######## fft_frame_loader ########
==> fft_frame_loader/power_grid.png <==
Scale bar: 100 um. Pins as bars on the die edge. Tap cells in grey.
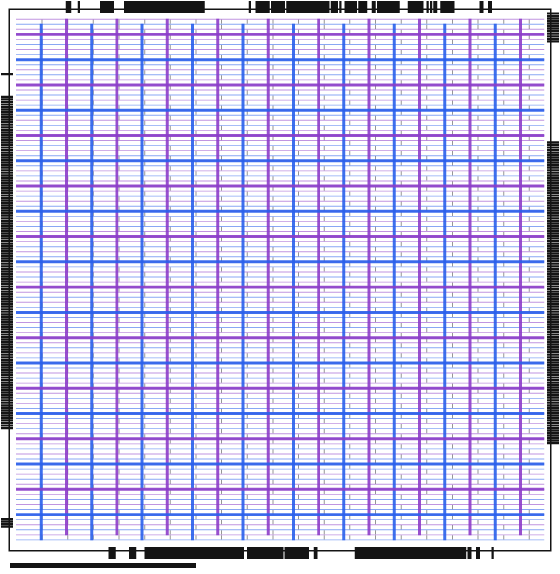
==> fft_frame_loader/placement_by_type.png <==
Scale bar: 100 um.
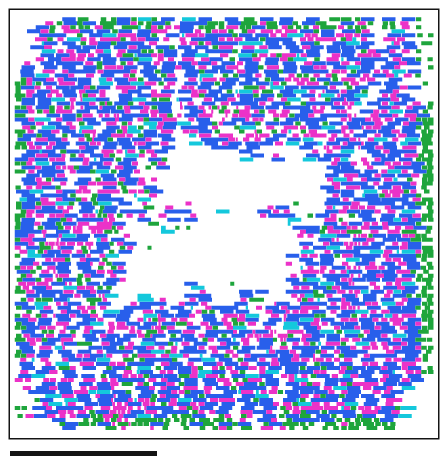
$ cat config.mk
export PLATFORM = sky130hd
export DESIGN_NAME = fft_frame_loader
export DESIGN_NICKNAME = d
export VERILOG_FILES = /design/src/rtl/fft_frame_loader_pkg.sv /design/src/rtl/fft_q16_sat.sv /design/src/rtl/fft_frame_loader.sv
export SDC_FILE = /design/constraint.sdc
export NUM_CORES = 2
export LEC_CHECK = 0
export ABC_CLOCK_PERIOD_IN_PS = 65500
export CORE_MARGIN = 3
export CORE_UTILIZATION = 50
export DETAILED_ROUTE_END_ITERATION = 8
export HOLD_SLACK_MARGIN = 0.15
export PLACE_DENSITY = 0.75
export SLEW_MARGIN = 25
export SYNTH_ARGS = -nofsm -noshare
export SYNTH_HDL_FRONTEND = slang
export SYNTH_SLANG_ARGS = --single-unit
$ cat constraint.sdc
create_clock -name clk -period 65.5 [get_ports clk]
set_input_delay 6.55 -clock clk [delete_from_list [all_inputs] [get_ports clk]]
set_output_delay 6.55 -clock clk [all_outputs]
set_load 0.02 [all_outputs]
$ cat src/rtl/fft_frame_loader_pkg.sv
// Shared complex sample type and loader constants for the FFT input-side frame assembler.
// The optional FFT_LOADER_Q16_EN build uses Q16_MAX/Q16_MIN and the integer limits for saturation.
package fft_frame_loader_pkg;

  localparam int CPLX_W = 32;

  typedef struct packed {
    logic signed [CPLX_W-1:0] r;
    logic signed [CPLX_W-1:0] i;
  } complex_t;

  typedef enum logic [0:0] {
    FILL = 1'b0,
    WAIT = 1'b1
  } loader_state_e;

  localparam logic [CPLX_W-1:0] Q16_MAX     = 32'h7FFF_0000;
  localparam logic [CPLX_W-1:0] Q16_MIN     = 32'h8000_0000;
  localparam int                Q16_INT_MAX = 32767;
  localparam int                Q16_INT_MIN = -32768;

  function automatic complex_t complex_make(input logic [CPLX_W-1:0] re,
                                            input logic [CPLX_W-1:0] im);
    complex_t c;
    c.r = re;
    c.i = im;
    return c;
  endfunction

endpackage

$ cat src/rtl/fft_q16_sat.sv
// Combinational integer -> Q16.16 converter with saturation at the Q16.16 integer range.
// Only instantiated when FFT_LOADER_Q16_EN is defined.
module fft_q16_sat
  import fft_frame_loader_pkg::*;
#(
  parameter int DATA_WIDTH = 32
) (
  input  logic signed [DATA_WIDTH-1:0] int_in,
  output logic signed [DATA_WIDTH-1:0] q16_out
);

  localparam logic signed [DATA_WIDTH-1:0] LIM_HI = DATA_WIDTH'(Q16_INT_MAX);
  localparam logic signed [DATA_WIDTH-1:0] LIM_LO = DATA_WIDTH'(Q16_INT_MIN);

  // Clamp out-of-range integers, otherwise scale by 2^16
  always_comb begin
    q16_out = '0;
    if (int_in > LIM_HI) begin
      q16_out = DATA_WIDTH'(Q16_MAX);
    end else if (int_in < LIM_LO) begin
      q16_out = DATA_WIDTH'(Q16_MIN);
    end else begin
      q16_out = int_in <<< 5'd16;
    end
  end

endmodule

$ cat src/rtl/fft_frame_loader.sv
// Collects N complex samples from a valid/ready stream into a parallel frame with a frame handshake.
// Define FFT_LOADER_Q16_EN to treat incoming components as integers converted to Q16.16.
module fft_frame_loader
  import fft_frame_loader_pkg::*;
#(
  parameter int DATA_WIDTH = 32,
  parameter int N          = 8,
  parameter int IDX_W      = 3
) (
  input  logic        clk,
  input  logic        rst,
  input  logic        s_valid,
  output logic        s_ready,
  input  complex_t    s_data,
  input  logic        s_last,
  output complex_t    frame_out [0:N-1],
  output logic        frame_valid,
  input  logic        dst_ready,
  output logic        frame_err,
  output logic [15:0] frame_cnt
);

  localparam logic [IDX_W-1:0] LAST_IDX = IDX_W'(N - 1);

  loader_state_e         state_r;
  loader_state_e         state_nxt_s;
  logic [IDX_W-1:0]      cnt_r;
  complex_t              sample_buf_r [0:N-1];
  complex_t              wr_data_s;
  logic [DATA_WIDTH-1:0] wr_r_s;
  logic [DATA_WIDTH-1:0] wr_i_s;
  logic                  accept_s;
  logic                  xfer_s;
  logic                  last_slot_s;
  logic                  full_accept_s;
  logic                  early_last_s;
  logic                  direct_load_s;
  logic                  park_s;
  logic                  release_s;

`ifdef FFT_LOADER_Q16_EN
  fft_q16_sat #(.DATA_WIDTH(DATA_WIDTH)) u_sat_r (.int_in(s_data.r), .q16_out(wr_r_s));
  fft_q16_sat #(.DATA_WIDTH(DATA_WIDTH)) u_sat_i (.int_in(s_data.i), .q16_out(wr_i_s));
`else
  assign wr_r_s = s_data.r;
  assign wr_i_s = s_data.i;
`endif

  assign wr_data_s = complex_make(wr_r_s, wr_i_s);

  // State register
  always_ff @(posedge clk or posedge rst) begin
    if (rst) begin
      state_r <= FILL;
    end else begin
      state_r <= state_nxt_s;
    end
  end

  // Next-state: park a full buffer while the output is still held, release it on transfer
  always_comb begin
    state_nxt_s = state_r;
    case (state_r)
      FILL: begin
        if (park_s) state_nxt_s = WAIT;
        else        state_nxt_s = FILL;
      end
      WAIT: begin
        if (xfer_s) state_nxt_s = FILL;
        else        state_nxt_s = WAIT;
      end
      default: state_nxt_s = FILL;
    endcase
  end

  // Handshake and datapath control derived from registered state only
  always_comb begin
    s_ready       = (state_r == FILL);
    accept_s      = s_valid && (state_r == FILL);
    xfer_s        = frame_valid && dst_ready;
    last_slot_s   = (cnt_r == LAST_IDX);
    full_accept_s = accept_s && last_slot_s;
    early_last_s  = accept_s && s_last && !last_slot_s;
    direct_load_s = full_accept_s && (!frame_valid || dst_ready);
    park_s        = full_accept_s && frame_valid && !dst_ready;
    release_s     = (state_r == WAIT) && xfer_s;
  end

  // Sample buffer, output frame register, counters and error pulse
  always_ff @(posedge clk or posedge rst) begin
    if (rst) begin
      cnt_r       <= '0;
      frame_valid <= 1'b0;
      frame_err   <= 1'b0;
      frame_cnt   <= 16'd0;
      for (int k = 0; k < N; k++) begin
        sample_buf_r[k] <= '0;
        frame_out[k]    <= '0;
      end
    end else begin
      frame_err <= early_last_s || (full_accept_s && !s_last);

      if (accept_s) begin
        sample_buf_r[cnt_r] <= wr_data_s;
      end

      if (early_last_s || full_accept_s) begin
        cnt_r <= '0;
      end else if (accept_s) begin
        cnt_r <= cnt_r + IDX_W'(1);
      end

      if (xfer_s) begin
        frame_cnt <= frame_cnt + 16'd1;
      end

      // The last sample bypasses the buffer so the frame appears one cycle after it
      if (direct_load_s) begin
        for (int k = 0; k < N - 1; k++) begin
          frame_out[k] <= sample_buf_r[k];
        end
        frame_out[N-1] <= wr_data_s;
      end else if (release_s) begin
        for (int k = 0; k < N; k++) begin
          frame_out[k] <= sample_buf_r[k];
        end
      end

      if (direct_load_s || release_s) begin
        frame_valid <= 1'b1;
      end else if (xfer_s) begin
        frame_valid <= 1'b0;
      end
    end
  end

endmodule
==> qor.txt <==
Met3 Use GR - 0.0669
Most frequent cells in the layout - dfrtp_1 (1046), mux2_2 (646), clkdlybuf4s50_1 (599), mux2_4 (300), clkbuf_16 (106)
Most frequent cell after synthesis - dfrtp_1
GR Util met1 - 0.306
Routability cong. - 0.812
CTS resizes - 0
Worst stage delay on the critical path - 0.92 ns
Drt via density - 5.44
Part of the power in the clock network - 0.473
DRC - 0
Top Registers - frame_out x512, sample_buf_r x512, frame_cnt x16
Reg power frac - 0.506
Syn-to-layout area delta - 26.0%
Drt first-iter violations - 1200
Synth area leader - dfrtp_1
Post-Place Cells - 3950
Most frequent cells after synthesis - dfrtp_1 (1046), mux2_2 (646), mux2_4 (300)
Largest net degree at the start of global routing - 195
Root Buffer - clkbuf_16
Post-CTS setup buffer count - 0
HP Class - reg2reg
Clk_skew - 0.0186 ns
Max cap viols - 0
Clock-pin slew on the worst setup and hold paths - 0.06 ns
Number of enable flip-flop cells - 0
Routed length per instance - 24.6 um
Unrepaired setup endpoints after global routing - no
Status - finished clean
Sw power - 0.000272 W
Crit Reg-Reg Startpoint - cnt_r[0]
Layout non-clock buf frac - 0.126
About fft_frame_loader/power_grid.png:
[VSS] blue
[VDD] purple
met1 rails: 104
met5 straps: 20
chip height: 291 um
VDD IR max: 0.0203 mV

About fft_frame_loader/placement_by_type.png:
[flops] blue | cells: 1046 | share of their area: 53%
[clock drivers and dummy loads] cyan | cells: 193 | share of their area: 7.1%
[combinational and other logic] magenta | cells: 1228 | share of their area: 27%
[other buffers and delay cells] green | cells: 632 | share of their area: 13%


######## uart_tx_interface ########
<file path="config.mk">
export PLATFORM = sky130hd
export DESIGN_NAME = uart_tx_interface
export DESIGN_NICKNAME = d
export VERILOG_FILES = /design/src/rtl/uart_alu_defs.sv /design/src/rtl/uart_tx_interface.sv
export SDC_FILE = /design/constraint.sdc
export NUM_CORES = 1
export LEC_CHECK = 0
export ABC_AREA = 0
export CAP_MARGIN = 20
export CORE_UTILIZATION = 35
export CTS_CLUSTER_DIAMETER = 30
export CTS_CLUSTER_SIZE = 28
export DETAILED_ROUTE_END_ITERATION = 6
export SLEW_MARGIN = 30
export SYNTH_ARGS = -nofsm -noshare
export SYNTH_HDL_FRONTEND = slang
export SYNTH_SLANG_ARGS = --single-unit
</file>
<file path="constraint.sdc">
create_clock -name i_clock -period 1.7 [get_ports i_clock]
set_input_delay 0.17 -clock i_clock [delete_from_list [all_inputs] [get_ports i_clock]]
set_output_delay 0.17 -clock i_clock [all_outputs]
set_load 0.03 [all_outputs]
</file>
<file path="src/rtl/uart_alu_defs.sv">
// Definitions shared by the UART-ALU link: byte width, one-hot FSM encoding
// and a constant-foldable clog2 used to size counters.
package uart_alu_defs;

    localparam int NB_DATA  = 8;
    localparam int NB_STATE = 3;

    typedef enum logic [NB_STATE-1:0] {
        ST_IDLE      = 3'b001,
        ST_SEND      = 3'b010,
        ST_WAIT_DONE = 3'b100
    } state_t;

    // Never returns less than 1 so a single-entry counter still has a bit.
    function automatic int clog2(input int value);
        int result;
        int v;
        result = 0;
        v      = value - 1;
        while (v > 0) begin
            result = result + 1;
            v      = v >> 1;
        end
        return (result < 1) ? 1 : result;
    endfunction

endpackage

</file>
<file path="src/rtl/uart_tx_interface.sv">
// Sends one ALU result to uart_tx as NB_DATA-wide bytes, LSB byte first,
// one start/done handshake per byte; results arriving while busy are dropped.
module uart_tx_interface #(
    parameter int NB_DATA   = uart_alu_defs::NB_DATA,
    parameter int NB_RESULT = 16
) (
    input  logic                                i_clock,
    input  logic                                i_reset,
    input  logic [NB_RESULT-1:0]                i_alu_result,
    input  logic                                i_alu_result_valid,
    input  logic                                i_tx_done,
    output logic [NB_DATA-1:0]                  o_tx_data,
    output logic                                o_tx_start,
    output logic                                o_busy,
    output logic                                o_overrun,
    output logic [uart_alu_defs::NB_STATE-1:0]  o_dbg_state
);
    import uart_alu_defs::*;

    localparam int N_BYTES = NB_RESULT / NB_DATA;
    localparam int CNT_W   = clog2(N_BYTES);
    localparam logic [CNT_W-1:0] LAST_CNT = CNT_W'(N_BYTES - 1);

    if ((NB_RESULT % NB_DATA) != 0) begin : g_bad_width
        $fatal(1, "uart_tx_interface: NB_RESULT must be a multiple of NB_DATA");
    end

    // Handshake: o_tx_start pulses for one cycle with o_tx_data valid; the
    // byte is held until uart_tx answers with a one-cycle i_tx_done.
    state_t                 state_q, state_d;
    logic [NB_RESULT-1:0]   shift_q, shift_d;
    logic [CNT_W-1:0]       cnt_q, cnt_d;
    logic [NB_DATA-1:0]     tx_data_q, tx_data_d;
    logic                   tx_start_q, tx_start_d;
    logic                   busy_q, busy_d;
    logic                   overrun_q, overrun_d;
    logic [NB_RESULT-1:0]   shift_next;

    always_ff @(posedge i_clock) begin
        if (i_reset) begin
            state_q    <= ST_IDLE;
            shift_q    <= '0;
            cnt_q      <= '0;
            tx_data_q  <= '0;
            tx_start_q <= 1'b0;
            busy_q     <= 1'b0;
            overrun_q  <= 1'b0;
        end else begin
            state_q    <= state_d;
            shift_q    <= shift_d;
            cnt_q      <= cnt_d;
            tx_data_q  <= tx_data_d;
            tx_start_q <= tx_start_d;
            busy_q     <= busy_d;
            overrun_q  <= overrun_d;
        end
    end

    always_comb begin
        state_d    = state_q;
        shift_d    = shift_q;
        cnt_d      = cnt_q;
        tx_data_d  = tx_data_q;
        shift_next = shift_q >> NB_DATA;

        case (state_q)
            ST_IDLE: begin
                if (i_alu_result_valid) begin
                    shift_d   = i_alu_result;
                    cnt_d     = '0;
                    tx_data_d = i_alu_result[NB_DATA-1:0];
                    state_d   = ST_SEND;
                end
            end
            ST_SEND: begin
                state_d = ST_WAIT_DONE;
            end
            ST_WAIT_DONE: begin
                if (i_tx_done) begin
                    if (cnt_q < LAST_CNT) begin
                        cnt_d     = cnt_q + CNT_W'(1);
                        shift_d   = shift_next;
                        tx_data_d = shift_next[NB_DATA-1:0];
                        state_d   = ST_SEND;
                    end else begin
                        state_d = ST_IDLE;
                    end
                end
            end
            default: begin
                state_d = ST_IDLE;
            end
        endcase

        // Outputs are registered copies of what the next state implies.
        tx_start_d = (state_d == ST_SEND);
        busy_d     = (state_d == ST_SEND) || (state_d == ST_WAIT_DONE);
        overrun_d  = i_alu_result_valid &&
                     ((state_q == ST_SEND) || (state_q == ST_WAIT_DONE));
    end

    assign o_tx_data   = tx_data_q;
    assign o_tx_start  = tx_start_q;
    assign o_busy      = busy_q;
    assign o_overrun   = overrun_q;
    assign o_dbg_state = state_q;

endmodule

</file>
==> qor.txt <==
Post-CTS setup buffer count - 0
Power density over cell area - 769 nW/um2
Pre-CTS WS - 0.0654 ns
Critical path depth - 4
Design area - 1550 um2
Critical Path Source Type - flip-flop
Met3 Use GR - 0.0207
Status - finished clean
WS Path Type - reg2reg
Largest net degree at the start of global routing - 30
Met1 WL - 1180 um
Slew @ Worst Pin - 0.381 ns
Family with the most delay on the worst path - simple AND/OR/NAND/NOR gates
CP bufs+invs - 1
Share of the synthesized area in the top cell type - 0.367
FF/Latch Area - 460 um2
CTS resizes - 2
Crit path from - o_dbg_state[0]
Hold endpoint - shift_q[12]
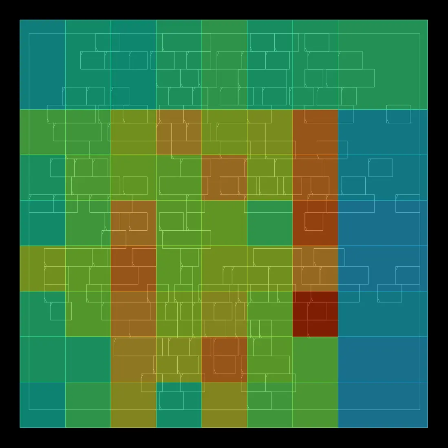
(uart_tx_interface/congestion.png)
GR Util met1: 0.208
final core occ: 0.458


######## mem_port_arbiter ########
==> mem_port_arbiter/power_grid.png <==
Scale bar: 20 um. Pins as bars on the die edge. Tap cells in grey.
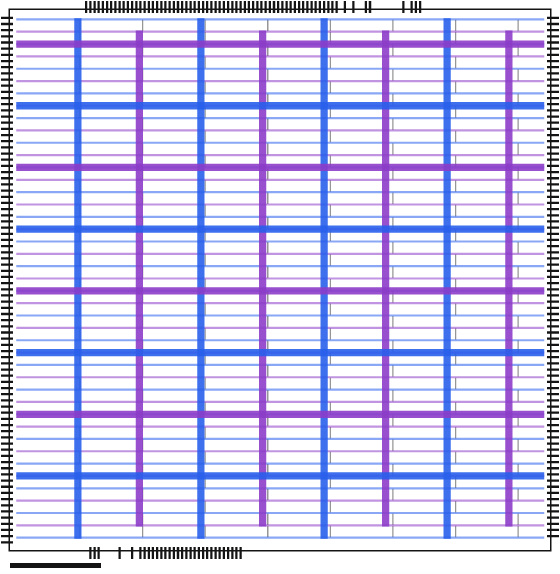
==> mem_port_arbiter/placement_by_type.png <==
Scale bar: 20 um.
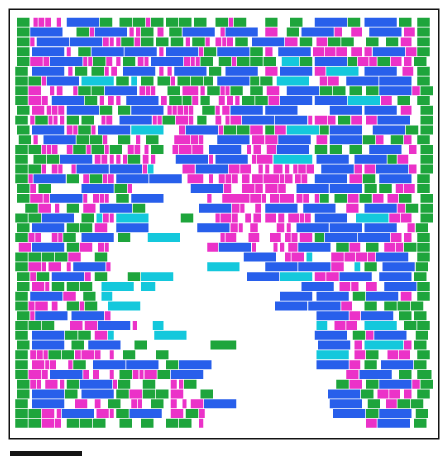
==> mem_port_arbiter/clk_routes.png <==
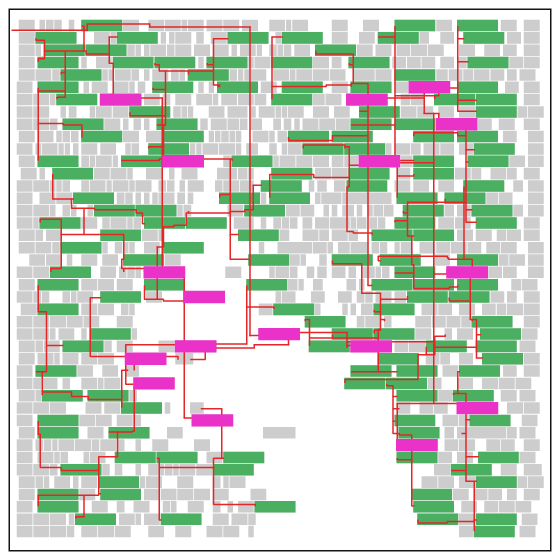
`src/rtl/mem_port_arbiter.sv`:
```
// mem_port_arbiter: arbitrates an instruction-fetch port and a load/store port
// onto a single memory port with one outstanding transfer and a wait timeout.
// Build option: define ARB_ROUND_ROBIN_EN for round-robin arbitration; without
// it the load/store port has fixed priority over fetch.
module mem_port_arbiter #(
    parameter int unsigned TIMEOUT = 255
) (
    input  logic        clk,
    input  logic        rst_n,
    input  logic        if_req,
    input  logic [31:0] if_addr,
    output logic        if_gnt,
    output logic        if_valid,
    output logic [31:0] if_rdata,
    input  logic        ls_req,
    input  logic        ls_we,
    input  logic [31:0] ls_addr,
    input  logic [31:0] ls_wdata,
    output logic        ls_gnt,
    output logic        ls_valid,
    output logic [31:0] ls_rdata,
    output logic        mem_req,
    output logic        mem_we,
    output logic [31:0] mem_addr,
    output logic [31:0] mem_wdata,
    input  logic        mem_ack,
    input  logic [31:0] mem_rdata,
    output logic        busy,
    output logic        err
);
    typedef enum logic [1:0] {
        IDLE    = 2'd0,
        XFER_IF = 2'd1,
        XFER_LS = 2'd2,
        DONE    = 2'd3
    } state_t;

    // Abort fires on the edge where the wait count would reach TIMEOUT.
    localparam logic [15:0] WAIT_LIMIT = 16'(TIMEOUT - 1);
    localparam logic [31:0] ABORT_DATA = 32'hDEAD_BEEF;

    state_t      state_reg;
    state_t      state_next;
    logic [15:0] wait_cnt_reg;
    logic        run_reg;      // low until the first clock edge after reset release
    logic        sel_ls;
    logic        sel_if;
    logic        in_xfer;
    logic        xfer_ack;
    logic        xfer_abort;
    logic [31:0] result_data;

`ifdef ARB_ROUND_ROBIN_EN
    logic last_owner_ls_reg;

    // On contention grant the port that did not own the previous transfer
    always_comb begin
        sel_ls = ls_req && (!if_req || !last_owner_ls_reg);
    end

    // Track which port received the most recent grant
    always_ff @(posedge clk or negedge rst_n) begin
        if (!rst_n) begin
            last_owner_ls_reg <= 1'b1;
        end else if (ls_gnt) begin
            last_owner_ls_reg <= 1'b1;
        end else if (if_gnt) begin
            last_owner_ls_reg <= 1'b0;
        end
    end
`else
    // Load/store always wins over fetch
    always_comb begin
        sel_ls = ls_req;
    end
`endif

    assign sel_if      = if_req && !sel_ls;
    assign in_xfer     = (state_reg == XFER_IF) || (state_reg == XFER_LS);
    assign mem_req     = in_xfer;
    assign busy        = (state_reg != IDLE);
    assign result_data = xfer_ack ? mem_rdata : ABORT_DATA;

    // State register; reset drops any transfer in flight without a response
    always_ff @(posedge clk or negedge rst_n) begin
        if (!rst_n) begin
            state_reg <= IDLE;
            run_reg   <= 1'b0;
        end else begin
            state_reg <= state_next;
            run_reg   <= 1'b1;
        end
    end

    // Next state, combinational grants and transfer-completion decode
    always_comb begin
        state_next = state_reg;
        if_gnt     = 1'b0;
        ls_gnt     = 1'b0;
        xfer_ack   = 1'b0;
        xfer_abort = 1'b0;
        case (state_reg)
            IDLE: begin
                if (run_reg) begin
                    if (sel_ls) begin
                        ls_gnt     = 1'b1;
                        state_next = XFER_LS;
                    end else if (sel_if) begin
                        if_gnt     = 1'b1;
                        state_next = XFER_IF;
                    end
                end
            end
            XFER_IF, XFER_LS: begin
                // An ack in the timeout cycle still completes normally.
                if (mem_ack) begin
                    xfer_ack   = 1'b1;
                    state_next = DONE;
                end else if (wait_cnt_reg == WAIT_LIMIT) begin
                    xfer_abort = 1'b1;
                    state_next = DONE;
                end
            end
            DONE: begin
                state_next = IDLE;
            end
            default: begin
                state_next = IDLE;
            end
        endcase
    end

    // Memory request registers, wait counter and per-port response registers
    always_ff @(posedge clk or negedge rst_n) begin
        if (!rst_n) begin
            mem_we       <= 1'b0;
            mem_addr     <= 32'h0;
            mem_wdata    <= 32'h0;
            wait_cnt_reg <= 16'h0;
            if_valid     <= 1'b0;
            ls_valid     <= 1'b0;
            if_rdata     <= 32'h0;
            ls_rdata     <= 32'h0;
            err          <= 1'b0;
        end else begin
            if_valid <= 1'b0;
            ls_valid <= 1'b0;
            err      <= 1'b0;
            if (if_gnt) begin
                mem_we    <= 1'b0;
                mem_addr  <= if_addr;
                mem_wdata <= 32'h0;
            end else if (ls_gnt) begin
                mem_we    <= ls_we;
                mem_addr  <= ls_addr;
                mem_wdata <= ls_wdata;
            end
            if (if_gnt || ls_gnt) begin
                wait_cnt_reg <= 16'h0;
            end else if (in_xfer && !mem_ack) begin
                wait_cnt_reg <= wait_cnt_reg + 16'd1;
            end
            if (xfer_ack || xfer_abort) begin
                err <= xfer_abort;
                if (state_reg == XFER_LS) begin
                    ls_rdata <= result_data;
                    ls_valid <= 1'b1;
                end else begin
                    if_rdata <= result_data;
                    if_valid <= 1'b1;
                end
            end
        end
    end
endmodule

```
`config.mk`:
```
export PLATFORM = sky130hd
export DESIGN_NAME = mem_port_arbiter
export DESIGN_NICKNAME = d
export VERILOG_FILES = /design/src/rtl/mem_port_arbiter.sv
export SDC_FILE = /design/constraint.sdc
export NUM_CORES = 1
export LEC_CHECK = 0
export CORE_UTILIZATION = 46
export CTS_CLUSTER_SIZE = 25
export DETAILED_ROUTE_END_ITERATION = 6
export PLACE_DENSITY = 0.95
export SYNTH_ARGS = -nofsm -noshare
export SYNTH_HDL_FRONTEND = slang
export SYNTH_SLANG_ARGS = --single-unit
```
`constraint.sdc`:
```
create_clock -name clk -period 3.6 [get_ports clk]
set_clock_uncertainty 0.1 [all_clocks]
set_input_delay 0.54 -clock clk [delete_from_list [all_inputs] [get_ports clk]]
set_output_delay 0.54 -clock clk [all_outputs]
set_load 0.02 [all_outputs]
```
==> qor.txt <==
Top power group - combinational logic
Antenna viol nets, final - 0
Most frequent cell after synthesis - dfrtp_1
Cell Type Count - 40
Status - finished clean
Largest cell class by area - flip-flops and latches
Critical path endpoint category - primary output
Ys cells - 570
Post-Place Cells - 987
DRT Pass-1 Iters - 6
Critical path depth - 5
Critical-path cell list - inv_1, ha_1, nand2_1, nor3b_2, clkdlybuf4s50_1
Clk buf depth - 2
Port bufs - 269
Flop count - 151
Tap Cells - 176
Clock Sink Count - 151
Initial antenna violation count - 0
Number of enable flip-flop cells - 0
Met3 Use GR - 0.0819
Total track usage - 0.286
Largest net degree at the start of global routing - 84
Row count - 42
Critical Path Source Type - flip-flop
Crit Path Max Fanout - 7
Part of the power in the clock network - 0.191
Cell-internal power - 0.00555 W
Routed length per instance - 19.4 um
Clock-pin slew on the worst setup and hold paths - 0.06 ns
Pleak - 4.04 nW
Setup TNS - 0 ns
Critical Path End - if_gnt
CTS resizes - 0
Fill cell count - 852
Endpoints failing setup - 0
HP Class - in2async
Final core occ - 0.731
Notes on mem_port_arbiter/power_grid.png above:
[VDD] purple
[VSS] blue
signal pins: 270
tap cells: 176
met5 straps: 8
met1 rails: 43

Notes on mem_port_arbiter/placement_by_type.png above:
[combinational and other logic] magenta | cells: 379 | share of their area: 25%
[clock drivers and dummy loads] cyan | cells: 30 | share of their area: 6.0%
[other buffers and delay cells] green | cells: 281 | share of their area: 29%
[flops] blue | cells: 151 | share of their area: 40%

Notes on mem_port_arbiter/clk_routes.png above:
[clock drivers] magenta | count: 17
[flip-flops] green | count: 151
[clock wires] red | length: 1810 um
flops lie: widely spread
routed clock nets: 18


######## rr_stream_mux ########
## src/rtl/rr_stream_mux.sv

```systemverilog
// rtl/rr_stream_mux.sv - round-robin N-channel stream mux with registered output stage
// Packet locking is built only when RR_STREAM_MUX_PKT_LOCK_EN is defined.
module rr_stream_mux #(
    parameter int BUS_WIDTH = 8,
    parameter int NUM_CH    = 4,
    localparam int CH_W     = $clog2(NUM_CH)
) (
    input  logic                        clk,
    input  logic                        rst_n,
    input  logic [NUM_CH*BUS_WIDTH-1:0] in_data,
    input  logic [NUM_CH-1:0]           in_valid,
    input  logic [NUM_CH-1:0]           in_last,
    output logic [NUM_CH-1:0]           in_ready,
    output logic [BUS_WIDTH-1:0]        out_data,
    output logic                        out_last,
    output logic [CH_W-1:0]             out_ch,
    output logic                        out_valid,
    input  logic                        out_ready
);

    localparam logic [CH_W:0]   NUM_CH_W = (CH_W+1)'(NUM_CH);
    localparam logic [CH_W-1:0] LAST_CH  = CH_W'(NUM_CH - 1);

    logic [CH_W-1:0]      ptr_q, ptr_d;
    logic [BUS_WIDTH-1:0] out_data_q, out_data_d;
    logic                 out_last_q, out_last_d;
    logic [CH_W-1:0]      out_ch_q, out_ch_d;
    logic                 out_valid_q, out_valid_d;

    logic [NUM_CH-1:0]    rot;
    logic [CH_W:0]        rr_sum;
    logic                 rr_found;
    logic [CH_W-1:0]      rr_gnt, gnt;
    logic [BUS_WIDTH-1:0] sel_data;
    logic                 sel_valid, sel_last, load, accept;

    // Rotate valids so bit 0 is the channel at ptr; the first set bit wins.
    always_comb begin
        rot      = NUM_CH'({in_valid, in_valid} >> ptr_q);
        rr_found = 1'b0;
        rr_sum   = '0;
        for (int k = 0; k < NUM_CH; k++) begin
            if (!rr_found && rot[k]) begin
                rr_found = 1'b1;
                rr_sum   = {1'b0, ptr_q} + (CH_W+1)'(k);
            end
        end
        if (rr_sum >= NUM_CH_W) begin
            rr_sum = rr_sum - NUM_CH_W;
        end
        rr_gnt = rr_sum[CH_W-1:0];
    end

`ifdef RR_STREAM_MUX_PKT_LOCK_EN
    typedef enum logic {IDLE, LOCKED} state_t;

    state_t          state_q, state_d;
    logic [CH_W-1:0] lock_ch_q, lock_ch_d;

    assign gnt = (state_q == LOCKED) ? lock_ch_q : rr_gnt;

    always_comb begin
        state_d   = state_q;
        lock_ch_d = lock_ch_q;
        case (state_q)
            IDLE: begin
                if (accept && !sel_last) begin
                    state_d   = LOCKED;
                    lock_ch_d = gnt;
                end
            end
            LOCKED: begin
                if (accept && sel_last) begin
                    state_d = IDLE;
                end
            end
            default: state_d = IDLE;
        endcase
    end

    always_ff @(posedge clk or negedge rst_n) begin
        if (!rst_n) begin
            state_q   <= IDLE;
            lock_ch_q <= '0;
        end else begin
            state_q   <= state_d;
            lock_ch_q <= lock_ch_d;
        end
    end
`else
    assign gnt = rr_gnt;
`endif

    // When nothing is valid the grant falls on an invalid channel, so sel_valid stays low.
    always_comb begin
        sel_data  = '0;
        sel_valid = 1'b0;
        sel_last  = 1'b0;
        for (int c = 0; c < NUM_CH; c++) begin
            if (gnt == CH_W'(c)) begin
                sel_data  = in_data[c*BUS_WIDTH +: BUS_WIDTH];
                sel_valid = in_valid[c];
                sel_last  = in_last[c];
            end
        end
    end

    assign load   = !out_valid_q || out_ready;
    assign accept = rst_n && load && sel_valid;

    always_comb begin
        in_ready = '0;
        for (int c = 0; c < NUM_CH; c++) begin
            in_ready[c] = accept && (gnt == CH_W'(c));
        end
    end

    always_comb begin
        out_valid_d = out_valid_q;
        out_data_d  = out_data_q;
        out_last_d  = out_last_q;
        out_ch_d    = out_ch_q;
        ptr_d       = ptr_q;
        if (accept) begin
            out_valid_d = 1'b1;
            out_data_d  = sel_data;
            out_last_d  = sel_last;
            out_ch_d    = gnt;
            ptr_d       = (gnt == LAST_CH) ? '0 : gnt + 1'b1;
        end else if (out_ready) begin
            out_valid_d = 1'b0;
        end
    end

    always_ff @(posedge clk or negedge rst_n) begin
        if (!rst_n) begin
            out_valid_q <= 1'b0;
            out_data_q  <= '0;
            out_last_q  <= 1'b0;
            out_ch_q    <= '0;
            ptr_q       <= '0;
        end else begin
            out_valid_q <= out_valid_d;
            out_data_q  <= out_data_d;
            out_last_q  <= out_last_d;
            out_ch_q    <= out_ch_d;
            ptr_q       <= ptr_d;
        end
    end

    assign out_valid = out_valid_q;
    assign out_data  = out_data_q;
    assign out_last  = out_last_q;
    assign out_ch    = out_ch_q;

endmodule

```

## config.mk

```make
export PLATFORM = sky130hd
export DESIGN_NAME = rr_stream_mux
export DESIGN_NICKNAME = d
export VERILOG_FILES = /design/src/rtl/rr_stream_mux.sv
export SDC_FILE = /design/constraint.sdc
export NUM_CORES = 1
export LEC_CHECK = 0
export CORE_ASPECT_RATIO = 0.75
export CORE_MARGIN = 5
export CORE_UTILIZATION = 41
export CTS_CLUSTER_SIZE = 12
export DETAILED_ROUTE_END_ITERATION = 8
export PLACE_DENSITY = 0.83
export REMOVE_ABC_BUFFERS = 1
export SYNTH_ARGS = -nofsm -noshare
export SYNTH_HDL_FRONTEND = slang
export SYNTH_SLANG_ARGS = --single-unit
```

## constraint.sdc

```tcl
create_clock -name clk -period 7.7 [get_ports clk]
set_clock_uncertainty 0.05 [all_clocks]
set_input_delay 1.54 -clock clk [delete_from_list [all_inputs] [get_ports clk]]
set_output_delay 1.54 -clock clk [all_outputs]
set_load 0.005 [all_outputs]
```

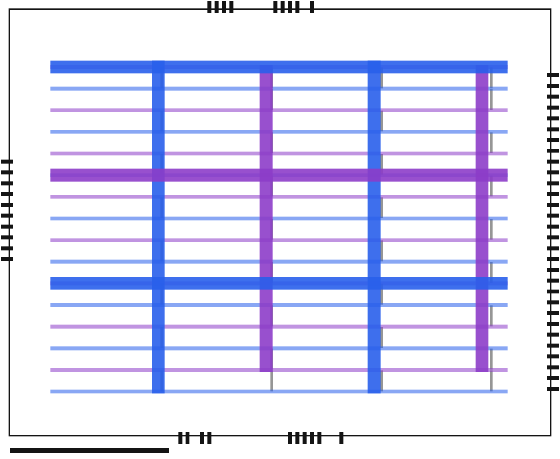
(rr_stream_mux/power_grid.png)
Scale bar: 20 um. Pins as bars on the die edge. Tap cells in grey.
[VSS] blue
[VDD] purple
met1 rails: 16
met5 straps: 3
rows: 15
signal pins: 59
core region area: 2350 um2
VDD IR max: 0.175 mV

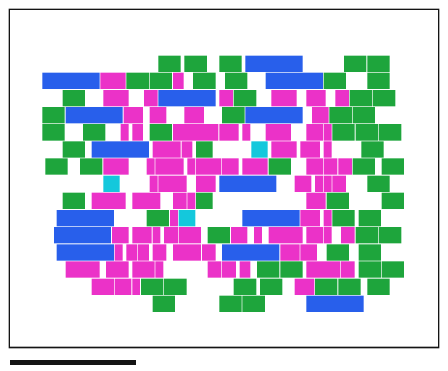
(rr_stream_mux/placement_by_type.png)
Scale bar: 20 um.
[other buffers and delay cells] green | cells: 60 | share of their area: 37%
[combinational and other logic] magenta | cells: 82 | share of their area: 40%
[flops] blue | cells: 14 | share of their area: 22%
[clock drivers] cyan | cells: 3 | share of their area: 1.4%
sequential cell area share: 0.213
row count: 15

==> qor.txt <==
Drt first-iter violations - 113
Ys cells - 103
Syn avg cell area - 10.0 um2
Reg2reg path depth - 10
Most frequent cell after synthesis - dfrtp_1
Synth Area in Adders - 0.0486
Total track usage - 0.177
Comb area leader - AND-OR/OR-AND gates
Status - finished clean
Most frequent cells in the layout - clkdlybuf4s50_1 (58), dfrtp_1 (14), nand2_1 (11), a221oi_1 (9)
Cells after Synth - 103
Die W - 67.9 um
Sw Share - 0.363
Routed length per instance - 16.3 um
CTS Buf Count - 3
Endpoints failing setup - 0
Area fraction in xor and xnor cells - 0
Layout non-clock buf frac - 0.361
Tool warnings - 28
Chip area - 3620 um2
Chip height - 53.4 um
Critical path endpoint category - primary output
Via Count - 1005
Critical-path top delay cell - clkdlybuf4s50_1
Cell Count, Final, Fillers Out - 193
Grt total ovfl - 0
Crit Reg-Reg Startpoint - ptr_q[1]
Fraction of layout cells with a size suffix above 1 - 0.126
Top cells by area - dfrtp_1 (34%), mux2_2 (8.7%), a221oi_1 (7.7%)
Family with the most delay on the worst path - AND-OR/OR-AND gates
WL met2 - 1360 um
Design area - 1650 um2
Routability cong. - 0.778
Largest net degree at the start of global routing - 22
Worst slew margin - 0.537
Unrepaired setup endpoints after global routing - no
Final period util - 0.887
Reg power frac - 0.272
FF-to-FF End - out_data[4]
Clock Sink Count - 14
Met3 Use GR - 0.0743
Met2 Use GR - 0.286
GR Util met1 - 0.220
CTS tree - built
Minimum clock period - 6.83 ns
Power density over cell area - 298 nW/um2
Aoi share - 0.228
Setup TNS - 0 ns
Net count reported at finish - 208
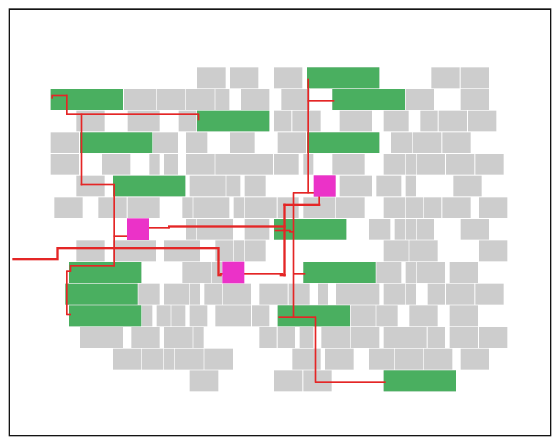
(rr_stream_mux/clk_routes.png)
[flip-flops] green | count: 14
[clock drivers] magenta | count: 3
[clock wires] red | length: 196 um
routed clock nets: 4


######## hazard_unit_ml_flat ########
==> hazard_unit_ml_flat/power_grid.png <==
Scale bar: 20 um. Pins as bars on the die edge. Tap cells in grey.
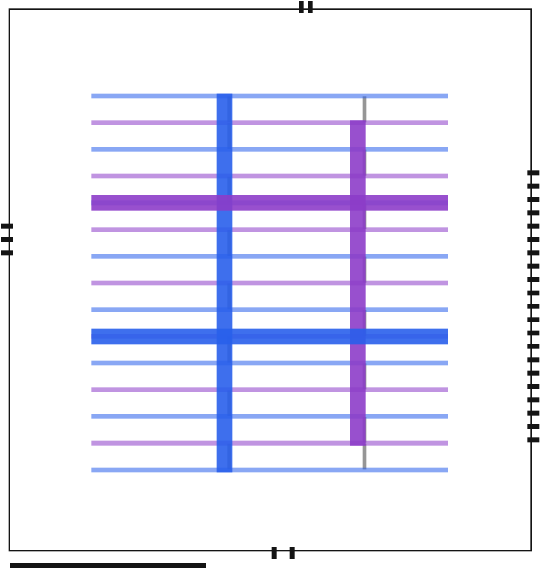
**src/rtl/hazard_unit_ml_if.sv**
```systemverilog
// Pipeline-control bundle between the ID-stage hazard unit and the core.
// The performance counter signals exist only when HAZARD_PERF_CNT_EN is defined.
interface hazard_unit_ml_if #(
  parameter int REG_AW = 5
);
  logic [REG_AW-1:0] id_rs_i;
  logic [REG_AW-1:0] id_rt_i;
  logic              id_use_rs_i;
  logic              id_use_rt_i;
  logic              ex_memread_i;
  logic [REG_AW-1:0] ex_rt_i;
  logic              branch_taken_i;
  logic              dmem_busy_i;
  logic              pc_stall_o;
  logic              ifid_stall_o;
  logic              bubble_o;
  logic              ifid_flush_o;
  logic              freeze_o;
  logic              stall_state_o;
`ifdef HAZARD_PERF_CNT_EN
  logic              perf_clr_i;
  logic [31:0]       perf_bubble_o;
  logic [31:0]       perf_flush_o;
`endif

  // Core side: drives the pipeline observations, receives the controls.
  modport master (
`ifdef HAZARD_PERF_CNT_EN
    output perf_clr_i,
    input  perf_bubble_o, perf_flush_o,
`endif
    output id_rs_i, id_rt_i, id_use_rs_i, id_use_rt_i,
    output ex_memread_i, ex_rt_i, branch_taken_i, dmem_busy_i,
    input  pc_stall_o, ifid_stall_o, bubble_o, ifid_flush_o,
    input  freeze_o, stall_state_o
  );

  // Hazard unit side.
  modport slave (
`ifdef HAZARD_PERF_CNT_EN
    input  perf_clr_i,
    output perf_bubble_o, perf_flush_o,
`endif
    input  id_rs_i, id_rt_i, id_use_rs_i, id_use_rt_i,
    input  ex_memread_i, ex_rt_i, branch_taken_i, dmem_busy_i,
    output pc_stall_o, ifid_stall_o, bubble_o, ifid_flush_o,
    output freeze_o, stall_state_o
  );
endinterface

```
**src/rtl/hazard_unit_ml.sv**
```systemverilog
// Load-use hazard detection and pipeline control for the 5-stage MIPS core.
// Inserts LOAD_LAT bubbles per load-use hazard, freezes the whole pipe while
// data memory is busy, and lets freeze > stall > branch flush.
// Optional macro HAZARD_PERF_CNT_EN adds bubble/flush performance counters.
module hazard_unit_ml #(
  parameter int REG_AW   = 5,
  parameter int LOAD_LAT = 1,   // 1..15 bubbles per hazard
  parameter int CNT_W    = 4    // 2**CNT_W must exceed LOAD_LAT
) (
  input  logic             clk_i,
  input  logic             rst_i,   // asynchronous, active-low
  hazard_unit_ml_if.slave  hz
);

  localparam logic [0:0]       ST_RUN   = 1'b0;
  localparam logic [0:0]       ST_STALL = 1'b1;
  // The detection cycle is the first bubble, so STALL covers the rest.
  localparam logic [CNT_W-1:0] CNT_INIT = CNT_W'(LOAD_LAT - 1);
  localparam logic [CNT_W-1:0] CNT_ONE  = CNT_W'(1);

  logic [0:0]       state_reg, state_next;
  logic [CNT_W-1:0] cnt_reg, cnt_next;
  logic             hit;
  logic             pc_stall, ifid_stall, bubble, ifid_flush, freeze, stall_state;

  // Hazard compare; register 0 is never a real dependency.
  always_comb begin
    hit = hz.ex_memread_i && (hz.ex_rt_i != '0) &&
          ((hz.id_use_rs_i && (hz.ex_rt_i == hz.id_rs_i)) ||
           (hz.id_use_rt_i && (hz.ex_rt_i == hz.id_rt_i)));
  end

  // Mealy control: busy freezes everything, STALL burns down the counter,
  // a fresh hit stalls in its own detection cycle, otherwise flush passes.
  always_comb begin
    pc_stall    = 1'b0;
    ifid_stall  = 1'b0;
    bubble      = 1'b0;
    ifid_flush  = 1'b0;
    freeze      = 1'b0;
    state_next  = state_reg;
    cnt_next    = cnt_reg;
    stall_state = (state_reg == ST_STALL);
    if (hz.dmem_busy_i) begin
      freeze     = 1'b1;
      pc_stall   = 1'b1;
      ifid_stall = 1'b1;
    end else if (state_reg == ST_STALL) begin
      pc_stall   = 1'b1;
      ifid_stall = 1'b1;
      bubble     = 1'b1;
      cnt_next   = cnt_reg - CNT_ONE;
      if (cnt_reg == CNT_ONE) begin
        state_next = ST_RUN;
      end
    end else if (hit) begin
      pc_stall   = 1'b1;
      ifid_stall = 1'b1;
      bubble     = 1'b1;
      if (LOAD_LAT > 1) begin
        cnt_next   = CNT_INIT;
        state_next = ST_STALL;
      end
    end else begin
      ifid_flush = hz.branch_taken_i;
    end
  end

  // Outputs are forced low for as long as reset is held.
  assign hz.pc_stall_o    = pc_stall    & rst_i;
  assign hz.ifid_stall_o  = ifid_stall  & rst_i;
  assign hz.bubble_o      = bubble      & rst_i;
  assign hz.ifid_flush_o  = ifid_flush  & rst_i;
  assign hz.freeze_o      = freeze      & rst_i;
  assign hz.stall_state_o = stall_state & rst_i;

  // State and bubble counter registers.
  always_ff @(posedge clk_i or negedge rst_i) begin
    if (!rst_i) begin
      state_reg <= ST_RUN;
      cnt_reg   <= '0;
    end else begin
      state_reg <= state_next;
      cnt_reg   <= cnt_next;
    end
  end

`ifdef HAZARD_PERF_CNT_EN
  logic [31:0] perf_bubble_reg;
  logic [31:0] perf_flush_reg;

  // Event counters: bubbles exclude frozen cycles; both wrap naturally.
  always_ff @(posedge clk_i or negedge rst_i) begin
    if (!rst_i) begin
      perf_bubble_reg <= '0;
      perf_flush_reg  <= '0;
    end else if (hz.perf_clr_i) begin
      perf_bubble_reg <= '0;
      perf_flush_reg  <= '0;
    end else begin
      if (bubble && !freeze) begin
        perf_bubble_reg <= perf_bubble_reg + 32'd1;
      end
      if (ifid_flush) begin
        perf_flush_reg <= perf_flush_reg + 32'd1;
      end
    end
  end

  assign hz.perf_bubble_o = perf_bubble_reg;
  assign hz.perf_flush_o  = perf_flush_reg;
`endif

endmodule
```
**src/flat_wrapper.sv**
```systemverilog
// flat-port wrapper written by rule: the top's interface ports become plain ports
module hazard_unit_ml_flat 
#(
  parameter int REG_AW   = 5,
  parameter int LOAD_LAT = 1,                              
  parameter int CNT_W    = 4                                    
)
  (clk_i, rst_i, hz_id_rs_i, hz_id_rt_i, hz_id_use_rs_i, hz_id_use_rt_i, hz_ex_memread_i, hz_ex_rt_i, hz_branch_taken_i, hz_dmem_busy_i, hz_pc_stall_o, hz_ifid_stall_o, hz_bubble_o, hz_ifid_flush_o, hz_freeze_o, hz_stall_state_o);
  hazard_unit_ml_if #(.REG_AW(REG_AW)) hz_i ();
  input  logic clk_i;
  input  logic rst_i;
  input wire logic [$bits(hz_i.id_rs_i)-1:0] hz_id_rs_i;
  input wire logic [$bits(hz_i.id_rt_i)-1:0] hz_id_rt_i;
  input wire logic [$bits(hz_i.id_use_rs_i)-1:0] hz_id_use_rs_i;
  input wire logic [$bits(hz_i.id_use_rt_i)-1:0] hz_id_use_rt_i;
  input wire logic [$bits(hz_i.ex_memread_i)-1:0] hz_ex_memread_i;
  input wire logic [$bits(hz_i.ex_rt_i)-1:0] hz_ex_rt_i;
  input wire logic [$bits(hz_i.branch_taken_i)-1:0] hz_branch_taken_i;
  input wire logic [$bits(hz_i.dmem_busy_i)-1:0] hz_dmem_busy_i;
  output wire logic [$bits(hz_i.pc_stall_o)-1:0] hz_pc_stall_o;
  output wire logic [$bits(hz_i.ifid_stall_o)-1:0] hz_ifid_stall_o;
  output wire logic [$bits(hz_i.bubble_o)-1:0] hz_bubble_o;
  output wire logic [$bits(hz_i.ifid_flush_o)-1:0] hz_ifid_flush_o;
  output wire logic [$bits(hz_i.freeze_o)-1:0] hz_freeze_o;
  output wire logic [$bits(hz_i.stall_state_o)-1:0] hz_stall_state_o;
  assign hz_i.id_rs_i = hz_id_rs_i;
  assign hz_i.id_rt_i = hz_id_rt_i;
  assign hz_i.id_use_rs_i = hz_id_use_rs_i;
  assign hz_i.id_use_rt_i = hz_id_use_rt_i;
  assign hz_i.ex_memread_i = hz_ex_memread_i;
  assign hz_i.ex_rt_i = hz_ex_rt_i;
  assign hz_i.branch_taken_i = hz_branch_taken_i;
  assign hz_i.dmem_busy_i = hz_dmem_busy_i;
  assign hz_pc_stall_o = hz_i.pc_stall_o;
  assign hz_ifid_stall_o = hz_i.ifid_stall_o;
  assign hz_bubble_o = hz_i.bubble_o;
  assign hz_ifid_flush_o = hz_i.ifid_flush_o;
  assign hz_freeze_o = hz_i.freeze_o;
  assign hz_stall_state_o = hz_i.stall_state_o;
  hazard_unit_ml #(.REG_AW(REG_AW), .LOAD_LAT(LOAD_LAT), .CNT_W(CNT_W)) u_core (.clk_i(clk_i), .rst_i(rst_i), .hz(hz_i));
endmodule
```
**config.mk**
```make
export PLATFORM = sky130hd
export DESIGN_NAME = hazard_unit_ml_flat
export DESIGN_NICKNAME = d
export VERILOG_FILES = /design/src/rtl/hazard_unit_ml_if.sv /design/src/rtl/hazard_unit_ml.sv /design/src/flat_wrapper.sv
export SDC_FILE = /design/constraint.sdc
export NUM_CORES = 1
export LEC_CHECK = 0
export CAP_MARGIN = 10
export CORE_AREA = 8 8 45 47
export CTS_BUF_LIST = sky130_fd_sc_hd__clkbuf_16
export DETAILED_ROUTE_END_ITERATION = 8
export DIE_AREA = 0 0 53 55
export HOLD_SLACK_MARGIN = 0.08
export PLACE_DENSITY = 0.79
export SLEW_MARGIN = 10
export SYNTH_ARGS = -nofsm -noshare
export SYNTH_HDL_FRONTEND = slang
export SYNTH_SLANG_ARGS = --single-unit
```
**constraint.sdc**
```tcl
create_clock -name clk_i -period 1.9 [get_ports clk_i]
set_input_delay 0.285 -clock clk_i [delete_from_list [all_inputs] [get_ports clk_i]]
set_output_delay 0.285 -clock clk_i [all_outputs]
set_load 0.05 [all_outputs]
```
==> qor.txt <==
Status - finished clean
GR Util met1 - 0.117
DRC - 0
Final worst setup slack - 0.0401 ns
Clk buf depth - 2
Synth warn - 0
Ys cells - 48
Clock buf count - 3
Cell Type Count - 22
Crit path from - hz_ex_rt_i[1]
Minimum clock period - 1.86 ns
Post-CTS setup buffer count - 0
Highest metal used - met4
Final period util - 0.979
Most frequent cells after synthesis - xor2_1 (9), dfrtp_1 (5), nand2_1 (4), xnor2_1 (4)
Via Count - 484
Comb area - 360 um2
Comb pwr share - 0.416
Top power group - combinational logic
HP Class - in2async
Critical path depth - 6
Arrival @ worst endpoint - 1.57 ns
Syn avg cell area - 9.02 um2
CTS resizes - 30
Post-CTS Hold Buffers - 0
Worst stage delay on the critical path - 0.36 ns
Most frequent cells in the layout - xor2_1 (7), clkdlybuf4s50_1 (6), clkbuf_2 (5), buf_12 (5), dfrtp_1 (5)
Synth mux share - 0
Tool warnings - 29
Max reg flops - 4
Comb area leader - XOR/XNOR gates
Yosys stat area - 433 um2
Notes on hazard_unit_ml_flat/power_grid.png above:
[VDD] purple
[VSS] blue
met5 straps: 2
tap cells: 16
met4 straps: 2
core region area: 1380 um2
VDD IR max: 0.739 mV
chip height: 55 um
Die W: 53 um


######## pulpemu_rst_gen ########
==> pulpemu_rst_gen/power_grid.png <==
Scale bar: 20 um. Pins as bars on the die edge. Tap cells in grey.
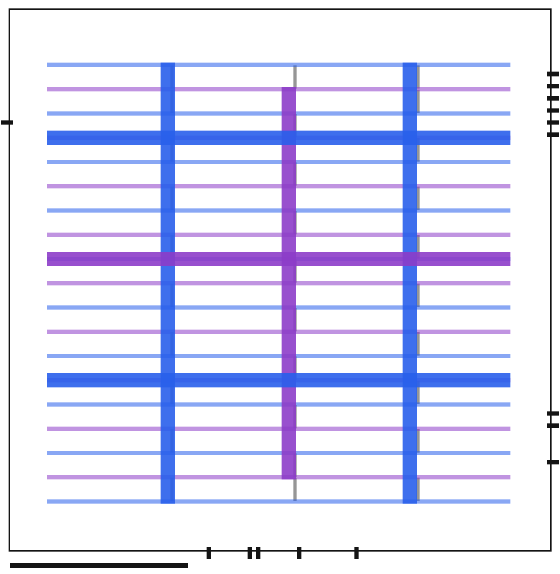
File: config.mk
export PLATFORM = sky130hd
export DESIGN_NAME = pulpemu_rst_gen
export DESIGN_NICKNAME = d
export VERILOG_FILES = /design/src/rtl/pulpemu_rst_pkg.sv /design/src/rtl/pulpemu_rst_debounce.sv /design/src/rtl/pulpemu_rst_gen.sv
export SDC_FILE = /design/constraint.sdc
export NUM_CORES = 1
export LEC_CHECK = 0
export ABC_AREA = 0
export CORE_MARGIN = 4
export CORE_UTILIZATION = 60
export DETAILED_ROUTE_END_ITERATION = 10
export PLACE_DENSITY = 0.83
export SLEW_MARGIN = 20
export SYNTH_ARGS = -nofsm -noshare
export SYNTH_HDL_FRONTEND = slang
export SYNTH_SLANG_ARGS = --single-unit
File: constraint.sdc
create_clock -name clk_i -period 5.2 [get_ports clk_i]
set_input_delay 1.56 -clock clk_i [delete_from_list [all_inputs] [get_ports clk_i]]
set_output_delay 1.56 -clock clk_i [all_outputs]
set_load 0.005 [all_outputs]
File: src/rtl/pulpemu_rst_pkg.sv
// pulpemu_rst_pkg: shared state encoding and widths for the emulation reset generator.
package pulpemu_rst_pkg;
    typedef enum logic [1:0] {
        RST_HOLD    = 2'b00,
        RST_STRETCH = 2'b01,
        RST_RUN     = 2'b10
    } rst_state_e;
    localparam int unsigned RST_CNT_W = 8;
endpackage

File: src/rtl/pulpemu_rst_debounce.sv
// pulpemu_rst_debounce: synchroniser followed by a stable-level debouncer.
module pulpemu_rst_debounce #(
    parameter int unsigned SYNC_STAGES     = 2,
    parameter int unsigned DEBOUNCE_CYCLES = 65536,
    parameter logic        RST_VAL         = 1'b1
) (
    input  logic clk,
    input  logic rst_n,
    input  logic din,
    output logic level
);
    localparam int unsigned CW = $clog2(DEBOUNCE_CYCLES + 1);
    logic [SYNC_STAGES-1:0] sync;
    logic [CW-1:0]          cnt;
    // The chain starts at the debounced reset value so no edge is seen until real data arrives.
    always_ff @(posedge clk or negedge rst_n) begin
        if (!rst_n) begin
            sync  <= {SYNC_STAGES{RST_VAL}};
            cnt   <= '0;
            level <= RST_VAL;
        end else begin
            sync <= {sync[SYNC_STAGES-2:0], din};
            if (sync[SYNC_STAGES-1] == level) begin
                cnt <= '0;
            end else if (cnt == CW'(DEBOUNCE_CYCLES - 1)) begin
                level <= ~level;
                cnt   <= '0;
            end else begin
                cnt <= cnt + 1'b1;
            end
        end
    end
endmodule

File: src/rtl/pulpemu_rst_gen.sv
// pulpemu_rst_gen: board reset generator (button debounce, lock gating, reset stretch).
// Define PULPEMU_RST_CNT_EN to build the saturating reset-episode counter on rst_cnt_o.
module pulpemu_rst_gen
    import pulpemu_rst_pkg::*;
#(
    parameter int unsigned SYNC_STAGES     = 2,
    parameter int unsigned DEBOUNCE_CYCLES = 65536,
    parameter int unsigned STRETCH_CYCLES  = 1024
) (
    input  logic                 clk_i,
    input  logic                 rst_ni,
    input  logic                 btn_rst_i,
    input  logic                 clk_locked_i,
    output logic                 soc_rst_no,
    output logic [1:0]           rst_state_o,
    output logic [RST_CNT_W-1:0] rst_cnt_o
);
    localparam int unsigned SW = $clog2(STRETCH_CYCLES + 1);
    rst_state_e             state, state_nx;
    logic [SW-1:0]          st_cnt;
    logic [SYNC_STAGES-1:0] lock_sync;
    logic                   btn_db, locked_s, abort;

    pulpemu_rst_debounce #(
        .SYNC_STAGES    (SYNC_STAGES),
        .DEBOUNCE_CYCLES(DEBOUNCE_CYCLES),
        .RST_VAL        (1'b1)
    ) u_btn (
        .clk  (clk_i),
        .rst_n(rst_ni),
        .din  (btn_rst_i),
        .level(btn_db)
    );

    assign locked_s    = lock_sync[SYNC_STAGES-1];
    assign abort       = btn_db || !locked_s;
    assign rst_state_o = state;

    // Abort outranks every other transition, including the final stretch cycle.
    always_comb begin
        state_nx = abort                  ? RST_HOLD :
                   state == RST_HOLD      ? RST_STRETCH :
                   state == RST_STRETCH   ? (st_cnt == SW'(STRETCH_CYCLES - 1) ? RST_RUN : RST_STRETCH) :
                   state == RST_RUN       ? RST_RUN : RST_HOLD;
    end

    always_ff @(posedge clk_i or negedge rst_ni) begin
        if (!rst_ni) begin
            lock_sync  <= '0;
            state      <= RST_HOLD;
            st_cnt     <= '0;
            soc_rst_no <= 1'b0;
        end else begin
            lock_sync  <= {lock_sync[SYNC_STAGES-2:0], clk_locked_i};
            state      <= state_nx;
            st_cnt     <= (state == RST_STRETCH && state_nx == RST_STRETCH) ? st_cnt + 1'b1 : '0;
            soc_rst_no <= state_nx == RST_RUN;
        end
    end

`ifdef PULPEMU_RST_CNT_EN
    logic [RST_CNT_W-1:0] rst_cnt;
    always_ff @(posedge clk_i or negedge rst_ni) begin
        if (!rst_ni) begin
            rst_cnt <= '0;
        end else if (state == RST_RUN && state_nx == RST_HOLD && rst_cnt != '1) begin
            rst_cnt <= rst_cnt + 1'b1;
        end
    end
    assign rst_cnt_o = rst_cnt;
`else
    assign rst_cnt_o = '0;
`endif
endmodule

==> qor.txt <==
Sequential cell area share - 0.504
Crit Path Max Fanout - 4
Worst slew margin - 0.465
WHS Path Cells - 0
CTS tree - built
Critical path endpoint category - primary output
Clk cell area share - 0.0446
Layout non-clock buf frac - 0.0377
Syn-to-layout area delta - 8.23%
Vias in the first global route - 1186
Met3 Use GR - 0.0702
Initial antenna violation count - 0
Placed Area - 1710 um2
WS Path Type - reg2out
Synth mux share - 0.00679
Antenna viol nets, final - 0
Largest cell class by area - flip-flops and latches
Share of the synthesized area in the top cell type - 0.498
Aoi share - 0.0475
Post-CTS setup buffer count - 0
Hold Vio Cnt, Final - 0
Pre-CTS WS - 2.75 ns
Reg power frac - 0.572
Flop+latch power - 0.000289 W
Fmax - 0.355 GHz
Grt total ovfl - 0
Setup TNS - 0 ns
Sw Share - 0.223
Top power group - registers
I/O pin count - 15
Area fraction in xor and xnor cells - 0.116
Critical-path cell list - clkdlybuf4s50_1
Cell Count, Final, Fillers Out - 195
Endpoints failing setup - 0
Non-clock buffers - 7
Crit path from - rst_state_o[1]
Critical path depth - 1
Pre-Place Util - 0.651
CTS Buf Count - 5
R2R Setup Slk - 2.85 ns
Status - finished clean
Met3 wire len - 154 um
GR Util met1 - 0.194
Hold endpoint - u_btn.sync[1]
Core region area - 2540 um2
Syn avg cell area - 10.8 um2
Final core occ - 0.705
Drt first-iter violations - 44
Clock Sink Count - 36
Mapped Area - 1660 um2
Chip height - 60.6 um
Inverters - 3
About pulpemu_rst_gen/power_grid.png:
[VSS] blue
[VDD] purple
rows: 18
met5 straps: 3
signal pins: 15
tap cells: 30


######## alu_share_arbiter ########
==> alu_share_arbiter/power_grid.png <==
Scale bar: 50 um. Pins as bars on the die edge. Tap cells in grey.
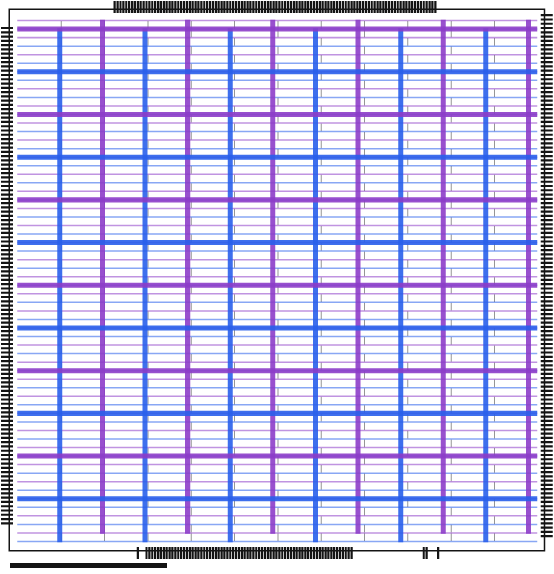
==> alu_share_arbiter/placement_by_type.png <==
Scale bar: 50 um.
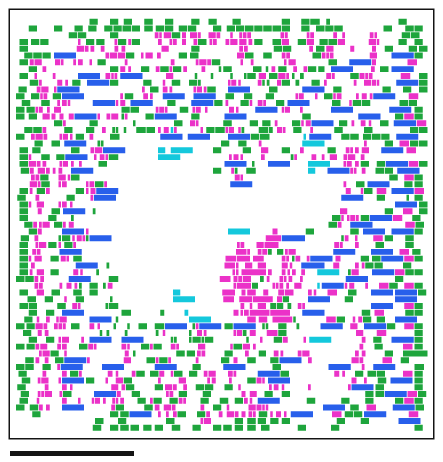
$ cat config.mk
export PLATFORM = sky130hd
export DESIGN_NAME = alu_share_arbiter
export DESIGN_NICKNAME = d
export VERILOG_FILES = /design/src/rtl/alu_share_arbiter_pkg.sv /design/src/rtl/alu_share_arbiter_rr_arbiter.sv /design/src/rtl/alu_share_arbiter.sv
export SDC_FILE = /design/constraint.sdc
export NUM_CORES = 1
export LEC_CHECK = 0
export CORE_AREA = 2 2 168 170
export DETAILED_ROUTE_END_ITERATION = 7
export DIE_AREA = 0 0 170 172
export GPL_ROUTABILITY_DRIVEN = 0
export GPL_TIMING_DRIVEN = 0
export HOLD_SLACK_MARGIN = 0.15
export PLACE_DENSITY = 0.54
export SLEW_MARGIN = 10
export SYNTH_ARGS = -nofsm -noshare
export SYNTH_HDL_FRONTEND = slang
export SYNTH_SLANG_ARGS = --single-unit
$ cat constraint.sdc
create_clock -name clk -period 4.2 [get_ports clk]
set_input_delay 0.63 -clock clk [delete_from_list [all_inputs] [get_ports clk]]
set_output_delay 0.63 -clock clk [all_outputs]
set_load 0.05 [all_outputs]
$ cat src/rtl/alu_share_arbiter_pkg.sv
// Shared defines for the ALU sharing block: requester count default, datapath widths
// and the integer ALU opcode encodings.
package alu_share_arbiter_pkg;

    localparam int unsigned NUM_REQ_DEFAULT = 4;
    localparam int unsigned OP_W            = 6;
    localparam int unsigned DATA_W          = 32;

    localparam logic [OP_W-1:0] OP_NOP   = 6'h00;
    localparam logic [OP_W-1:0] OP_IADD  = 6'h01;
    localparam logic [OP_W-1:0] OP_ISUB  = 6'h02;
    localparam logic [OP_W-1:0] OP_IAND  = 6'h03;
    localparam logic [OP_W-1:0] OP_IOR   = 6'h04;
    localparam logic [OP_W-1:0] OP_IXOR  = 6'h05;
    localparam logic [OP_W-1:0] OP_ISLL  = 6'h06;
    localparam logic [OP_W-1:0] OP_ISRL  = 6'h07;
    localparam logic [OP_W-1:0] OP_ISRA  = 6'h08;
    localparam logic [OP_W-1:0] OP_ISLT  = 6'h09;
    localparam logic [OP_W-1:0] OP_ISLTU = 6'h0a;

    typedef struct packed {
        logic [OP_W-1:0]   op;
        logic [DATA_W-1:0] operand1;
        logic [DATA_W-1:0] operand2;
    } alu_issue_t;

endpackage

$ cat src/rtl/alu_share_arbiter_rr_arbiter.sv
// Round-robin arbiter: grants the first asserted request at or after rr_ptr, wrapping
// modulo NUM_REQ. Grant is all-zero when enable is low.
module alu_share_arbiter_rr_arbiter #(
    parameter int unsigned NUM_REQ = 4,
    parameter int unsigned ID_W    = $clog2(NUM_REQ)
) (
    input  logic [NUM_REQ-1:0] req,
    input  logic [ID_W-1:0]    rr_ptr,
    input  logic               enable,
    output logic [NUM_REQ-1:0] grant,
    output logic [ID_W-1:0]    grant_idx
);

    logic        found;
    int unsigned sum;
    logic [ID_W-1:0] idx;

    always_comb begin
        grant     = '0;
        grant_idx = '0;
        found     = 1'b0;
        sum       = 0;
        idx       = '0;
        for (int unsigned k = 0; k < NUM_REQ; k++) begin
            sum = 32'(rr_ptr) + k;
            if (sum >= NUM_REQ) begin
                sum = sum - NUM_REQ;
            end
            idx = ID_W'(sum);
            if (enable && !found && req[idx]) begin
                found      = 1'b1;
                grant[idx] = 1'b1;
                grant_idx  = idx;
            end
        end
    end

endmodule

$ cat src/rtl/alu_share_arbiter.sv
// Shares one combinational ALU among NUM_REQ requesters: round-robin pick into an issue
// register driving the ALU, then a result register returned over valid/ready.
module alu_share_arbiter
    import alu_share_arbiter_pkg::*;
#(
    parameter int unsigned NUM_REQ = NUM_REQ_DEFAULT,
    parameter int unsigned ID_W    = $clog2(NUM_REQ)
) (
    input  logic                    clk,
    input  logic                    reset_n,
    input  logic [NUM_REQ-1:0]      req_valid,
    input  logic [NUM_REQ*6-1:0]    req_op,
    input  logic [NUM_REQ*32-1:0]   req_operand1,
    input  logic [NUM_REQ*32-1:0]   req_operand2,
    output logic [NUM_REQ-1:0]      req_ready,
    output logic [5:0]              alu_op,
    output logic [31:0]             alu_operand1,
    output logic [31:0]             alu_operand2,
    input  logic [31:0]             alu_result,
    output logic                    result_valid,
    output logic [ID_W-1:0]         result_id,
    output logic [31:0]             result_value,
    input  logic                    result_ready
);

    logic [ID_W-1:0] rr_ptr_q, rr_ptr_d;
    logic            i_valid_q, i_valid_d;
    logic [ID_W-1:0] i_id_q, i_id_d;
    alu_issue_t      i_q, i_d;
    logic            r_valid_q, r_valid_d;
    logic [ID_W-1:0] r_id_q, r_id_d;
    logic [31:0]     r_value_q, r_value_d;

    logic               stall;
    logic               i_can_load;
    logic               arb_en;
    logic               accept;
    logic [NUM_REQ-1:0] grant;
    logic [ID_W-1:0]    grant_idx;
    alu_issue_t         sel;

    assign stall      = r_valid_q & ~result_ready;
    assign i_can_load = ~i_valid_q | ~stall;
    // Reset_n gates the grant so no acceptance is advertised while reset is held.
    assign arb_en     = i_can_load & reset_n;

    alu_share_arbiter_rr_arbiter #(
        .NUM_REQ (NUM_REQ),
        .ID_W    (ID_W)
    ) u_rr_arbiter (
        .req       (req_valid),
        .rr_ptr    (rr_ptr_q),
        .enable    (arb_en),
        .grant     (grant),
        .grant_idx (grant_idx)
    );

    assign req_ready = grant;
    assign accept    = |grant;

    // One-hot operand mux from the grant vector.
    always_comb begin
        sel = '0;
        for (int unsigned i = 0; i < NUM_REQ; i++) begin
            if (grant[i]) begin
                sel.op       = req_op[6*i +: 6];
                sel.operand1 = req_operand1[32*i +: 32];
                sel.operand2 = req_operand2[32*i +: 32];
            end
        end
    end

    always_comb begin
        rr_ptr_d  = rr_ptr_q;
        i_valid_d = i_valid_q;
        i_id_d    = i_id_q;
        i_d       = i_q;
        r_valid_d = r_valid_q;
        r_id_d    = r_id_q;
        r_value_d = r_value_q;

        if (i_can_load) begin
            i_valid_d = accept;
            if (accept) begin
                i_d      = sel;
                i_id_d   = grant_idx;
                rr_ptr_d = (grant_idx == ID_W'(NUM_REQ - 1)) ? '0 : grant_idx + 1'b1;
            end
        end

        if (!stall) begin
            r_valid_d = i_valid_q;
            if (i_valid_q) begin
                r_id_d    = i_id_q;
                r_value_d = alu_result;
            end
        end
    end

    always_ff @(posedge clk or negedge reset_n) begin
        if (!reset_n) begin
            rr_ptr_q  <= '0;
            i_valid_q <= 1'b0;
            i_id_q    <= '0;
            i_q       <= '0;
            r_valid_q <= 1'b0;
            r_id_q    <= '0;
            r_value_q <= '0;
        end else begin
            rr_ptr_q  <= rr_ptr_d;
            i_valid_q <= i_valid_d;
            i_id_q    <= i_id_d;
            i_q       <= i_d;
            r_valid_q <= r_valid_d;
            r_id_q    <= r_id_d;
            r_value_q <= r_value_d;
        end
    end

    assign alu_op       = i_q.op;
    assign alu_operand1 = i_q.operand1;
    assign alu_operand2 = i_q.operand2;
    assign result_valid = r_valid_q;
    assign result_id    = r_id_q;
    assign result_value = r_value_q;

endmodule
==> qor.txt <==
Power density over cell area - 948 nW/um2
Tool warnings - 32
HP Class - in2async
Share of the synthesized area in the top cell type - 0.414
Simple share - 0.195
Fraction of layout cells with a size suffix above 1 - 0.132
Max cap viols - 0
CTS Buf Count - 9
Final worst setup slack - 0.167 ns
Post-CTS setup buffer count - 1
Critical path depth - 7
Sw Share - 0.535
Most frequent cells after synthesis - nand2_1 (151), dfrtp_1 (110), o21ai_0 (75)
CTS tree - built
Minimum clock period - 4.03 ns
Post-Place Cells - 1567
Inverters - 9
Critical-path top delay cell - mux4_2
Clk_skew - 0.0147 ns
WL final - 32200 um
Total track usage - 0.211
Status - finished clean
Pre-Place Util - 0.242
Sequential cell area share - 0.234
Crit Path Max Fanout - 11
Comb. pwr - 0.00833 W
Synth flops - 110
Clk power - 0.000838 W
Post-synthesis sequential area ratio - 0.414
Hold Vio Cnt, Final - 0
Drt first-iter violations - 342
Met2 Use GR - 0.361
Final Max Tran Viols - 0
Via Count - 7810
Post-Syn Nets - 1119
CTS resizes - 31
Met1 WL - 13400 um
Net count reported at finish - 1560
Worst Path Required - 3.57 ns
Comb area - 3560 um2
Fill cell count - 2802
Grt peak-use layer - met2
Number of enable flip-flop cells - 0
Critical Path End - req_ready[1]
I/O pin count - 428
Highest metal used - met4
MI comb cells - 598
Part of the power in the clock network - 0.075
Ys cells - 793
Arrival @ worst endpoint - 3.40 ns
Slew @ Worst Pin - 0.741 ns
Cell Count, Final, Fillers Out - 1587
DRT Pass-1 Iters - 5
Clock buf count - 12
Clk cell area share - 0.0228
About alu_share_arbiter/power_grid.png:
[VSS] blue
[VDD] purple
signal pins: 428
met4 straps: 12
VDD IR max: 0.343 mV
core region area: 27500 um2
Die W: 170 um
chip height: 172 um

About alu_share_arbiter/placement_by_type.png:
[flops] blue | cells: 110 | share of their area: 24%
[clock drivers and dummy loads] cyan | cells: 16 | share of their area: 2.4%
[other buffers and delay cells] green | cells: 506 | share of their area: 42%
[combinational and other logic] magenta | cells: 607 | share of their area: 32%


######## mips32_prog_loader ########
==> mips32_prog_loader/power_grid.png <==
Scale bar: 20 um. Pins as bars on the die edge. Tap cells in grey.
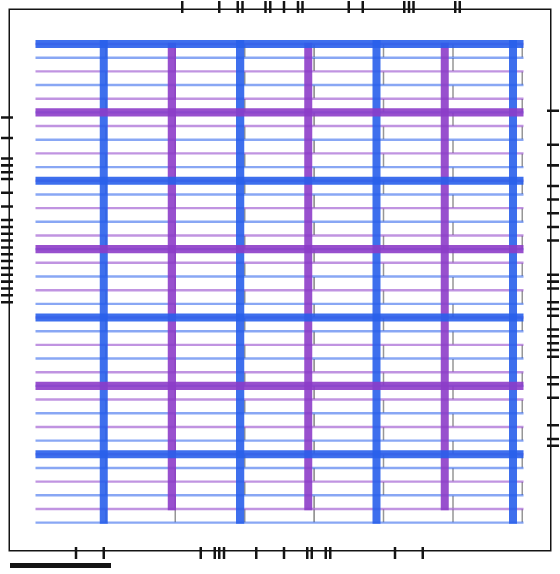
==> mips32_prog_loader/placement_by_type.png <==
Scale bar: 20 um.
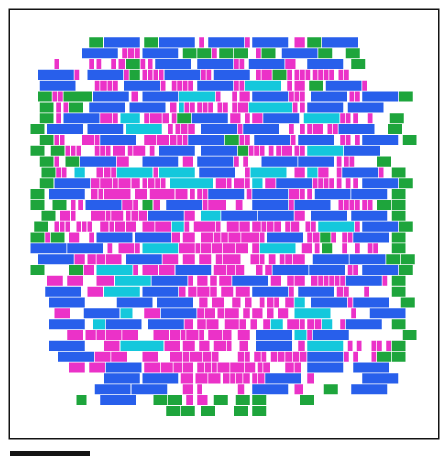
===== config.mk =====
export PLATFORM = sky130hd
export DESIGN_NAME = mips32_prog_loader
export DESIGN_NICKNAME = d
export VERILOG_FILES = /design/src/rtl/mips32_loader_pkg.sv /design/src/rtl/mips32_word_packer.sv /design/src/rtl/mips32_prog_loader.sv
export SDC_FILE = /design/constraint.sdc
export NUM_CORES = 1
export LEC_CHECK = 0
export CAP_MARGIN = 20
export CORE_MARGIN = 5
export CORE_UTILIZATION = 59
export DETAILED_ROUTE_END_ITERATION = 8
export HOLD_SLACK_MARGIN = 0.12
export PLACE_DENSITY = 0.88
export SKIP_LAST_GASP = 1
export SYNTH_ARGS = -nofsm -noshare
export SYNTH_HDL_FRONTEND = slang
export SYNTH_SLANG_ARGS = --single-unit
export TNS_END_PERCENT = 50

===== constraint.sdc =====
create_clock -name clk -period 4 [get_ports clk]
set_clock_uncertainty 0.1 [all_clocks]
set_input_delay 0.8 -clock clk [delete_from_list [all_inputs] [get_ports clk]]
set_output_delay 0.8 -clock clk [all_outputs]
set_load 0.01 [all_outputs]

===== src/rtl/mips32_loader_pkg.sv =====
// Shared types and constants for the mips32 program loader.
// Opcodes are exported for encoding test programs.
package mips32_loader_pkg;

   typedef enum logic [2:0] {
      IDLE,
      LEN_LO,
      DATA,
      CSUM,
      DONE,
      ERR
   } ld_state_t;

   localparam int BYTES_PER_WORD = 4;

   localparam logic [5:0] HLT  = 6'h3f;
   localparam logic [5:0] ADDI = 6'h0a;

endpackage


===== src/rtl/mips32_word_packer.sv =====
// Assembles big-endian 32-bit words from a byte stream.
// o_word_valid pulses combinationally on the 4th byte.
module mips32_word_packer
   import mips32_loader_pkg::*;
(
   input  logic        clk,
   input  logic        rst_n,
   input  logic [7:0]  i_byte,
   input  logic        i_valid,
   input  logic        i_clear,
   output logic [31:0] o_word,
   output logic        o_word_valid
);

   localparam logic [1:0] LAST = 2'(BYTES_PER_WORD - 1);

   logic [1:0]  r_cnt;
   logic [23:0] r_asm;

   assign o_word       = {r_asm, i_byte};
   assign o_word_valid = i_valid && (r_cnt == LAST);

   // shift accepted bytes in, MSB first; clear drops partial word
   always_ff @(posedge clk or negedge rst_n) begin
      if (!rst_n) begin
         r_cnt <= '0;
         r_asm <= '0;
      end else if (i_clear) begin
         r_cnt <= '0;
         r_asm <= '0;
      end else if (i_valid) begin
         r_cnt <= r_cnt + 2'd1;
         r_asm <= {r_asm[15:0], i_byte};
      end
   end

endmodule


===== src/rtl/mips32_prog_loader.sv =====
// Framed byte-stream loader for the mips32 instruction memory.
// Holds the core halted until a frame with a good checksum lands.
module mips32_prog_loader
   import mips32_loader_pkg::*;
#(
   parameter int          ADDR_W    = 10,
   parameter int unsigned BASE_ADDR = 0,
   parameter int unsigned MAX_WORDS = 1024
)(
   input  logic              clk,
   input  logic              rst_n,
   input  logic [7:0]        in_data,
   input  logic              in_valid,
   output logic              in_ready,
   input  logic              clear,
   output logic              mem_we,
   output logic [ADDR_W-1:0] mem_addr,
   output logic [31:0]       mem_wdata,
   output logic              core_hold,
   output logic              core_start,
   output logic              load_done,
   output logic              load_err,
   output logic [15:0]       word_cnt
);

   localparam logic [ADDR_W-1:0] BASE = ADDR_W'(BASE_ADDR);

   ld_state_t         r_state;
   ld_state_t         w_next;
   logic [7:0]        r_len_hi;
   logic [15:0]       r_len;
   logic [7:0]        r_csum;
   logic [15:0]       r_word_cnt;
   logic              r_we;
   logic [ADDR_W-1:0] r_addr;
   logic [31:0]       r_wdata;
   logic              r_start;

   logic              w_acc;
   logic              w_data_acc;
   logic [15:0]       w_len;
   logic [31:0]       w_word;
   logic              w_word_valid;
   logic              w_last_word;
   logic [ADDR_W-1:0] w_addr;

   assign in_ready   = (r_state == IDLE) || (r_state == LEN_LO)
                    || (r_state == DATA) || (r_state == CSUM);
   assign w_acc      = in_valid && in_ready && !clear;
   assign w_data_acc = w_acc && (r_state == DATA);
   assign w_len      = {r_len_hi, in_data};
   assign w_addr     = ADDR_W'(32'(BASE_ADDR) + 32'(r_word_cnt));
   assign w_last_word = w_word_valid
                     && ((r_word_cnt + 16'd1) == r_len);

   mips32_word_packer u_packer (
      .clk          (clk),
      .rst_n        (rst_n),
      .i_byte       (in_data),
      .i_valid      (w_data_acc),
      .i_clear      (clear),
      .o_word       (w_word),
      .o_word_valid (w_word_valid)
   );

   // state register
   always_ff @(posedge clk or negedge rst_n) begin
      if (!rst_n) r_state <= IDLE;
      else        r_state <= w_next;
   end

   // next-state decode; clear overrides everything
   always_comb begin
      w_next = r_state;
      unique case (r_state)
         IDLE:   if (w_acc) w_next = LEN_LO;
         LEN_LO: if (w_acc) begin
            if (32'(w_len) > MAX_WORDS) w_next = ERR;
            else if (w_len == 16'd0)    w_next = CSUM;
            else                        w_next = DATA;
         end
         DATA:   if (w_last_word) w_next = CSUM;
         CSUM:   if (w_acc) begin
            if (in_data == r_csum) w_next = DONE;
            else                   w_next = ERR;
         end
         DONE:   w_next = DONE;
         ERR:    w_next = ERR;
         default: w_next = IDLE;
      endcase
      if (clear) w_next = IDLE;
   end

   // length capture, checksum, word counter and write port
   always_ff @(posedge clk or negedge rst_n) begin
      if (!rst_n) begin
         r_len_hi   <= '0;
         r_len      <= '0;
         r_csum     <= '0;
         r_word_cnt <= '0;
         r_we       <= 1'b0;
         r_addr     <= BASE;
         r_wdata    <= '0;
         r_start    <= 1'b0;
      end else begin
         r_we    <= w_word_valid;
         r_start <= (r_state != DONE) && (w_next == DONE);
         if (clear) begin
            r_csum     <= '0;
            r_word_cnt <= '0;
         end else begin
            if (w_acc && r_state == IDLE)   r_len_hi <= in_data;
            if (w_acc && r_state == LEN_LO) r_len    <= w_len;
            if (w_data_acc) r_csum <= r_csum ^ in_data;
            if (w_word_valid) begin
               r_wdata    <= w_word;
               r_addr     <= w_addr;
               r_word_cnt <= r_word_cnt + 16'd1;
            end
         end
      end
   end

   assign mem_we     = r_we;
   assign mem_addr   = r_addr;
   assign mem_wdata  = r_wdata;
   assign core_start = r_start;
   assign core_hold  = (r_state != DONE);
   assign load_done  = (r_state == DONE);
   assign load_err   = (r_state == ERR);
   assign word_cnt   = r_word_cnt;

endmodule


==> qor.txt <==
Slew @ Worst Pin - 0.990 ns
Vias in the first global route - 4696
Initial antenna violation count - 0
Chip area - 11500 um2
DRT Pass-1 Iters - 6
Status - finished clean
Share of the synthesized area in the top cell type - 0.541
Pleak - 3.28 nW
Flop+latch power - 0.00139 W
Ys flop type - dfrtp_1
Drt first-iter violations - 497
Critical path endpoint category - flip-flop
Synth flops - 121
Power density over cell area - 459 nW/um2
Max cap viols - 0
Clk ins delay skew pair - 0.51 ns
Comb pwr share - 0.094
Critical Path Source Type - input port
Final Max Tran Viols - 0
HP Class - in2async
Largest net degree at the start of global routing - 77
First-pass GRT wire length - 23900 um
Fmax - 0.335 GHz
Cell Type Count - 47
Comb area leader - simple AND/OR/NAND/NOR gates
Tap Cells - 129
Antenna viol nets, final - 0
Post-Syn Nets - 604
Comb area - 2410 um2
Simple share - 0.236
Placed Area - 6430 um2
Fraction of layout cells with a size suffix above 1 - 0.103
Grt peak-use layer - met2
Critical-path cell list - clkdlybuf4s50_1, nor3b_4, nand3_4, buf_4, inv_1, nor2_1, o21ai_0, o31ai_1
DP HPWL - 8930 um
Grt total ovfl - 0
About mips32_prog_loader/power_grid.png:
[VSS] blue
[VDD] purple
met1 rails: 36
rows: 35
Die W: 107 um
chip height: 107 um
core region area: 9240 um2
VDD IR max: 0.286 mV

About mips32_prog_loader/placement_by_type.png:
[other buffers and delay cells] green | cells: 81 | share of their area: 12%
[combinational and other logic] magenta | cells: 436 | share of their area: 35%
[clock drivers and dummy loads] cyan | cells: 32 | share of their area: 8.8%
[flops] blue | cells: 121 | share of their area: 44%
design area: 7040 um2
final core occ: 0.762
row count: 35
sequential cell area share: 0.430


######## cu_ctrl ########
==> cu_ctrl/power_grid.png <==
Scale bar: 10 um. Pins as bars on the die edge. Tap cells in grey.
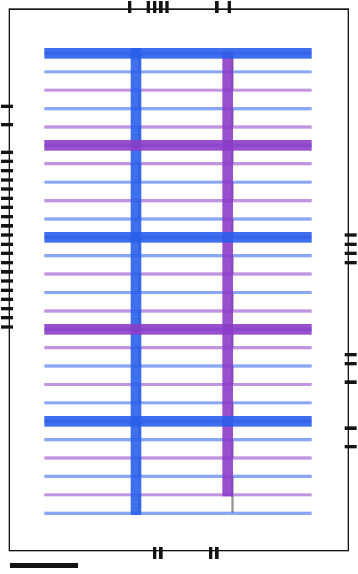
==> cu_ctrl/placement_by_type.png <==
Scale bar: 10 um.
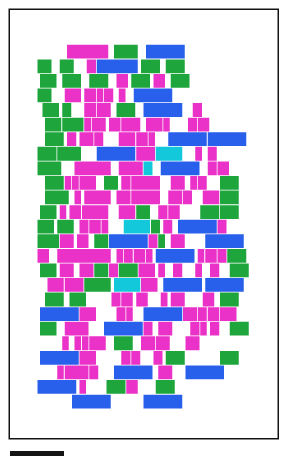
==> cu_ctrl/clk_routes.png <==
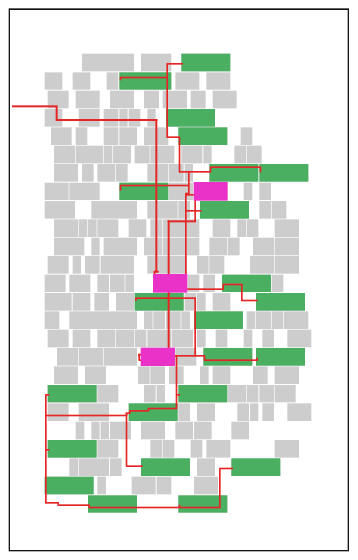
### src/rtl/cu_ctrl.sv
// -----------------------------------------------------------------------------
// cu_ctrl - control-signal generator for the Simple CPU sequencer.
//
// Decodes the sequencer state q into datapath micro-ops and drives the
// counter's load/inc/clr back. It also provides a run/halt/fault FSM, a
// memory-wait stall counter with timeout, and a retired-instruction counter.
//
// Ports
//   clk, rst_n        : clock (rising edge), synchronous active-low reset
//   q                 : current sequencer state
//   start             : leave IDLE/HALT and begin fetching
//   halt_req          : stop at the next instruction boundary
//   mem_ready         : memory read data valid this cycle
//   cnt_load/inc/clr  : sequencer controls
//   ar_from_pc .. ac_inc, mem_rd : datapath micro-ops / memory strobe
//   instr_done        : final execute cycle of an instruction
//   running/halted/fault : registered FSM status
//   retired           : count of completed instructions (wraps)
// -----------------------------------------------------------------------------
module cu_ctrl #(
   parameter int N           = 4,
   parameter int MEM_TIMEOUT = 15,
   parameter int WAIT_W      = 4,
   parameter int RET_W       = 16
) (
   input  logic             clk,
   input  logic             rst_n,
   input  logic [N-1:0]     q,
   input  logic             start,
   input  logic             halt_req,
   input  logic             mem_ready,
   output logic             cnt_load,
   output logic             cnt_inc,
   output logic             cnt_clr,
   output logic             ar_from_pc,
   output logic             ar_from_dr,
   output logic             pc_inc,
   output logic             pc_load,
   output logic             dr_load,
   output logic             ir_load,
   output logic             ac_add,
   output logic             ac_and,
   output logic             ac_inc,
   output logic             mem_rd,
   output logic             instr_done,
   output logic             running,
   output logic             halted,
   output logic             fault,
   output logic [RET_W-1:0] retired
);

   typedef enum logic [1:0] {S_IDLE, S_RUN, S_HALT, S_FAULT} state_e;

   state_e            state_q, state_d;
   logic              halt_pend_q, halt_pend_d;
   logic [WAIT_W-1:0] stall_q, stall_d;
   logic [RET_W-1:0]  ret_q, ret_d;
   logic              mem_state;
   logic [31:0]       q_w;

   // Widen q so case items are plain 32-bit constants regardless of N.
   assign q_w = 32'(q);

   always_ff @(posedge clk) begin
      if (!rst_n) begin
         state_q     <= S_IDLE;
         halt_pend_q <= 1'b0;
         stall_q     <= '0;
         ret_q       <= '0;
      end else begin
         state_q     <= state_d;
         halt_pend_q <= halt_pend_d;
         stall_q     <= stall_d;
         ret_q       <= ret_d;
      end
   end

   always_comb begin
      state_d     = state_q;
      halt_pend_d = halt_pend_q;
      stall_d     = '0;              // clears unless a stall cycle below
      ret_d       = ret_q;
      mem_state   = 1'b0;
      cnt_load    = 1'b0;
      cnt_inc     = 1'b0;
      cnt_clr     = 1'b0;
      ar_from_pc  = 1'b0;
      ar_from_dr  = 1'b0;
      pc_inc      = 1'b0;
      pc_load     = 1'b0;
      dr_load     = 1'b0;
      ir_load     = 1'b0;
      ac_add      = 1'b0;
      ac_and      = 1'b0;
      ac_inc      = 1'b0;
      mem_rd      = 1'b0;
      instr_done  = 1'b0;

      case (state_q)
         S_IDLE, S_HALT: begin
            // Hold the sequencer at 0 so FETCH1 runs in the first RUN cycle.
            cnt_clr     = 1'b1;
            halt_pend_d = 1'b0;
            if (start) state_d = S_RUN;
         end
         S_RUN: begin
            halt_pend_d = halt_pend_q | halt_req;
            case (q_w)
               32'd0: begin
                  ar_from_pc = 1'b1;
                  cnt_inc    = 1'b1;
               end
               32'd1: begin
                  mem_state = 1'b1;
                  mem_rd    = 1'b1;
                  if (mem_ready) begin
                     dr_load = 1'b1;
                     pc_inc  = 1'b1;
                     cnt_inc = 1'b1;
                  end
               end
               32'd2: begin
                  ir_load    = 1'b1;
                  ar_from_dr = 1'b1;
                  cnt_load   = 1'b1;
               end
               32'd3, 32'd5: begin
                  mem_state = 1'b1;
                  mem_rd    = 1'b1;
                  if (mem_ready) begin
                     dr_load = 1'b1;
                     cnt_inc = 1'b1;
                  end
               end
               32'd4: begin
                  ac_add     = 1'b1;
                  cnt_clr    = 1'b1;
                  instr_done = 1'b1;
               end
               32'd6: begin
                  ac_and     = 1'b1;
                  cnt_clr    = 1'b1;
                  instr_done = 1'b1;
               end
               32'd7: begin
                  pc_load    = 1'b1;
                  cnt_clr    = 1'b1;
                  instr_done = 1'b1;
               end
               32'd8: begin
                  ac_inc     = 1'b1;
                  cnt_clr    = 1'b1;
                  instr_done = 1'b1;
               end
               default: begin
                  cnt_clr = 1'b1;
                  state_d = S_FAULT;
               end
            endcase

            // Stall: counter controls are already all zero, so q holds.
            if (mem_state && !mem_ready) begin
               stall_d = stall_q + 1'b1;
               if (stall_q == WAIT_W'(MEM_TIMEOUT - 1)) state_d = S_FAULT;
            end

            // halt_pend_d already folds in a same-cycle halt_req.
            if (instr_done) begin
               ret_d = ret_q + 1'b1;
               if (halt_pend_d) begin
                  state_d     = S_HALT;
                  halt_pend_d = 1'b0;
               end
            end
         end
         default: begin // S_FAULT: only reset leaves
            cnt_clr     = 1'b1;
            halt_pend_d = 1'b0;
         end
      endcase
   end

   assign running = (state_q == S_RUN);
   assign halted  = (state_q == S_HALT);
   assign fault   = (state_q == S_FAULT);
   assign retired = ret_q;

endmodule

### config.mk
export PLATFORM = sky130hd
export DESIGN_NAME = cu_ctrl
export DESIGN_NICKNAME = d
export VERILOG_FILES = /design/src/rtl/cu_ctrl.sv
export SDC_FILE = /design/constraint.sdc
export NUM_CORES = 1
export LEC_CHECK = 0
export CORE_ASPECT_RATIO = 1.75
export CORE_MARGIN = 5
export CORE_UTILIZATION = 45
export CTS_CLUSTER_SIZE = 8
export DETAILED_ROUTE_END_ITERATION = 12
export GPL_TIMING_DRIVEN = 0
export PLACE_DENSITY = 0.79
export SLEW_MARGIN = 40
export SYNTH_ARGS = -nofsm -noshare
export SYNTH_HDL_FRONTEND = slang
export SYNTH_SLANG_ARGS = --single-unit
### constraint.sdc
create_clock -name clk -period 2.15 [get_ports clk]
set_input_delay 0.3225 -clock clk [delete_from_list [all_inputs] [get_ports clk]]
set_output_delay 0.3225 -clock clk [all_outputs]
set_load 0.01 [all_outputs]
==> qor.txt <==
Clk buf depth - 2
I/O pin count - 42
Share of the synthesized area in the top cell type - 0.367
Drt first-iter violations - 16
Cell-internal power - 0.000615 W
Critical Path End - cnt_clr
Clock Sink Count - 23
Part of the power in the clock network - 0.329
Synth Area in Adders - 0.0299
Met3 wire len - 212 um
Grt peak-use layer - met2
Sequential cell area share - 0.252
Highest metal used - met4
Status - finished clean
Simple share - 0.309
Post-synthesis sequential area ratio - 0.367
Worst hold slack - 0.465 ns
Crit Path Max Fanout - 9
FF/Latch Area - 462 um2
Chip area - 3990 um2
Synth flops - 23
Tap Cells - 27
Crit path from - q[0]
Sw power - 0.000206 W
Fmax - 0.485 GHz
Max cap viols - 0
Root Buffer - clkbuf_8
Final Max Tran Viols - 0
Family with the most delay on the worst path - buffers and inverters
Clock-pin slew on the worst setup and hold paths - 0.08 ns
Synth area leader - dfxtp_1
Routability cong. - 0.772
Largest cell class by area - combinational gates
Ys flop type - dfxtp_1
Power density over cell area - 449 nW/um2
Synth mux share - 0.00798
Top power group - registers
Pre-Place Util - 0.467
Logic share of the area - 0.423
Placed Area - 1700 um2
WHS Path Cells - 1
Total track usage - 0.172
Final worst setup slack - 0.0871 ns
Net count reported at finish - 210
Critical Path Source Type - input port
Reg power frac - 0.533
Fill cell count - 236
Worst Path Required - 1.83 ns
Comb pwr share - 0.138
Overall power - 0.000822 W
Most frequent cell after synthesis - dfxtp_1
Clock buf count - 3
VDD IR max - 0.328 mV
Sw Share - 0.251
Number of enable flip-flop cells - 0
Syn-to-layout area delta - 46.0%
CP bufs+invs - 3
About cu_ctrl/power_grid.png:
[VSS] blue
[VDD] purple
met4 straps: 2
met5 straps: 5
tap cells: 27
chip height: 79.9 um
Die W: 49.9 um

About cu_ctrl/placement_by_type.png:
[other buffers and delay cells] green | cells: 51 | share of their area: 27%
[combinational and other logic] magenta | cells: 119 | share of their area: 45%
[clock drivers and dummy loads] cyan | cells: 4 | share of their area: 2.6%
[flops] blue | cells: 23 | share of their area: 26%

About cu_ctrl/clk_routes.png:
[clock drivers] magenta | count: 3
[flip-flops] green | count: 23
[clock wires] red | length: 296 um
routed clock nets: 4


######## mem_ctrl ########
**src/rtl/mem_ctrl.sv**
```systemverilog
// mem_ctrl: single-outstanding request/response front end for a registered-read RAM.
// Define MEM_CTRL_OOB_CHECK_EN to flag addresses >= DATA_DEPTH instead of accessing RAM.
module mem_ctrl #(
  parameter int ADDR_WIDTH  = 16,
  parameter int DATA_WIDTH  = 16,
  parameter int DATA_DEPTH  = 65536,
  parameter int WAIT_STATES = 0
) (
  input  logic                  clk,
  input  logic                  rst,
  input  logic                  req_valid,
  output logic                  req_ready,
  input  logic                  req_we,
  input  logic [ADDR_WIDTH-1:0] req_addr,
  input  logic [DATA_WIDTH-1:0] req_wdata,
  output logic                  rsp_valid,
  input  logic                  rsp_ready,
  output logic [DATA_WIDTH-1:0] rsp_rdata,
  output logic                  rsp_err,
  output logic                  mem_wr_en,
  output logic [ADDR_WIDTH-1:0] mem_addr,
  output logic [DATA_WIDTH-1:0] mem_wr_data,
  input  logic [DATA_WIDTH-1:0] mem_rd_data
);

`ifdef MEM_CTRL_OOB_CHECK_EN
  localparam bit OOB_EN = 1'b1;
`else
  localparam bit OOB_EN = 1'b0;
`endif

  localparam int CNT_W = (WAIT_STATES > 0) ? $clog2(WAIT_STATES + 1) : 1;

  typedef enum logic [1:0] {IDLE, ACCESS, WAIT, RESP} state_t;

  state_t                state_q, state_d;
  logic [CNT_W-1:0]      cnt_q, cnt_d;
  logic                  we_q, we_d;
  logic [DATA_WIDTH-1:0] wdata_q, wdata_d;
  logic                  oob_q, oob_d;
  logic                  req_ready_q, req_ready_d;
  logic                  rsp_valid_q, rsp_valid_d;
  logic [DATA_WIDTH-1:0] rsp_rdata_q, rsp_rdata_d;
  logic                  rsp_err_q, rsp_err_d;
  logic                  mem_wr_en_q, mem_wr_en_d;
  logic [ADDR_WIDTH-1:0] mem_addr_q, mem_addr_d;
  logic [DATA_WIDTH-1:0] mem_wr_data_q, mem_wr_data_d;
  logic                  req_oob;

  // Folds to 0 when checking is disabled, so every address reaches the RAM.
  assign req_oob = OOB_EN && (64'(req_addr) >= 64'(DATA_DEPTH));

  always_ff @(posedge clk or posedge rst) begin
    if (rst) begin
      state_q       <= IDLE;
      cnt_q         <= '0;
      we_q          <= 1'b0;
      wdata_q       <= '0;
      oob_q         <= 1'b0;
      req_ready_q   <= 1'b1;
      rsp_valid_q   <= 1'b0;
      rsp_rdata_q   <= '0;
      rsp_err_q     <= 1'b0;
      mem_wr_en_q   <= 1'b0;
      mem_addr_q    <= '0;
      mem_wr_data_q <= '0;
    end else begin
      state_q       <= state_d;
      cnt_q         <= cnt_d;
      we_q          <= we_d;
      wdata_q       <= wdata_d;
      oob_q         <= oob_d;
      req_ready_q   <= req_ready_d;
      rsp_valid_q   <= rsp_valid_d;
      rsp_rdata_q   <= rsp_rdata_d;
      rsp_err_q     <= rsp_err_d;
      mem_wr_en_q   <= mem_wr_en_d;
      mem_addr_q    <= mem_addr_d;
      mem_wr_data_q <= mem_wr_data_d;
    end
  end

  always_comb begin
    state_d       = state_q;
    cnt_d         = cnt_q;
    we_d          = we_q;
    wdata_d       = wdata_q;
    oob_d         = oob_q;
    req_ready_d   = req_ready_q;
    rsp_valid_d   = rsp_valid_q;
    rsp_rdata_d   = rsp_rdata_q;
    rsp_err_d     = rsp_err_q;
    mem_wr_en_d   = mem_wr_en_q;
    mem_addr_d    = mem_addr_q;
    mem_wr_data_d = mem_wr_data_q;

    unique case (state_q)
      IDLE: begin
        if (req_valid && req_ready_q) begin
          we_d        = req_we;
          wdata_d     = req_wdata;
          oob_d       = req_oob;
          req_ready_d = 1'b0;
          if (req_oob) begin
            // Bypass the RAM: a zero-length WAIT turns into RESP on the next edge.
            cnt_d   = '0;
            state_d = WAIT;
          end else begin
            mem_addr_d    = req_addr;
            mem_wr_data_d = req_wdata;
            mem_wr_en_d   = req_we;
            state_d       = ACCESS;
          end
        end
      end
      ACCESS: begin
        mem_wr_en_d = 1'b0;
        cnt_d       = CNT_W'(WAIT_STATES);
        state_d     = WAIT;
      end
      WAIT: begin
        if (cnt_q == '0) begin
          rsp_valid_d = 1'b1;
          rsp_err_d   = oob_q;
          if (oob_q)     rsp_rdata_d = '0;
          else if (we_q) rsp_rdata_d = wdata_q;
          else           rsp_rdata_d = mem_rd_data;
          state_d = RESP;
        end else begin
          cnt_d = cnt_q - 1'b1;
        end
      end
      RESP: begin
        if (rsp_ready) begin
          rsp_valid_d = 1'b0;
          req_ready_d = 1'b1;
          state_d     = IDLE;
        end
      end
      default: state_d = IDLE;
    endcase
  end

  assign req_ready   = req_ready_q;
  assign rsp_valid   = rsp_valid_q;
  assign rsp_rdata   = rsp_rdata_q;
  assign rsp_err     = rsp_err_q;
  assign mem_wr_en   = mem_wr_en_q;
  assign mem_addr    = mem_addr_q;
  assign mem_wr_data = mem_wr_data_q;

endmodule

```
**config.mk**
```make
export PLATFORM = sky130hd
export DESIGN_NAME = mem_ctrl
export DESIGN_NICKNAME = d
export VERILOG_FILES = /design/src/rtl/mem_ctrl.sv
export SDC_FILE = /design/constraint.sdc
export NUM_CORES = 1
export LEC_CHECK = 0
export ABC_AREA = 0
export CORE_MARGIN = 8
export CORE_UTILIZATION = 35
export CTS_CLUSTER_DIAMETER = 50
export CTS_CLUSTER_SIZE = 30
export DETAILED_ROUTE_END_ITERATION = 8
export PLACE_DENSITY = 0.81
export SETUP_SLACK_MARGIN = 0.2
export SLEW_MARGIN = 20
export SYNTH_ARGS = -nofsm -noshare
export SYNTH_HDL_FRONTEND = slang
export SYNTH_SLANG_ARGS = --single-unit
```
**constraint.sdc**
```tcl
create_clock -name clk -period 1.5 [get_ports clk]
set_input_delay 0.3 -clock clk [delete_from_list [all_inputs] [get_ports clk]]
set_output_delay 0.3 -clock clk [all_outputs]
set_load 0.03 [all_outputs]
```
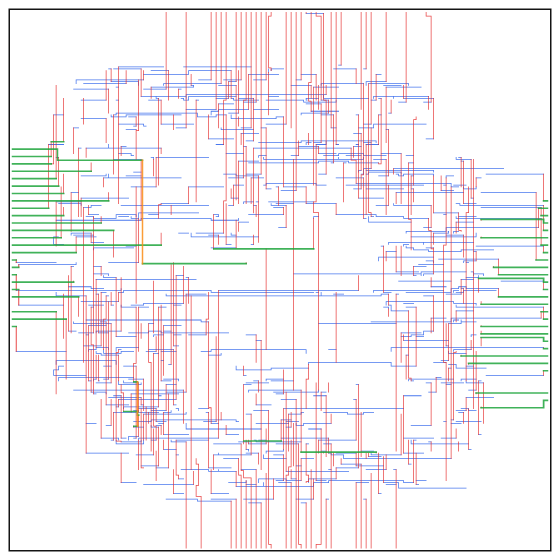
(mem_ctrl/wires.png)
[metal 1] blue | wire length: 2740 um
[metal 4] orange | wire length: 27.2 um
[metal 3] green | wire length: 493 um
[metal 2] red | wire length: 3500 um
Via Count: 1764
total track usage: 0.131
routed length per instance: 18.0 um
WL final: 6770 um

==> qor.txt <==
Clock buf count - 7
Worst Path Required - 1.69 ns
Chip height - 99.4 um
GR Util met1 - 0.147
Initial antenna violation count - 0
Pre-Place Util - 0.360
Arrival @ worst endpoint - 1.59 ns
Sw power - 0.000516 W
Synth flops - 54
FF-to-FF End - mem_wr_data[14]
Post-Syn Nets - 232
Net count reported at finish - 354
Drt via density - 4.69
Clk power - 0.000953 W
Port bufs - 103
Met1 WL - 2740 um
VDD IR max - 0.322 mV
Comb area leader - multiplexers
Mapped Area - 2430 um2
Cell Type Count - 25
Antenna Cells - 0
Synth warn - 0
Non-clock buffers - 125
Row count - 30
First-pass GRT wire length - 10300 um
Most frequent cells in the layout - dfrtp_1 (53), clkdlybuf4s50_1 (52), buf_2 (45), mux2_4 (31), mux2i_1 (17)
WL met2 - 3500 um
Cell-internal power - 0.00209 W
Grt total ovfl - 0
Clk_skew - 0.00949 ns
Comb. pwr - 0.000199 W
Reg power frac - 0.558
Ys flop type - dfrtp_1
MI comb cells - 106
Fmax - 0.713 GHz
Worst stage delay on the critical path - 0.42 ns
Status - finished clean
Comb area - 1060 um2
Met3 wire len - 493 um
Largest cell class by area - flip-flops and latches
Placed Area - 3650 um2
Logic share of the area - 0.286
Vias in the first global route - 1916
Endpoints failing setup - 0
Flop count - 54
Post-CTS Hold Buffers - 0
Minimum clock period - 1.40 ns
Design area - 3700 um2
Simple share - 0.0504
Commonest Layout Cell - dfrtp_1
Hold Vio Cnt, Final - 0
Max cap viols - 0

######## l2_req_arbiter ########
### src/rtl/l2_req_arbiter.sv
// rtl/l2_req_arbiter.sv - L1 icache/dcache arbiter for the single L2 port (optional ARB_RR_EN: round-robin ties)
`timescale 1ns/1ps
module l2_req_arbiter #(
    parameter int ADDR_W = 28,
    parameter int DATA_W = 128
) (
    input  logic              clk,
    input  logic              rst,
    input  logic              irq,
    input  logic [ADDR_W-1:0] ic_addr,
    input  logic              ic_rw,
    input  logic              ic_complete,
    input  logic              drq,
    input  logic [ADDR_W-1:0] dc_addr,
    input  logic              dc_rw,
    input  logic [DATA_W-1:0] dc_wd,
    input  logic              dc_complete,
    input  logic              l2_busy,
    input  logic              l2_rdy,
    input  logic [DATA_W-1:0] l2_rd,
    output logic              l2_req,
    output logic [ADDR_W-1:0] l2_addr,
    output logic              l2_rw,
    output logic [DATA_W-1:0] l2_wd,
    output logic              ic_gnt,
    output logic              dc_gnt,
    output logic              ic_busy,
    output logic              dc_busy,
    output logic              ic_rdy,
    output logic              dc_rdy,
    output logic [DATA_W-1:0] ic_rd,
    output logic [DATA_W-1:0] dc_rd
);

    // Command encoding shared with both L1 caches and the L2 controller
    localparam logic RW_READ = 1'b0;

    typedef enum logic [2:0] {
        IDLE    = 3'd0,
        GNT_IC  = 3'd1,
        GNT_DC  = 3'd2,
        FILL_IC = 3'd3,
        FILL_DC = 3'd4
    } state_t;

    state_t              state_q, state_d;
    logic                l2_req_q, l2_req_d;
    logic [ADDR_W-1:0]   l2_addr_q, l2_addr_d;
    logic                l2_rw_q, l2_rw_d;
    logic [DATA_W-1:0]   l2_wd_q, l2_wd_d;
    logic                ic_gnt_q, ic_gnt_d;
    logic                dc_gnt_q, dc_gnt_d;
    logic                ic_rdy_q, ic_rdy_d;
    logic                dc_rdy_q, dc_rdy_d;
    logic [DATA_W-1:0]   ic_rd_q, ic_rd_d;
    logic [DATA_W-1:0]   dc_rd_q, dc_rd_d;
    logic                pick_dc;

`ifdef ARB_RR_EN
    // 0 = icache was granted last, 1 = dcache was granted last
    logic                last_gnt_q, last_gnt_d;

    // Round-robin: on a tie the requester not granted last wins
    always_comb begin
        pick_dc = drq && (!irq || !last_gnt_q);
    end
`else
    // Fixed priority: the dcache wins every tie
    always_comb begin
        pick_dc = drq;
    end
`endif

    // Next-state and next-output computation for the grant FSM
    always_comb begin
        state_d   = state_q;
        l2_addr_d = l2_addr_q;
        l2_rw_d   = l2_rw_q;
        l2_wd_d   = l2_wd_q;
        ic_rd_d   = ic_rd_q;
        dc_rd_d   = dc_rd_q;
        ic_rdy_d  = 1'b0;
        dc_rdy_d  = 1'b0;
`ifdef ARB_RR_EN
        last_gnt_d = last_gnt_q;
`endif
        case (state_q)
            IDLE: begin
                if (!l2_busy && (irq || drq)) begin
                    if (pick_dc) begin
                        state_d   = GNT_DC;
                        l2_addr_d = dc_addr;
                        l2_rw_d   = dc_rw;
                        l2_wd_d   = dc_wd;
`ifdef ARB_RR_EN
                        last_gnt_d = 1'b1;
`endif
                    end else begin
                        state_d   = GNT_IC;
                        l2_addr_d = ic_addr;
                        l2_rw_d   = ic_rw;
                        l2_wd_d   = '0;
`ifdef ARB_RR_EN
                        last_gnt_d = 1'b0;
`endif
                    end
                end
            end
            GNT_IC: begin
                if (l2_rdy) begin
                    ic_rdy_d = 1'b1;
                    if (l2_rw_q == RW_READ) begin
                        ic_rd_d = l2_rd;
                        state_d = FILL_IC;
                    end else begin
                        state_d = IDLE;
                    end
                end
            end
            GNT_DC: begin
                if (l2_rdy) begin
                    dc_rdy_d = 1'b1;
                    if (l2_rw_q == RW_READ) begin
                        dc_rd_d = l2_rd;
                        state_d = FILL_DC;
                    end else begin
                        state_d = IDLE;
                    end
                end
            end
            FILL_IC: begin
                if (ic_complete) begin
                    state_d = IDLE;
                end
            end
            FILL_DC: begin
                if (dc_complete) begin
                    state_d = IDLE;
                end
            end
            default: begin
                state_d = IDLE;
            end
        endcase
        // Request and grant flops follow the next state so they line up with it
        l2_req_d = (state_d == GNT_IC) || (state_d == GNT_DC);
        ic_gnt_d = (state_d == GNT_IC) || (state_d == FILL_IC);
        dc_gnt_d = (state_d == GNT_DC) || (state_d == FILL_DC);
    end

    // State and registered outputs; reset abandons any access in flight
    always_ff @(posedge clk or negedge rst) begin
        if (!rst) begin
            state_q   <= IDLE;
            l2_req_q  <= 1'b0;
            l2_addr_q <= '0;
            l2_rw_q   <= 1'b0;
            l2_wd_q   <= '0;
            ic_gnt_q  <= 1'b0;
            dc_gnt_q  <= 1'b0;
            ic_rdy_q  <= 1'b0;
            dc_rdy_q  <= 1'b0;
            ic_rd_q   <= '0;
            dc_rd_q   <= '0;
        end else begin
            state_q   <= state_d;
            l2_req_q  <= l2_req_d;
            l2_addr_q <= l2_addr_d;
            l2_rw_q   <= l2_rw_d;
            l2_wd_q   <= l2_wd_d;
            ic_gnt_q  <= ic_gnt_d;
            dc_gnt_q  <= dc_gnt_d;
            ic_rdy_q  <= ic_rdy_d;
            dc_rdy_q  <= dc_rdy_d;
            ic_rd_q   <= ic_rd_d;
            dc_rd_q   <= dc_rd_d;
        end
    end

`ifdef ARB_RR_EN
    // Last-grant history; starts as icache so the first tie goes to the dcache
    always_ff @(posedge clk or negedge rst) begin
        if (!rst) begin
            last_gnt_q <= 1'b0;
        end else begin
            last_gnt_q <= last_gnt_d;
        end
    end
`endif

    assign l2_req  = l2_req_q;
    assign l2_addr = l2_addr_q;
    assign l2_rw   = l2_rw_q;
    assign l2_wd   = l2_wd_q;
    assign ic_gnt  = ic_gnt_q;
    assign dc_gnt  = dc_gnt_q;
    assign ic_rdy  = ic_rdy_q;
    assign dc_rdy  = dc_rdy_q;
    assign ic_rd   = ic_rd_q;
    assign dc_rd   = dc_rd_q;

    // Busy is combinational so a requester sees L2 backpressure in the same cycle
    assign ic_busy = (state_q != IDLE) ? !ic_gnt_q : l2_busy;
    assign dc_busy = (state_q != IDLE) ? !dc_gnt_q : l2_busy;

endmodule
### config.mk
export PLATFORM = sky130hd
export DESIGN_NAME = l2_req_arbiter
export DESIGN_NICKNAME = d
export VERILOG_FILES = /design/src/rtl/l2_req_arbiter.sv
export SDC_FILE = /design/constraint.sdc
export NUM_CORES = 1
export LEC_CHECK = 0
export CORE_AREA = 2 2 292 294
export DETAILED_ROUTE_END_ITERATION = 8
export DIE_AREA = 0 0 294 296
export PLACE_DENSITY_LB_ADDON = 0.3
export SYNTH_ARGS = -nofsm -noshare
export SYNTH_HDL_FRONTEND = slang
export SYNTH_SLANG_ARGS = --single-unit
### constraint.sdc
create_clock -name clk -period 2.3 [get_ports clk]
set_input_delay 0.69 -clock clk [delete_from_list [all_inputs] [get_ports clk]]
set_output_delay 0.69 -clock clk [all_outputs]
set_load 0.01 [all_outputs]
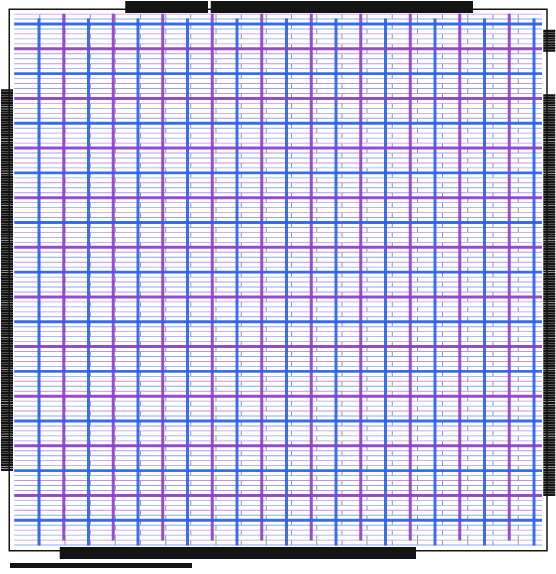
(l2_req_arbiter/power_grid.png)
Scale bar: 100 um. Pins as bars on the die edge. Tap cells in grey.
[VDD] purple
[VSS] blue
tap cells: 1090
met5 straps: 21
met1 rails: 108

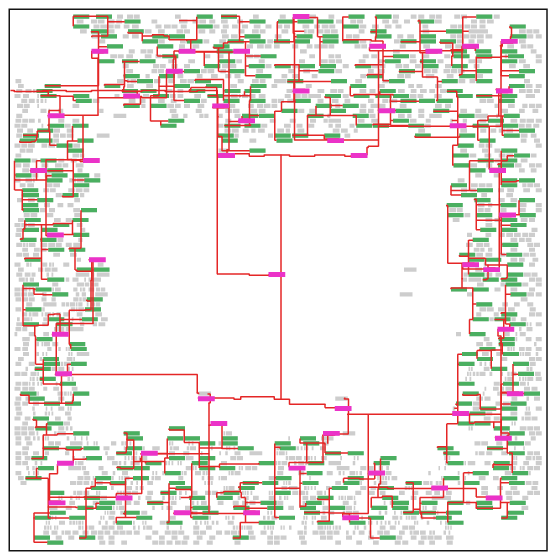
(l2_req_arbiter/clk_routes.png)
[clock drivers] magenta | count: 50
[clock wires] red | length: 6400 um
[flip-flops] green | count: 421
routed clock nets: 51

==> qor.txt <==
Final worst setup slack - -0.0589 ns
Synth mux share - 0.197
Drt first-iter violations - 431
Status - complete, but fails checks
Synth Area in Adders - 0
Inverters - 3
Met1 WL - 23000 um
Sequential cell area share - 0.390
Met2 Use GR - 0.222
GR Util met1 - 0.150
Placed Area - 25400 um2
Ys cells - 1260
Syn-to-layout area delta - 66.7%
Grt total ovfl - 0
Clk buf depth - 3
Comb area - 5250 um2
Vias in the first global route - 13400
Synth warn - 0
Violated checks - negative setup slack
Endpoints failing setup - 2
Cells after Synth - 1260
CTS resizes - 35
Synth area leader - dfrtp_1
Comb area leader - multiplexers
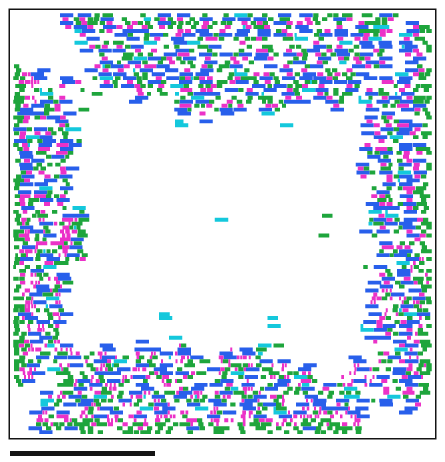
(l2_req_arbiter/placement_by_type.png)
Scale bar: 100 um.
[other buffers and delay cells] green | cells: 818 | share of their area: 32%
[clock drivers and dummy loads] cyan | cells: 91 | share of their area: 6.2%
[flops] blue | cells: 421 | share of their area: 41%
[combinational and other logic] magenta | cells: 756 | share of their area: 20%
core region area: 84200 um2
row count: 107
design area: 27000 um2


######## pipe_bundle_buf ########
### src/rtl/pipe_bundle_buf_pkg.sv
// Shared definitions for the inter-stage bundle buffer.
// State encodings and default bundle geometry.
package pipe_bundle_buf_pkg;

    typedef enum logic [1:0] {
        STATE_EMPTY = 2'd0,
        STATE_HEAD  = 2'd1,
        STATE_FULL  = 2'd2
    } state_e;

    localparam int LANES_DEF  = 2;
    localparam int DATA_W_DEF = 64;
    localparam int CNT_W_DEF  = 16;

endpackage

### src/rtl/pipe_bundle_buf_sat_counter.sv
// Saturating up-counter; holds at all-ones.
// Cleared only by reset.
module sat_counter #(
    parameter int CNT_W = 16
) (
    input  logic             clock_i,
    input  logic             reset_ni,
    input  logic             inc_i,
    output logic [CNT_W-1:0] count_o
);

    logic [CNT_W-1:0] r_cnt;

    always_ff @(posedge clock_i or negedge reset_ni) begin
        if (!reset_ni) begin
            r_cnt <= '0;
        end else if (inc_i && (r_cnt != '1)) begin
            r_cnt <= r_cnt + 1'b1;
        end
    end

    assign count_o = r_cnt;

endmodule

### src/rtl/pipe_bundle_buf.sv
// Inter-stage bundle register with one-entry skid, flush,
// per-lane kill and a saturating stall counter.
module pipe_bundle_buf
    import pipe_bundle_buf_pkg::*;
#(
    parameter int LANES  = LANES_DEF,
    parameter int DATA_W = DATA_W_DEF,
    parameter int CNT_W  = CNT_W_DEF
) (
    input  logic                    clock_i,
    input  logic                    reset_ni,
    input  logic [LANES-1:0]        in_valid_i,
    input  logic [LANES*DATA_W-1:0] in_data_i,
    output logic                    in_ready_o,
    output logic [LANES-1:0]        out_valid_o,
    output logic [LANES*DATA_W-1:0] out_data_o,
    input  logic                    out_ready_i,
    input  logic                    flush_i,
    input  logic [LANES-1:0]        kill_i,
    output logic [CNT_W-1:0]        stall_cnt_o
);

    state_e                    r_state;
    logic                      r_in_ready;
    logic [LANES-1:0]          r_head_vld;
    logic [LANES*DATA_W-1:0]   r_head_data;
    logic [LANES-1:0]          r_skid_vld;
    logic [LANES*DATA_W-1:0]   r_skid_data;

    logic                      w_in_fire;
    logic                      w_out_fire;
    logic [LANES-1:0]          w_kill_vld;
    logic                      w_consume;
    state_e                    w_state_nxt;
    logic [LANES-1:0]          w_head_vld_nxt;
    logic [LANES-1:0]          w_skid_vld_nxt;
    logic                      w_load_head;
    logic                      w_head_from_skid;
    logic                      w_load_skid;
    logic                      w_stall;

    assign w_in_fire  = r_in_ready && (|in_valid_i);
    assign w_out_fire = out_ready_i && (|r_head_vld);
    assign w_kill_vld = r_head_vld & ~kill_i;
    // A head whose last valid lane is killed leaves as if consumed.
    assign w_consume  = w_out_fire ||
                        ((|r_head_vld) && !(|w_kill_vld));

    always_comb begin
        w_state_nxt      = r_state;
        w_head_vld_nxt   = r_head_vld;
        w_skid_vld_nxt   = r_skid_vld;
        w_load_head      = 1'b0;
        w_head_from_skid = 1'b0;
        w_load_skid      = 1'b0;
        if (flush_i) begin
            w_state_nxt    = STATE_EMPTY;
            w_head_vld_nxt = '0;
            w_skid_vld_nxt = '0;
        end else begin
            unique case (r_state)
                STATE_EMPTY: begin
                    if (w_in_fire) begin
                        w_state_nxt    = STATE_HEAD;
                        w_head_vld_nxt = in_valid_i;
                        w_load_head    = 1'b1;
                    end
                end
                STATE_HEAD: begin
                    if (w_consume && w_in_fire) begin
                        w_head_vld_nxt = in_valid_i;
                        w_load_head    = 1'b1;
                    end else if (w_in_fire) begin
                        w_state_nxt    = STATE_FULL;
                        w_head_vld_nxt = w_kill_vld;
                        w_skid_vld_nxt = in_valid_i;
                        w_load_skid    = 1'b1;
                    end else if (w_consume) begin
                        w_state_nxt    = STATE_EMPTY;
                        w_head_vld_nxt = '0;
                    end else begin
                        w_head_vld_nxt = w_kill_vld;
                    end
                end
                STATE_FULL: begin
                    if (w_consume) begin
                        w_state_nxt      = STATE_HEAD;
                        w_head_vld_nxt   = r_skid_vld;
                        w_skid_vld_nxt   = '0;
                        w_head_from_skid = 1'b1;
                    end else begin
                        w_head_vld_nxt = w_kill_vld;
                    end
                end
                default: begin
                    w_state_nxt    = STATE_EMPTY;
                    w_head_vld_nxt = '0;
                    w_skid_vld_nxt = '0;
                end
            endcase
        end
    end

    always_ff @(posedge clock_i or negedge reset_ni) begin
        if (!reset_ni) begin
            r_state    <= STATE_EMPTY;
            r_in_ready <= 1'b1;
            r_head_vld <= '0;
            r_skid_vld <= '0;
        end else begin
            r_state    <= w_state_nxt;
            r_in_ready <= (w_state_nxt != STATE_FULL);
            r_head_vld <= w_head_vld_nxt;
            r_skid_vld <= w_skid_vld_nxt;
        end
    end

    always_ff @(posedge clock_i or negedge reset_ni) begin
        if (!reset_ni) begin
            r_head_data <= '0;
            r_skid_data <= '0;
        end else begin
            if (w_load_head) begin
                r_head_data <= in_data_i;
            end else if (w_head_from_skid) begin
                r_head_data <= r_skid_data;
            end
            if (w_load_skid) begin
                r_skid_data <= in_data_i;
            end
        end
    end

    assign w_stall = (|r_head_vld) && !out_ready_i && !flush_i;

    sat_counter #(
        .CNT_W (CNT_W)
    ) u_stall_cnt (
        .clock_i  (clock_i),
        .reset_ni (reset_ni),
        .inc_i    (w_stall),
        .count_o  (stall_cnt_o)
    );

    assign in_ready_o  = r_in_ready;
    assign out_valid_o = r_head_vld;
    assign out_data_o  = r_head_data;

endmodule
### config.mk
export PLATFORM = sky130hd
export DESIGN_NAME = pipe_bundle_buf
export DESIGN_NICKNAME = d
export VERILOG_FILES = /design/src/rtl/pipe_bundle_buf_pkg.sv /design/src/rtl/pipe_bundle_buf_sat_counter.sv /design/src/rtl/pipe_bundle_buf.sv
export SDC_FILE = /design/constraint.sdc
export NUM_CORES = 1
export LEC_CHECK = 0
export CORE_MARGIN = 2
export CORE_UTILIZATION = 45
export DETAILED_ROUTE_END_ITERATION = 7
export GPL_TIMING_DRIVEN = 1
export PLACE_DENSITY = 0.75
export SYNTH_ARGS = -nofsm -noshare
export SYNTH_HDL_FRONTEND = slang
export SYNTH_HIERARCHICAL = 1
export SYNTH_SLANG_ARGS = --single-unit
export TNS_END_PERCENT = 20
### constraint.sdc
create_clock -name clock_i -period 1.7 [get_ports clock_i]
set_input_delay 0.17 -clock clock_i [delete_from_list [all_inputs] [get_ports clock_i]]
set_output_delay 0.17 -clock clock_i [all_outputs]
set_load 0.05 [all_outputs]
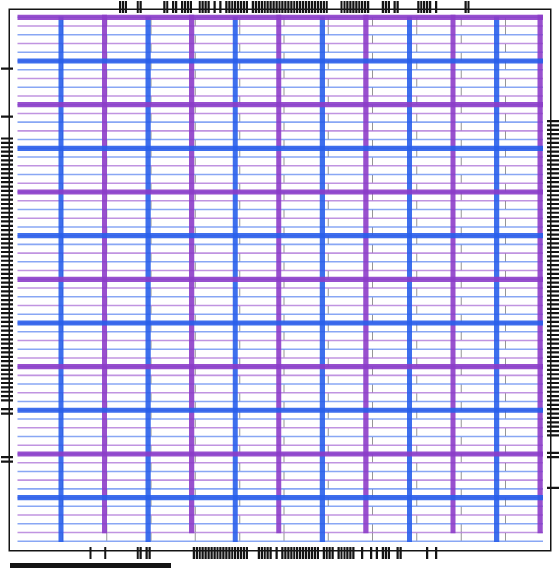
(pipe_bundle_buf/power_grid.png)
Scale bar: 50 um. Pins as bars on the die edge. Tap cells in grey.
[VSS] blue
[VDD] purple
signal pins: 283
tap cells: 341
rows: 60
met1 rails: 61
chip height: 168 um
core region area: 26700 um2
Die W: 168 um

==> qor.txt <==
Tool warnings - 29
Worst hold slack - 0.154 ns
Routability cong. - 0.830
Overall power - 0.0347 W
Crit path from - in_ready_o
Cell-internal power - 0.0207 W
Unrepaired setup endpoints after global routing - yes
Non-clock buffers - 354
CTS resizes - 82
Critical Path End - out_data_o[49]
Grt total ovfl - 0
Initial antenna violation count - 0
Arrival @ worst endpoint - 2.36 ns
Violated checks - negative setup slack
Most frequent CP cell - buf_6
Inverters - 1
Vias in the first global route - 9074
Met3 Use GR - 0.0491
Status - complete, but fails checks
Largest cell class by area - flip-flops and latches
CTS tree - built
Final core occ - 0.622
Mapped Area - 12100 um2
Post-Syn Nets - 987
WL final - 31800 um
WS Path Type - reg2reg
Top cells by area - dfrtp_1 (57%), mux2_4 (14%), a221o_1 (11%)
Syn-to-layout area delta - 37.0%
GR Util met1 - 0.315
Most frequent cells in the layout - dfrtp_1 (274), clkdlybuf4s50_1 (134), and3_1 (129), a221o_1 (128), buf_4 (125)
Crit Path Max Fanout - 13
Routed length per instance - 20.8 um
Antenna Cells - 0
Clock Sink Count - 279
Sequential cell area share - 0.420
Post-CTS Hold Buffers - 1
Drt first-iter violations - 569
Critical-path cell list - o21ai_4, nor2_4, buf_6, and3_4, nor3_2, buf_6, clkbuf_16, a221o_1
Critical Path Source Type - flip-flop
Ys cells - 850
Antenna viol nets, final - 0
Pre-Place Util - 0.454
Post-synthesis sequential area ratio - 0.575
Flop+latch power - 0.0117 W
Fmax - 0.514 GHz
Met2 Use GR - 0.342
FF-to-FF End - out_data_o[49]
Power density over cell area - 2090 nW/um2
Endpoints failing setup - 259
Final worst setup slack - -0.246 ns
I/O pin count - 283
Pleak - 8.35 nW
Clock-pin slew on the worst setup and hold paths - 0.06 ns
Area fraction in xor and xnor cells - 0.00505
Logic share of the area - 0.292
Comb. pwr - 0.0165 W
Clk_skew - 0.0120 ns
Slew @ Worst Pin - 0.730 ns
Total track usage - 0.220
Met3 wire len - 2130 um
H-tree Lvls - 1
Async S/R FF share, synth - 1.00
R2R Setup Slk - -0.25 ns
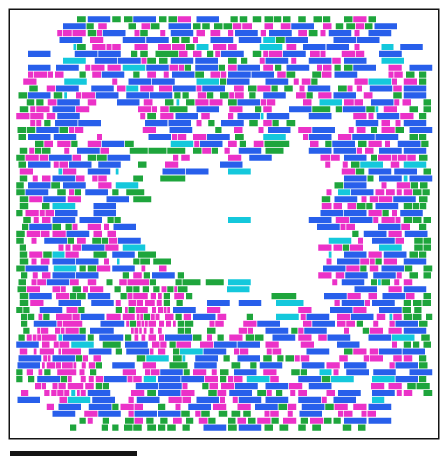
(pipe_bundle_buf/placement_by_type.png)
Scale bar: 50 um.
[flops] blue | cells: 279 | share of their area: 43%
[clock drivers and dummy loads] cyan | cells: 56 | share of their area: 6.1%
[combinational and other logic] magenta | cells: 498 | share of their area: 30%
[other buffers and delay cells] green | cells: 354 | share of their area: 21%
design area: 16600 um2
row count: 60



==> layout pictures side by side <==
Clock distribution.
picture 1
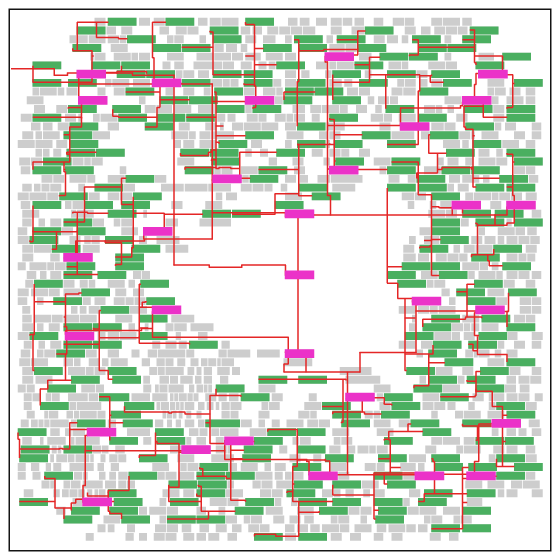
picture 2
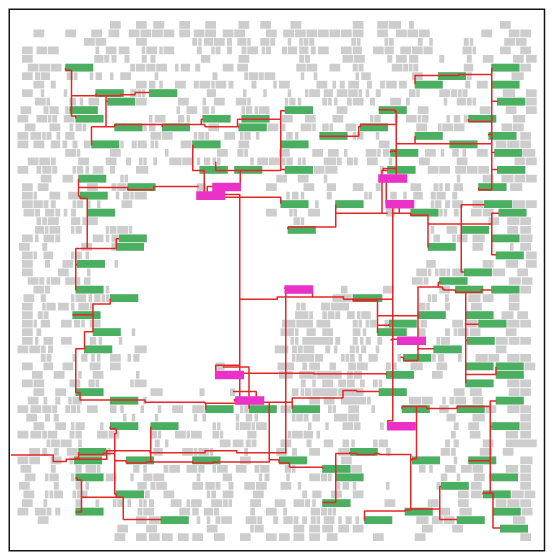
picture 3
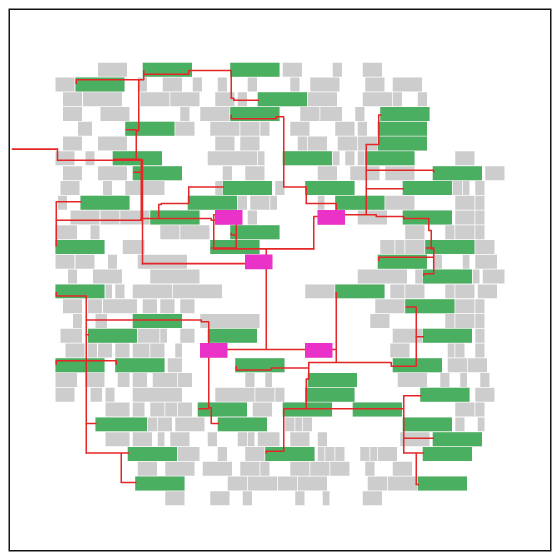
picture 4
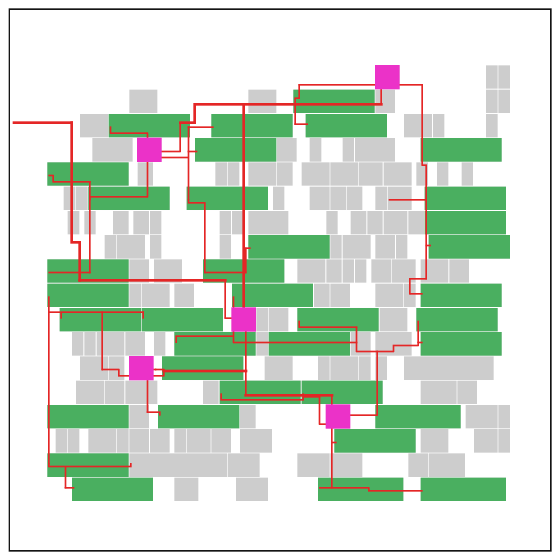
picture 5
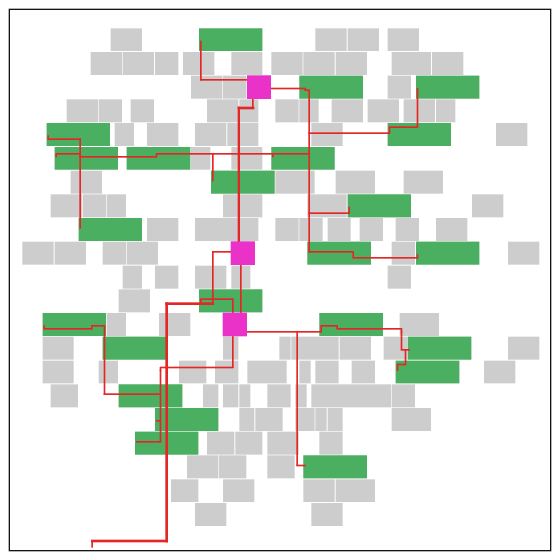
picture 6
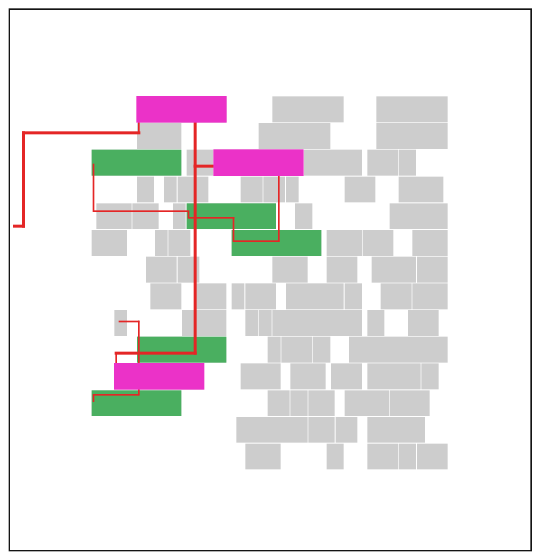
| picture | from |
|---|---|
| picture 1 | pipe_bundle_buf |
| picture 5 | uart_tx_interface |
| picture 2 | alu_share_arbiter |
| picture 4 | pulpemu_rst_gen |
| picture 3 | mem_ctrl |
| picture 6 | hazard_unit_ml_flat |


==> screenshots <==
Routed metal, one colour a layer.
shot_01.png
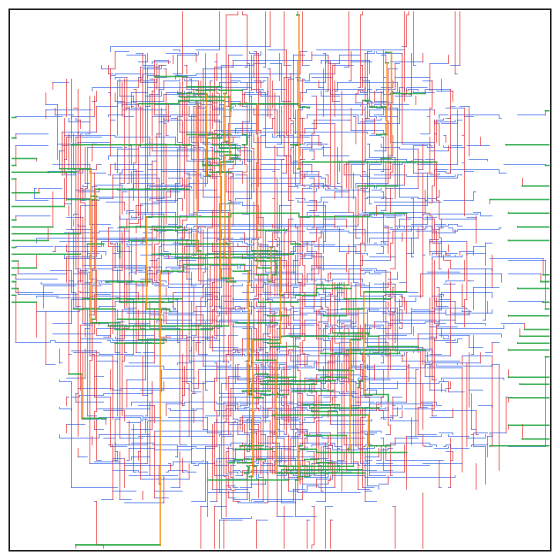
shot_02.png
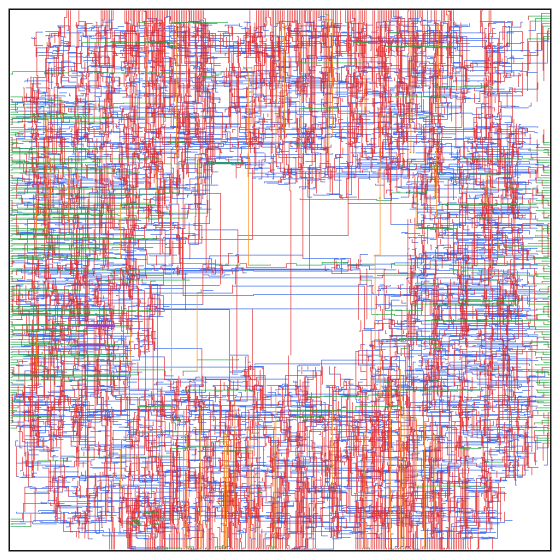
shot_03.png
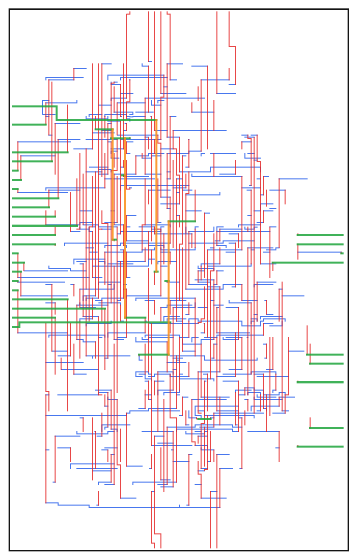
shot_04.png
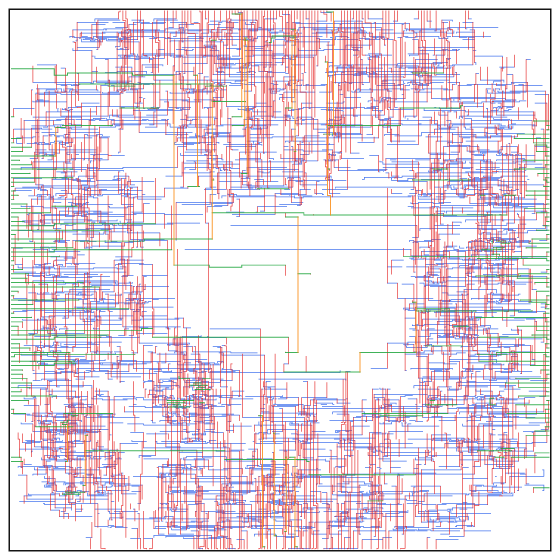
shot_05.png
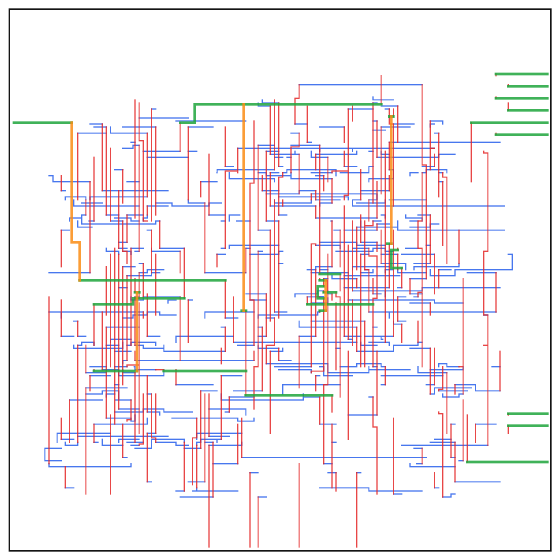
shot_06.png
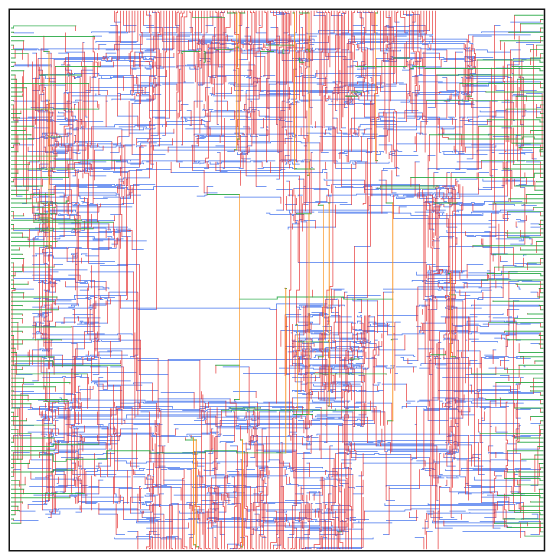
mips32_prog_loader is shot_01.png.
alu_share_arbiter is shot_06.png.
pipe_bundle_buf is shot_04.png.
fft_frame_loader is shot_02.png.
cu_ctrl is shot_03.png.
pulpemu_rst_gen is shot_05.png.
Of these, least wire: shot_05.png
Of these, most wire: shot_02.png

Key to shot_01.png:
[metal 4] orange | wire length: 516 um
[metal 1] blue | wire length: 5980 um
[metal 2] red | wire length: 6900 um
[metal 3] green | wire length: 1230 um

No activity file was given, so power comes from the tool's default toggle rates.
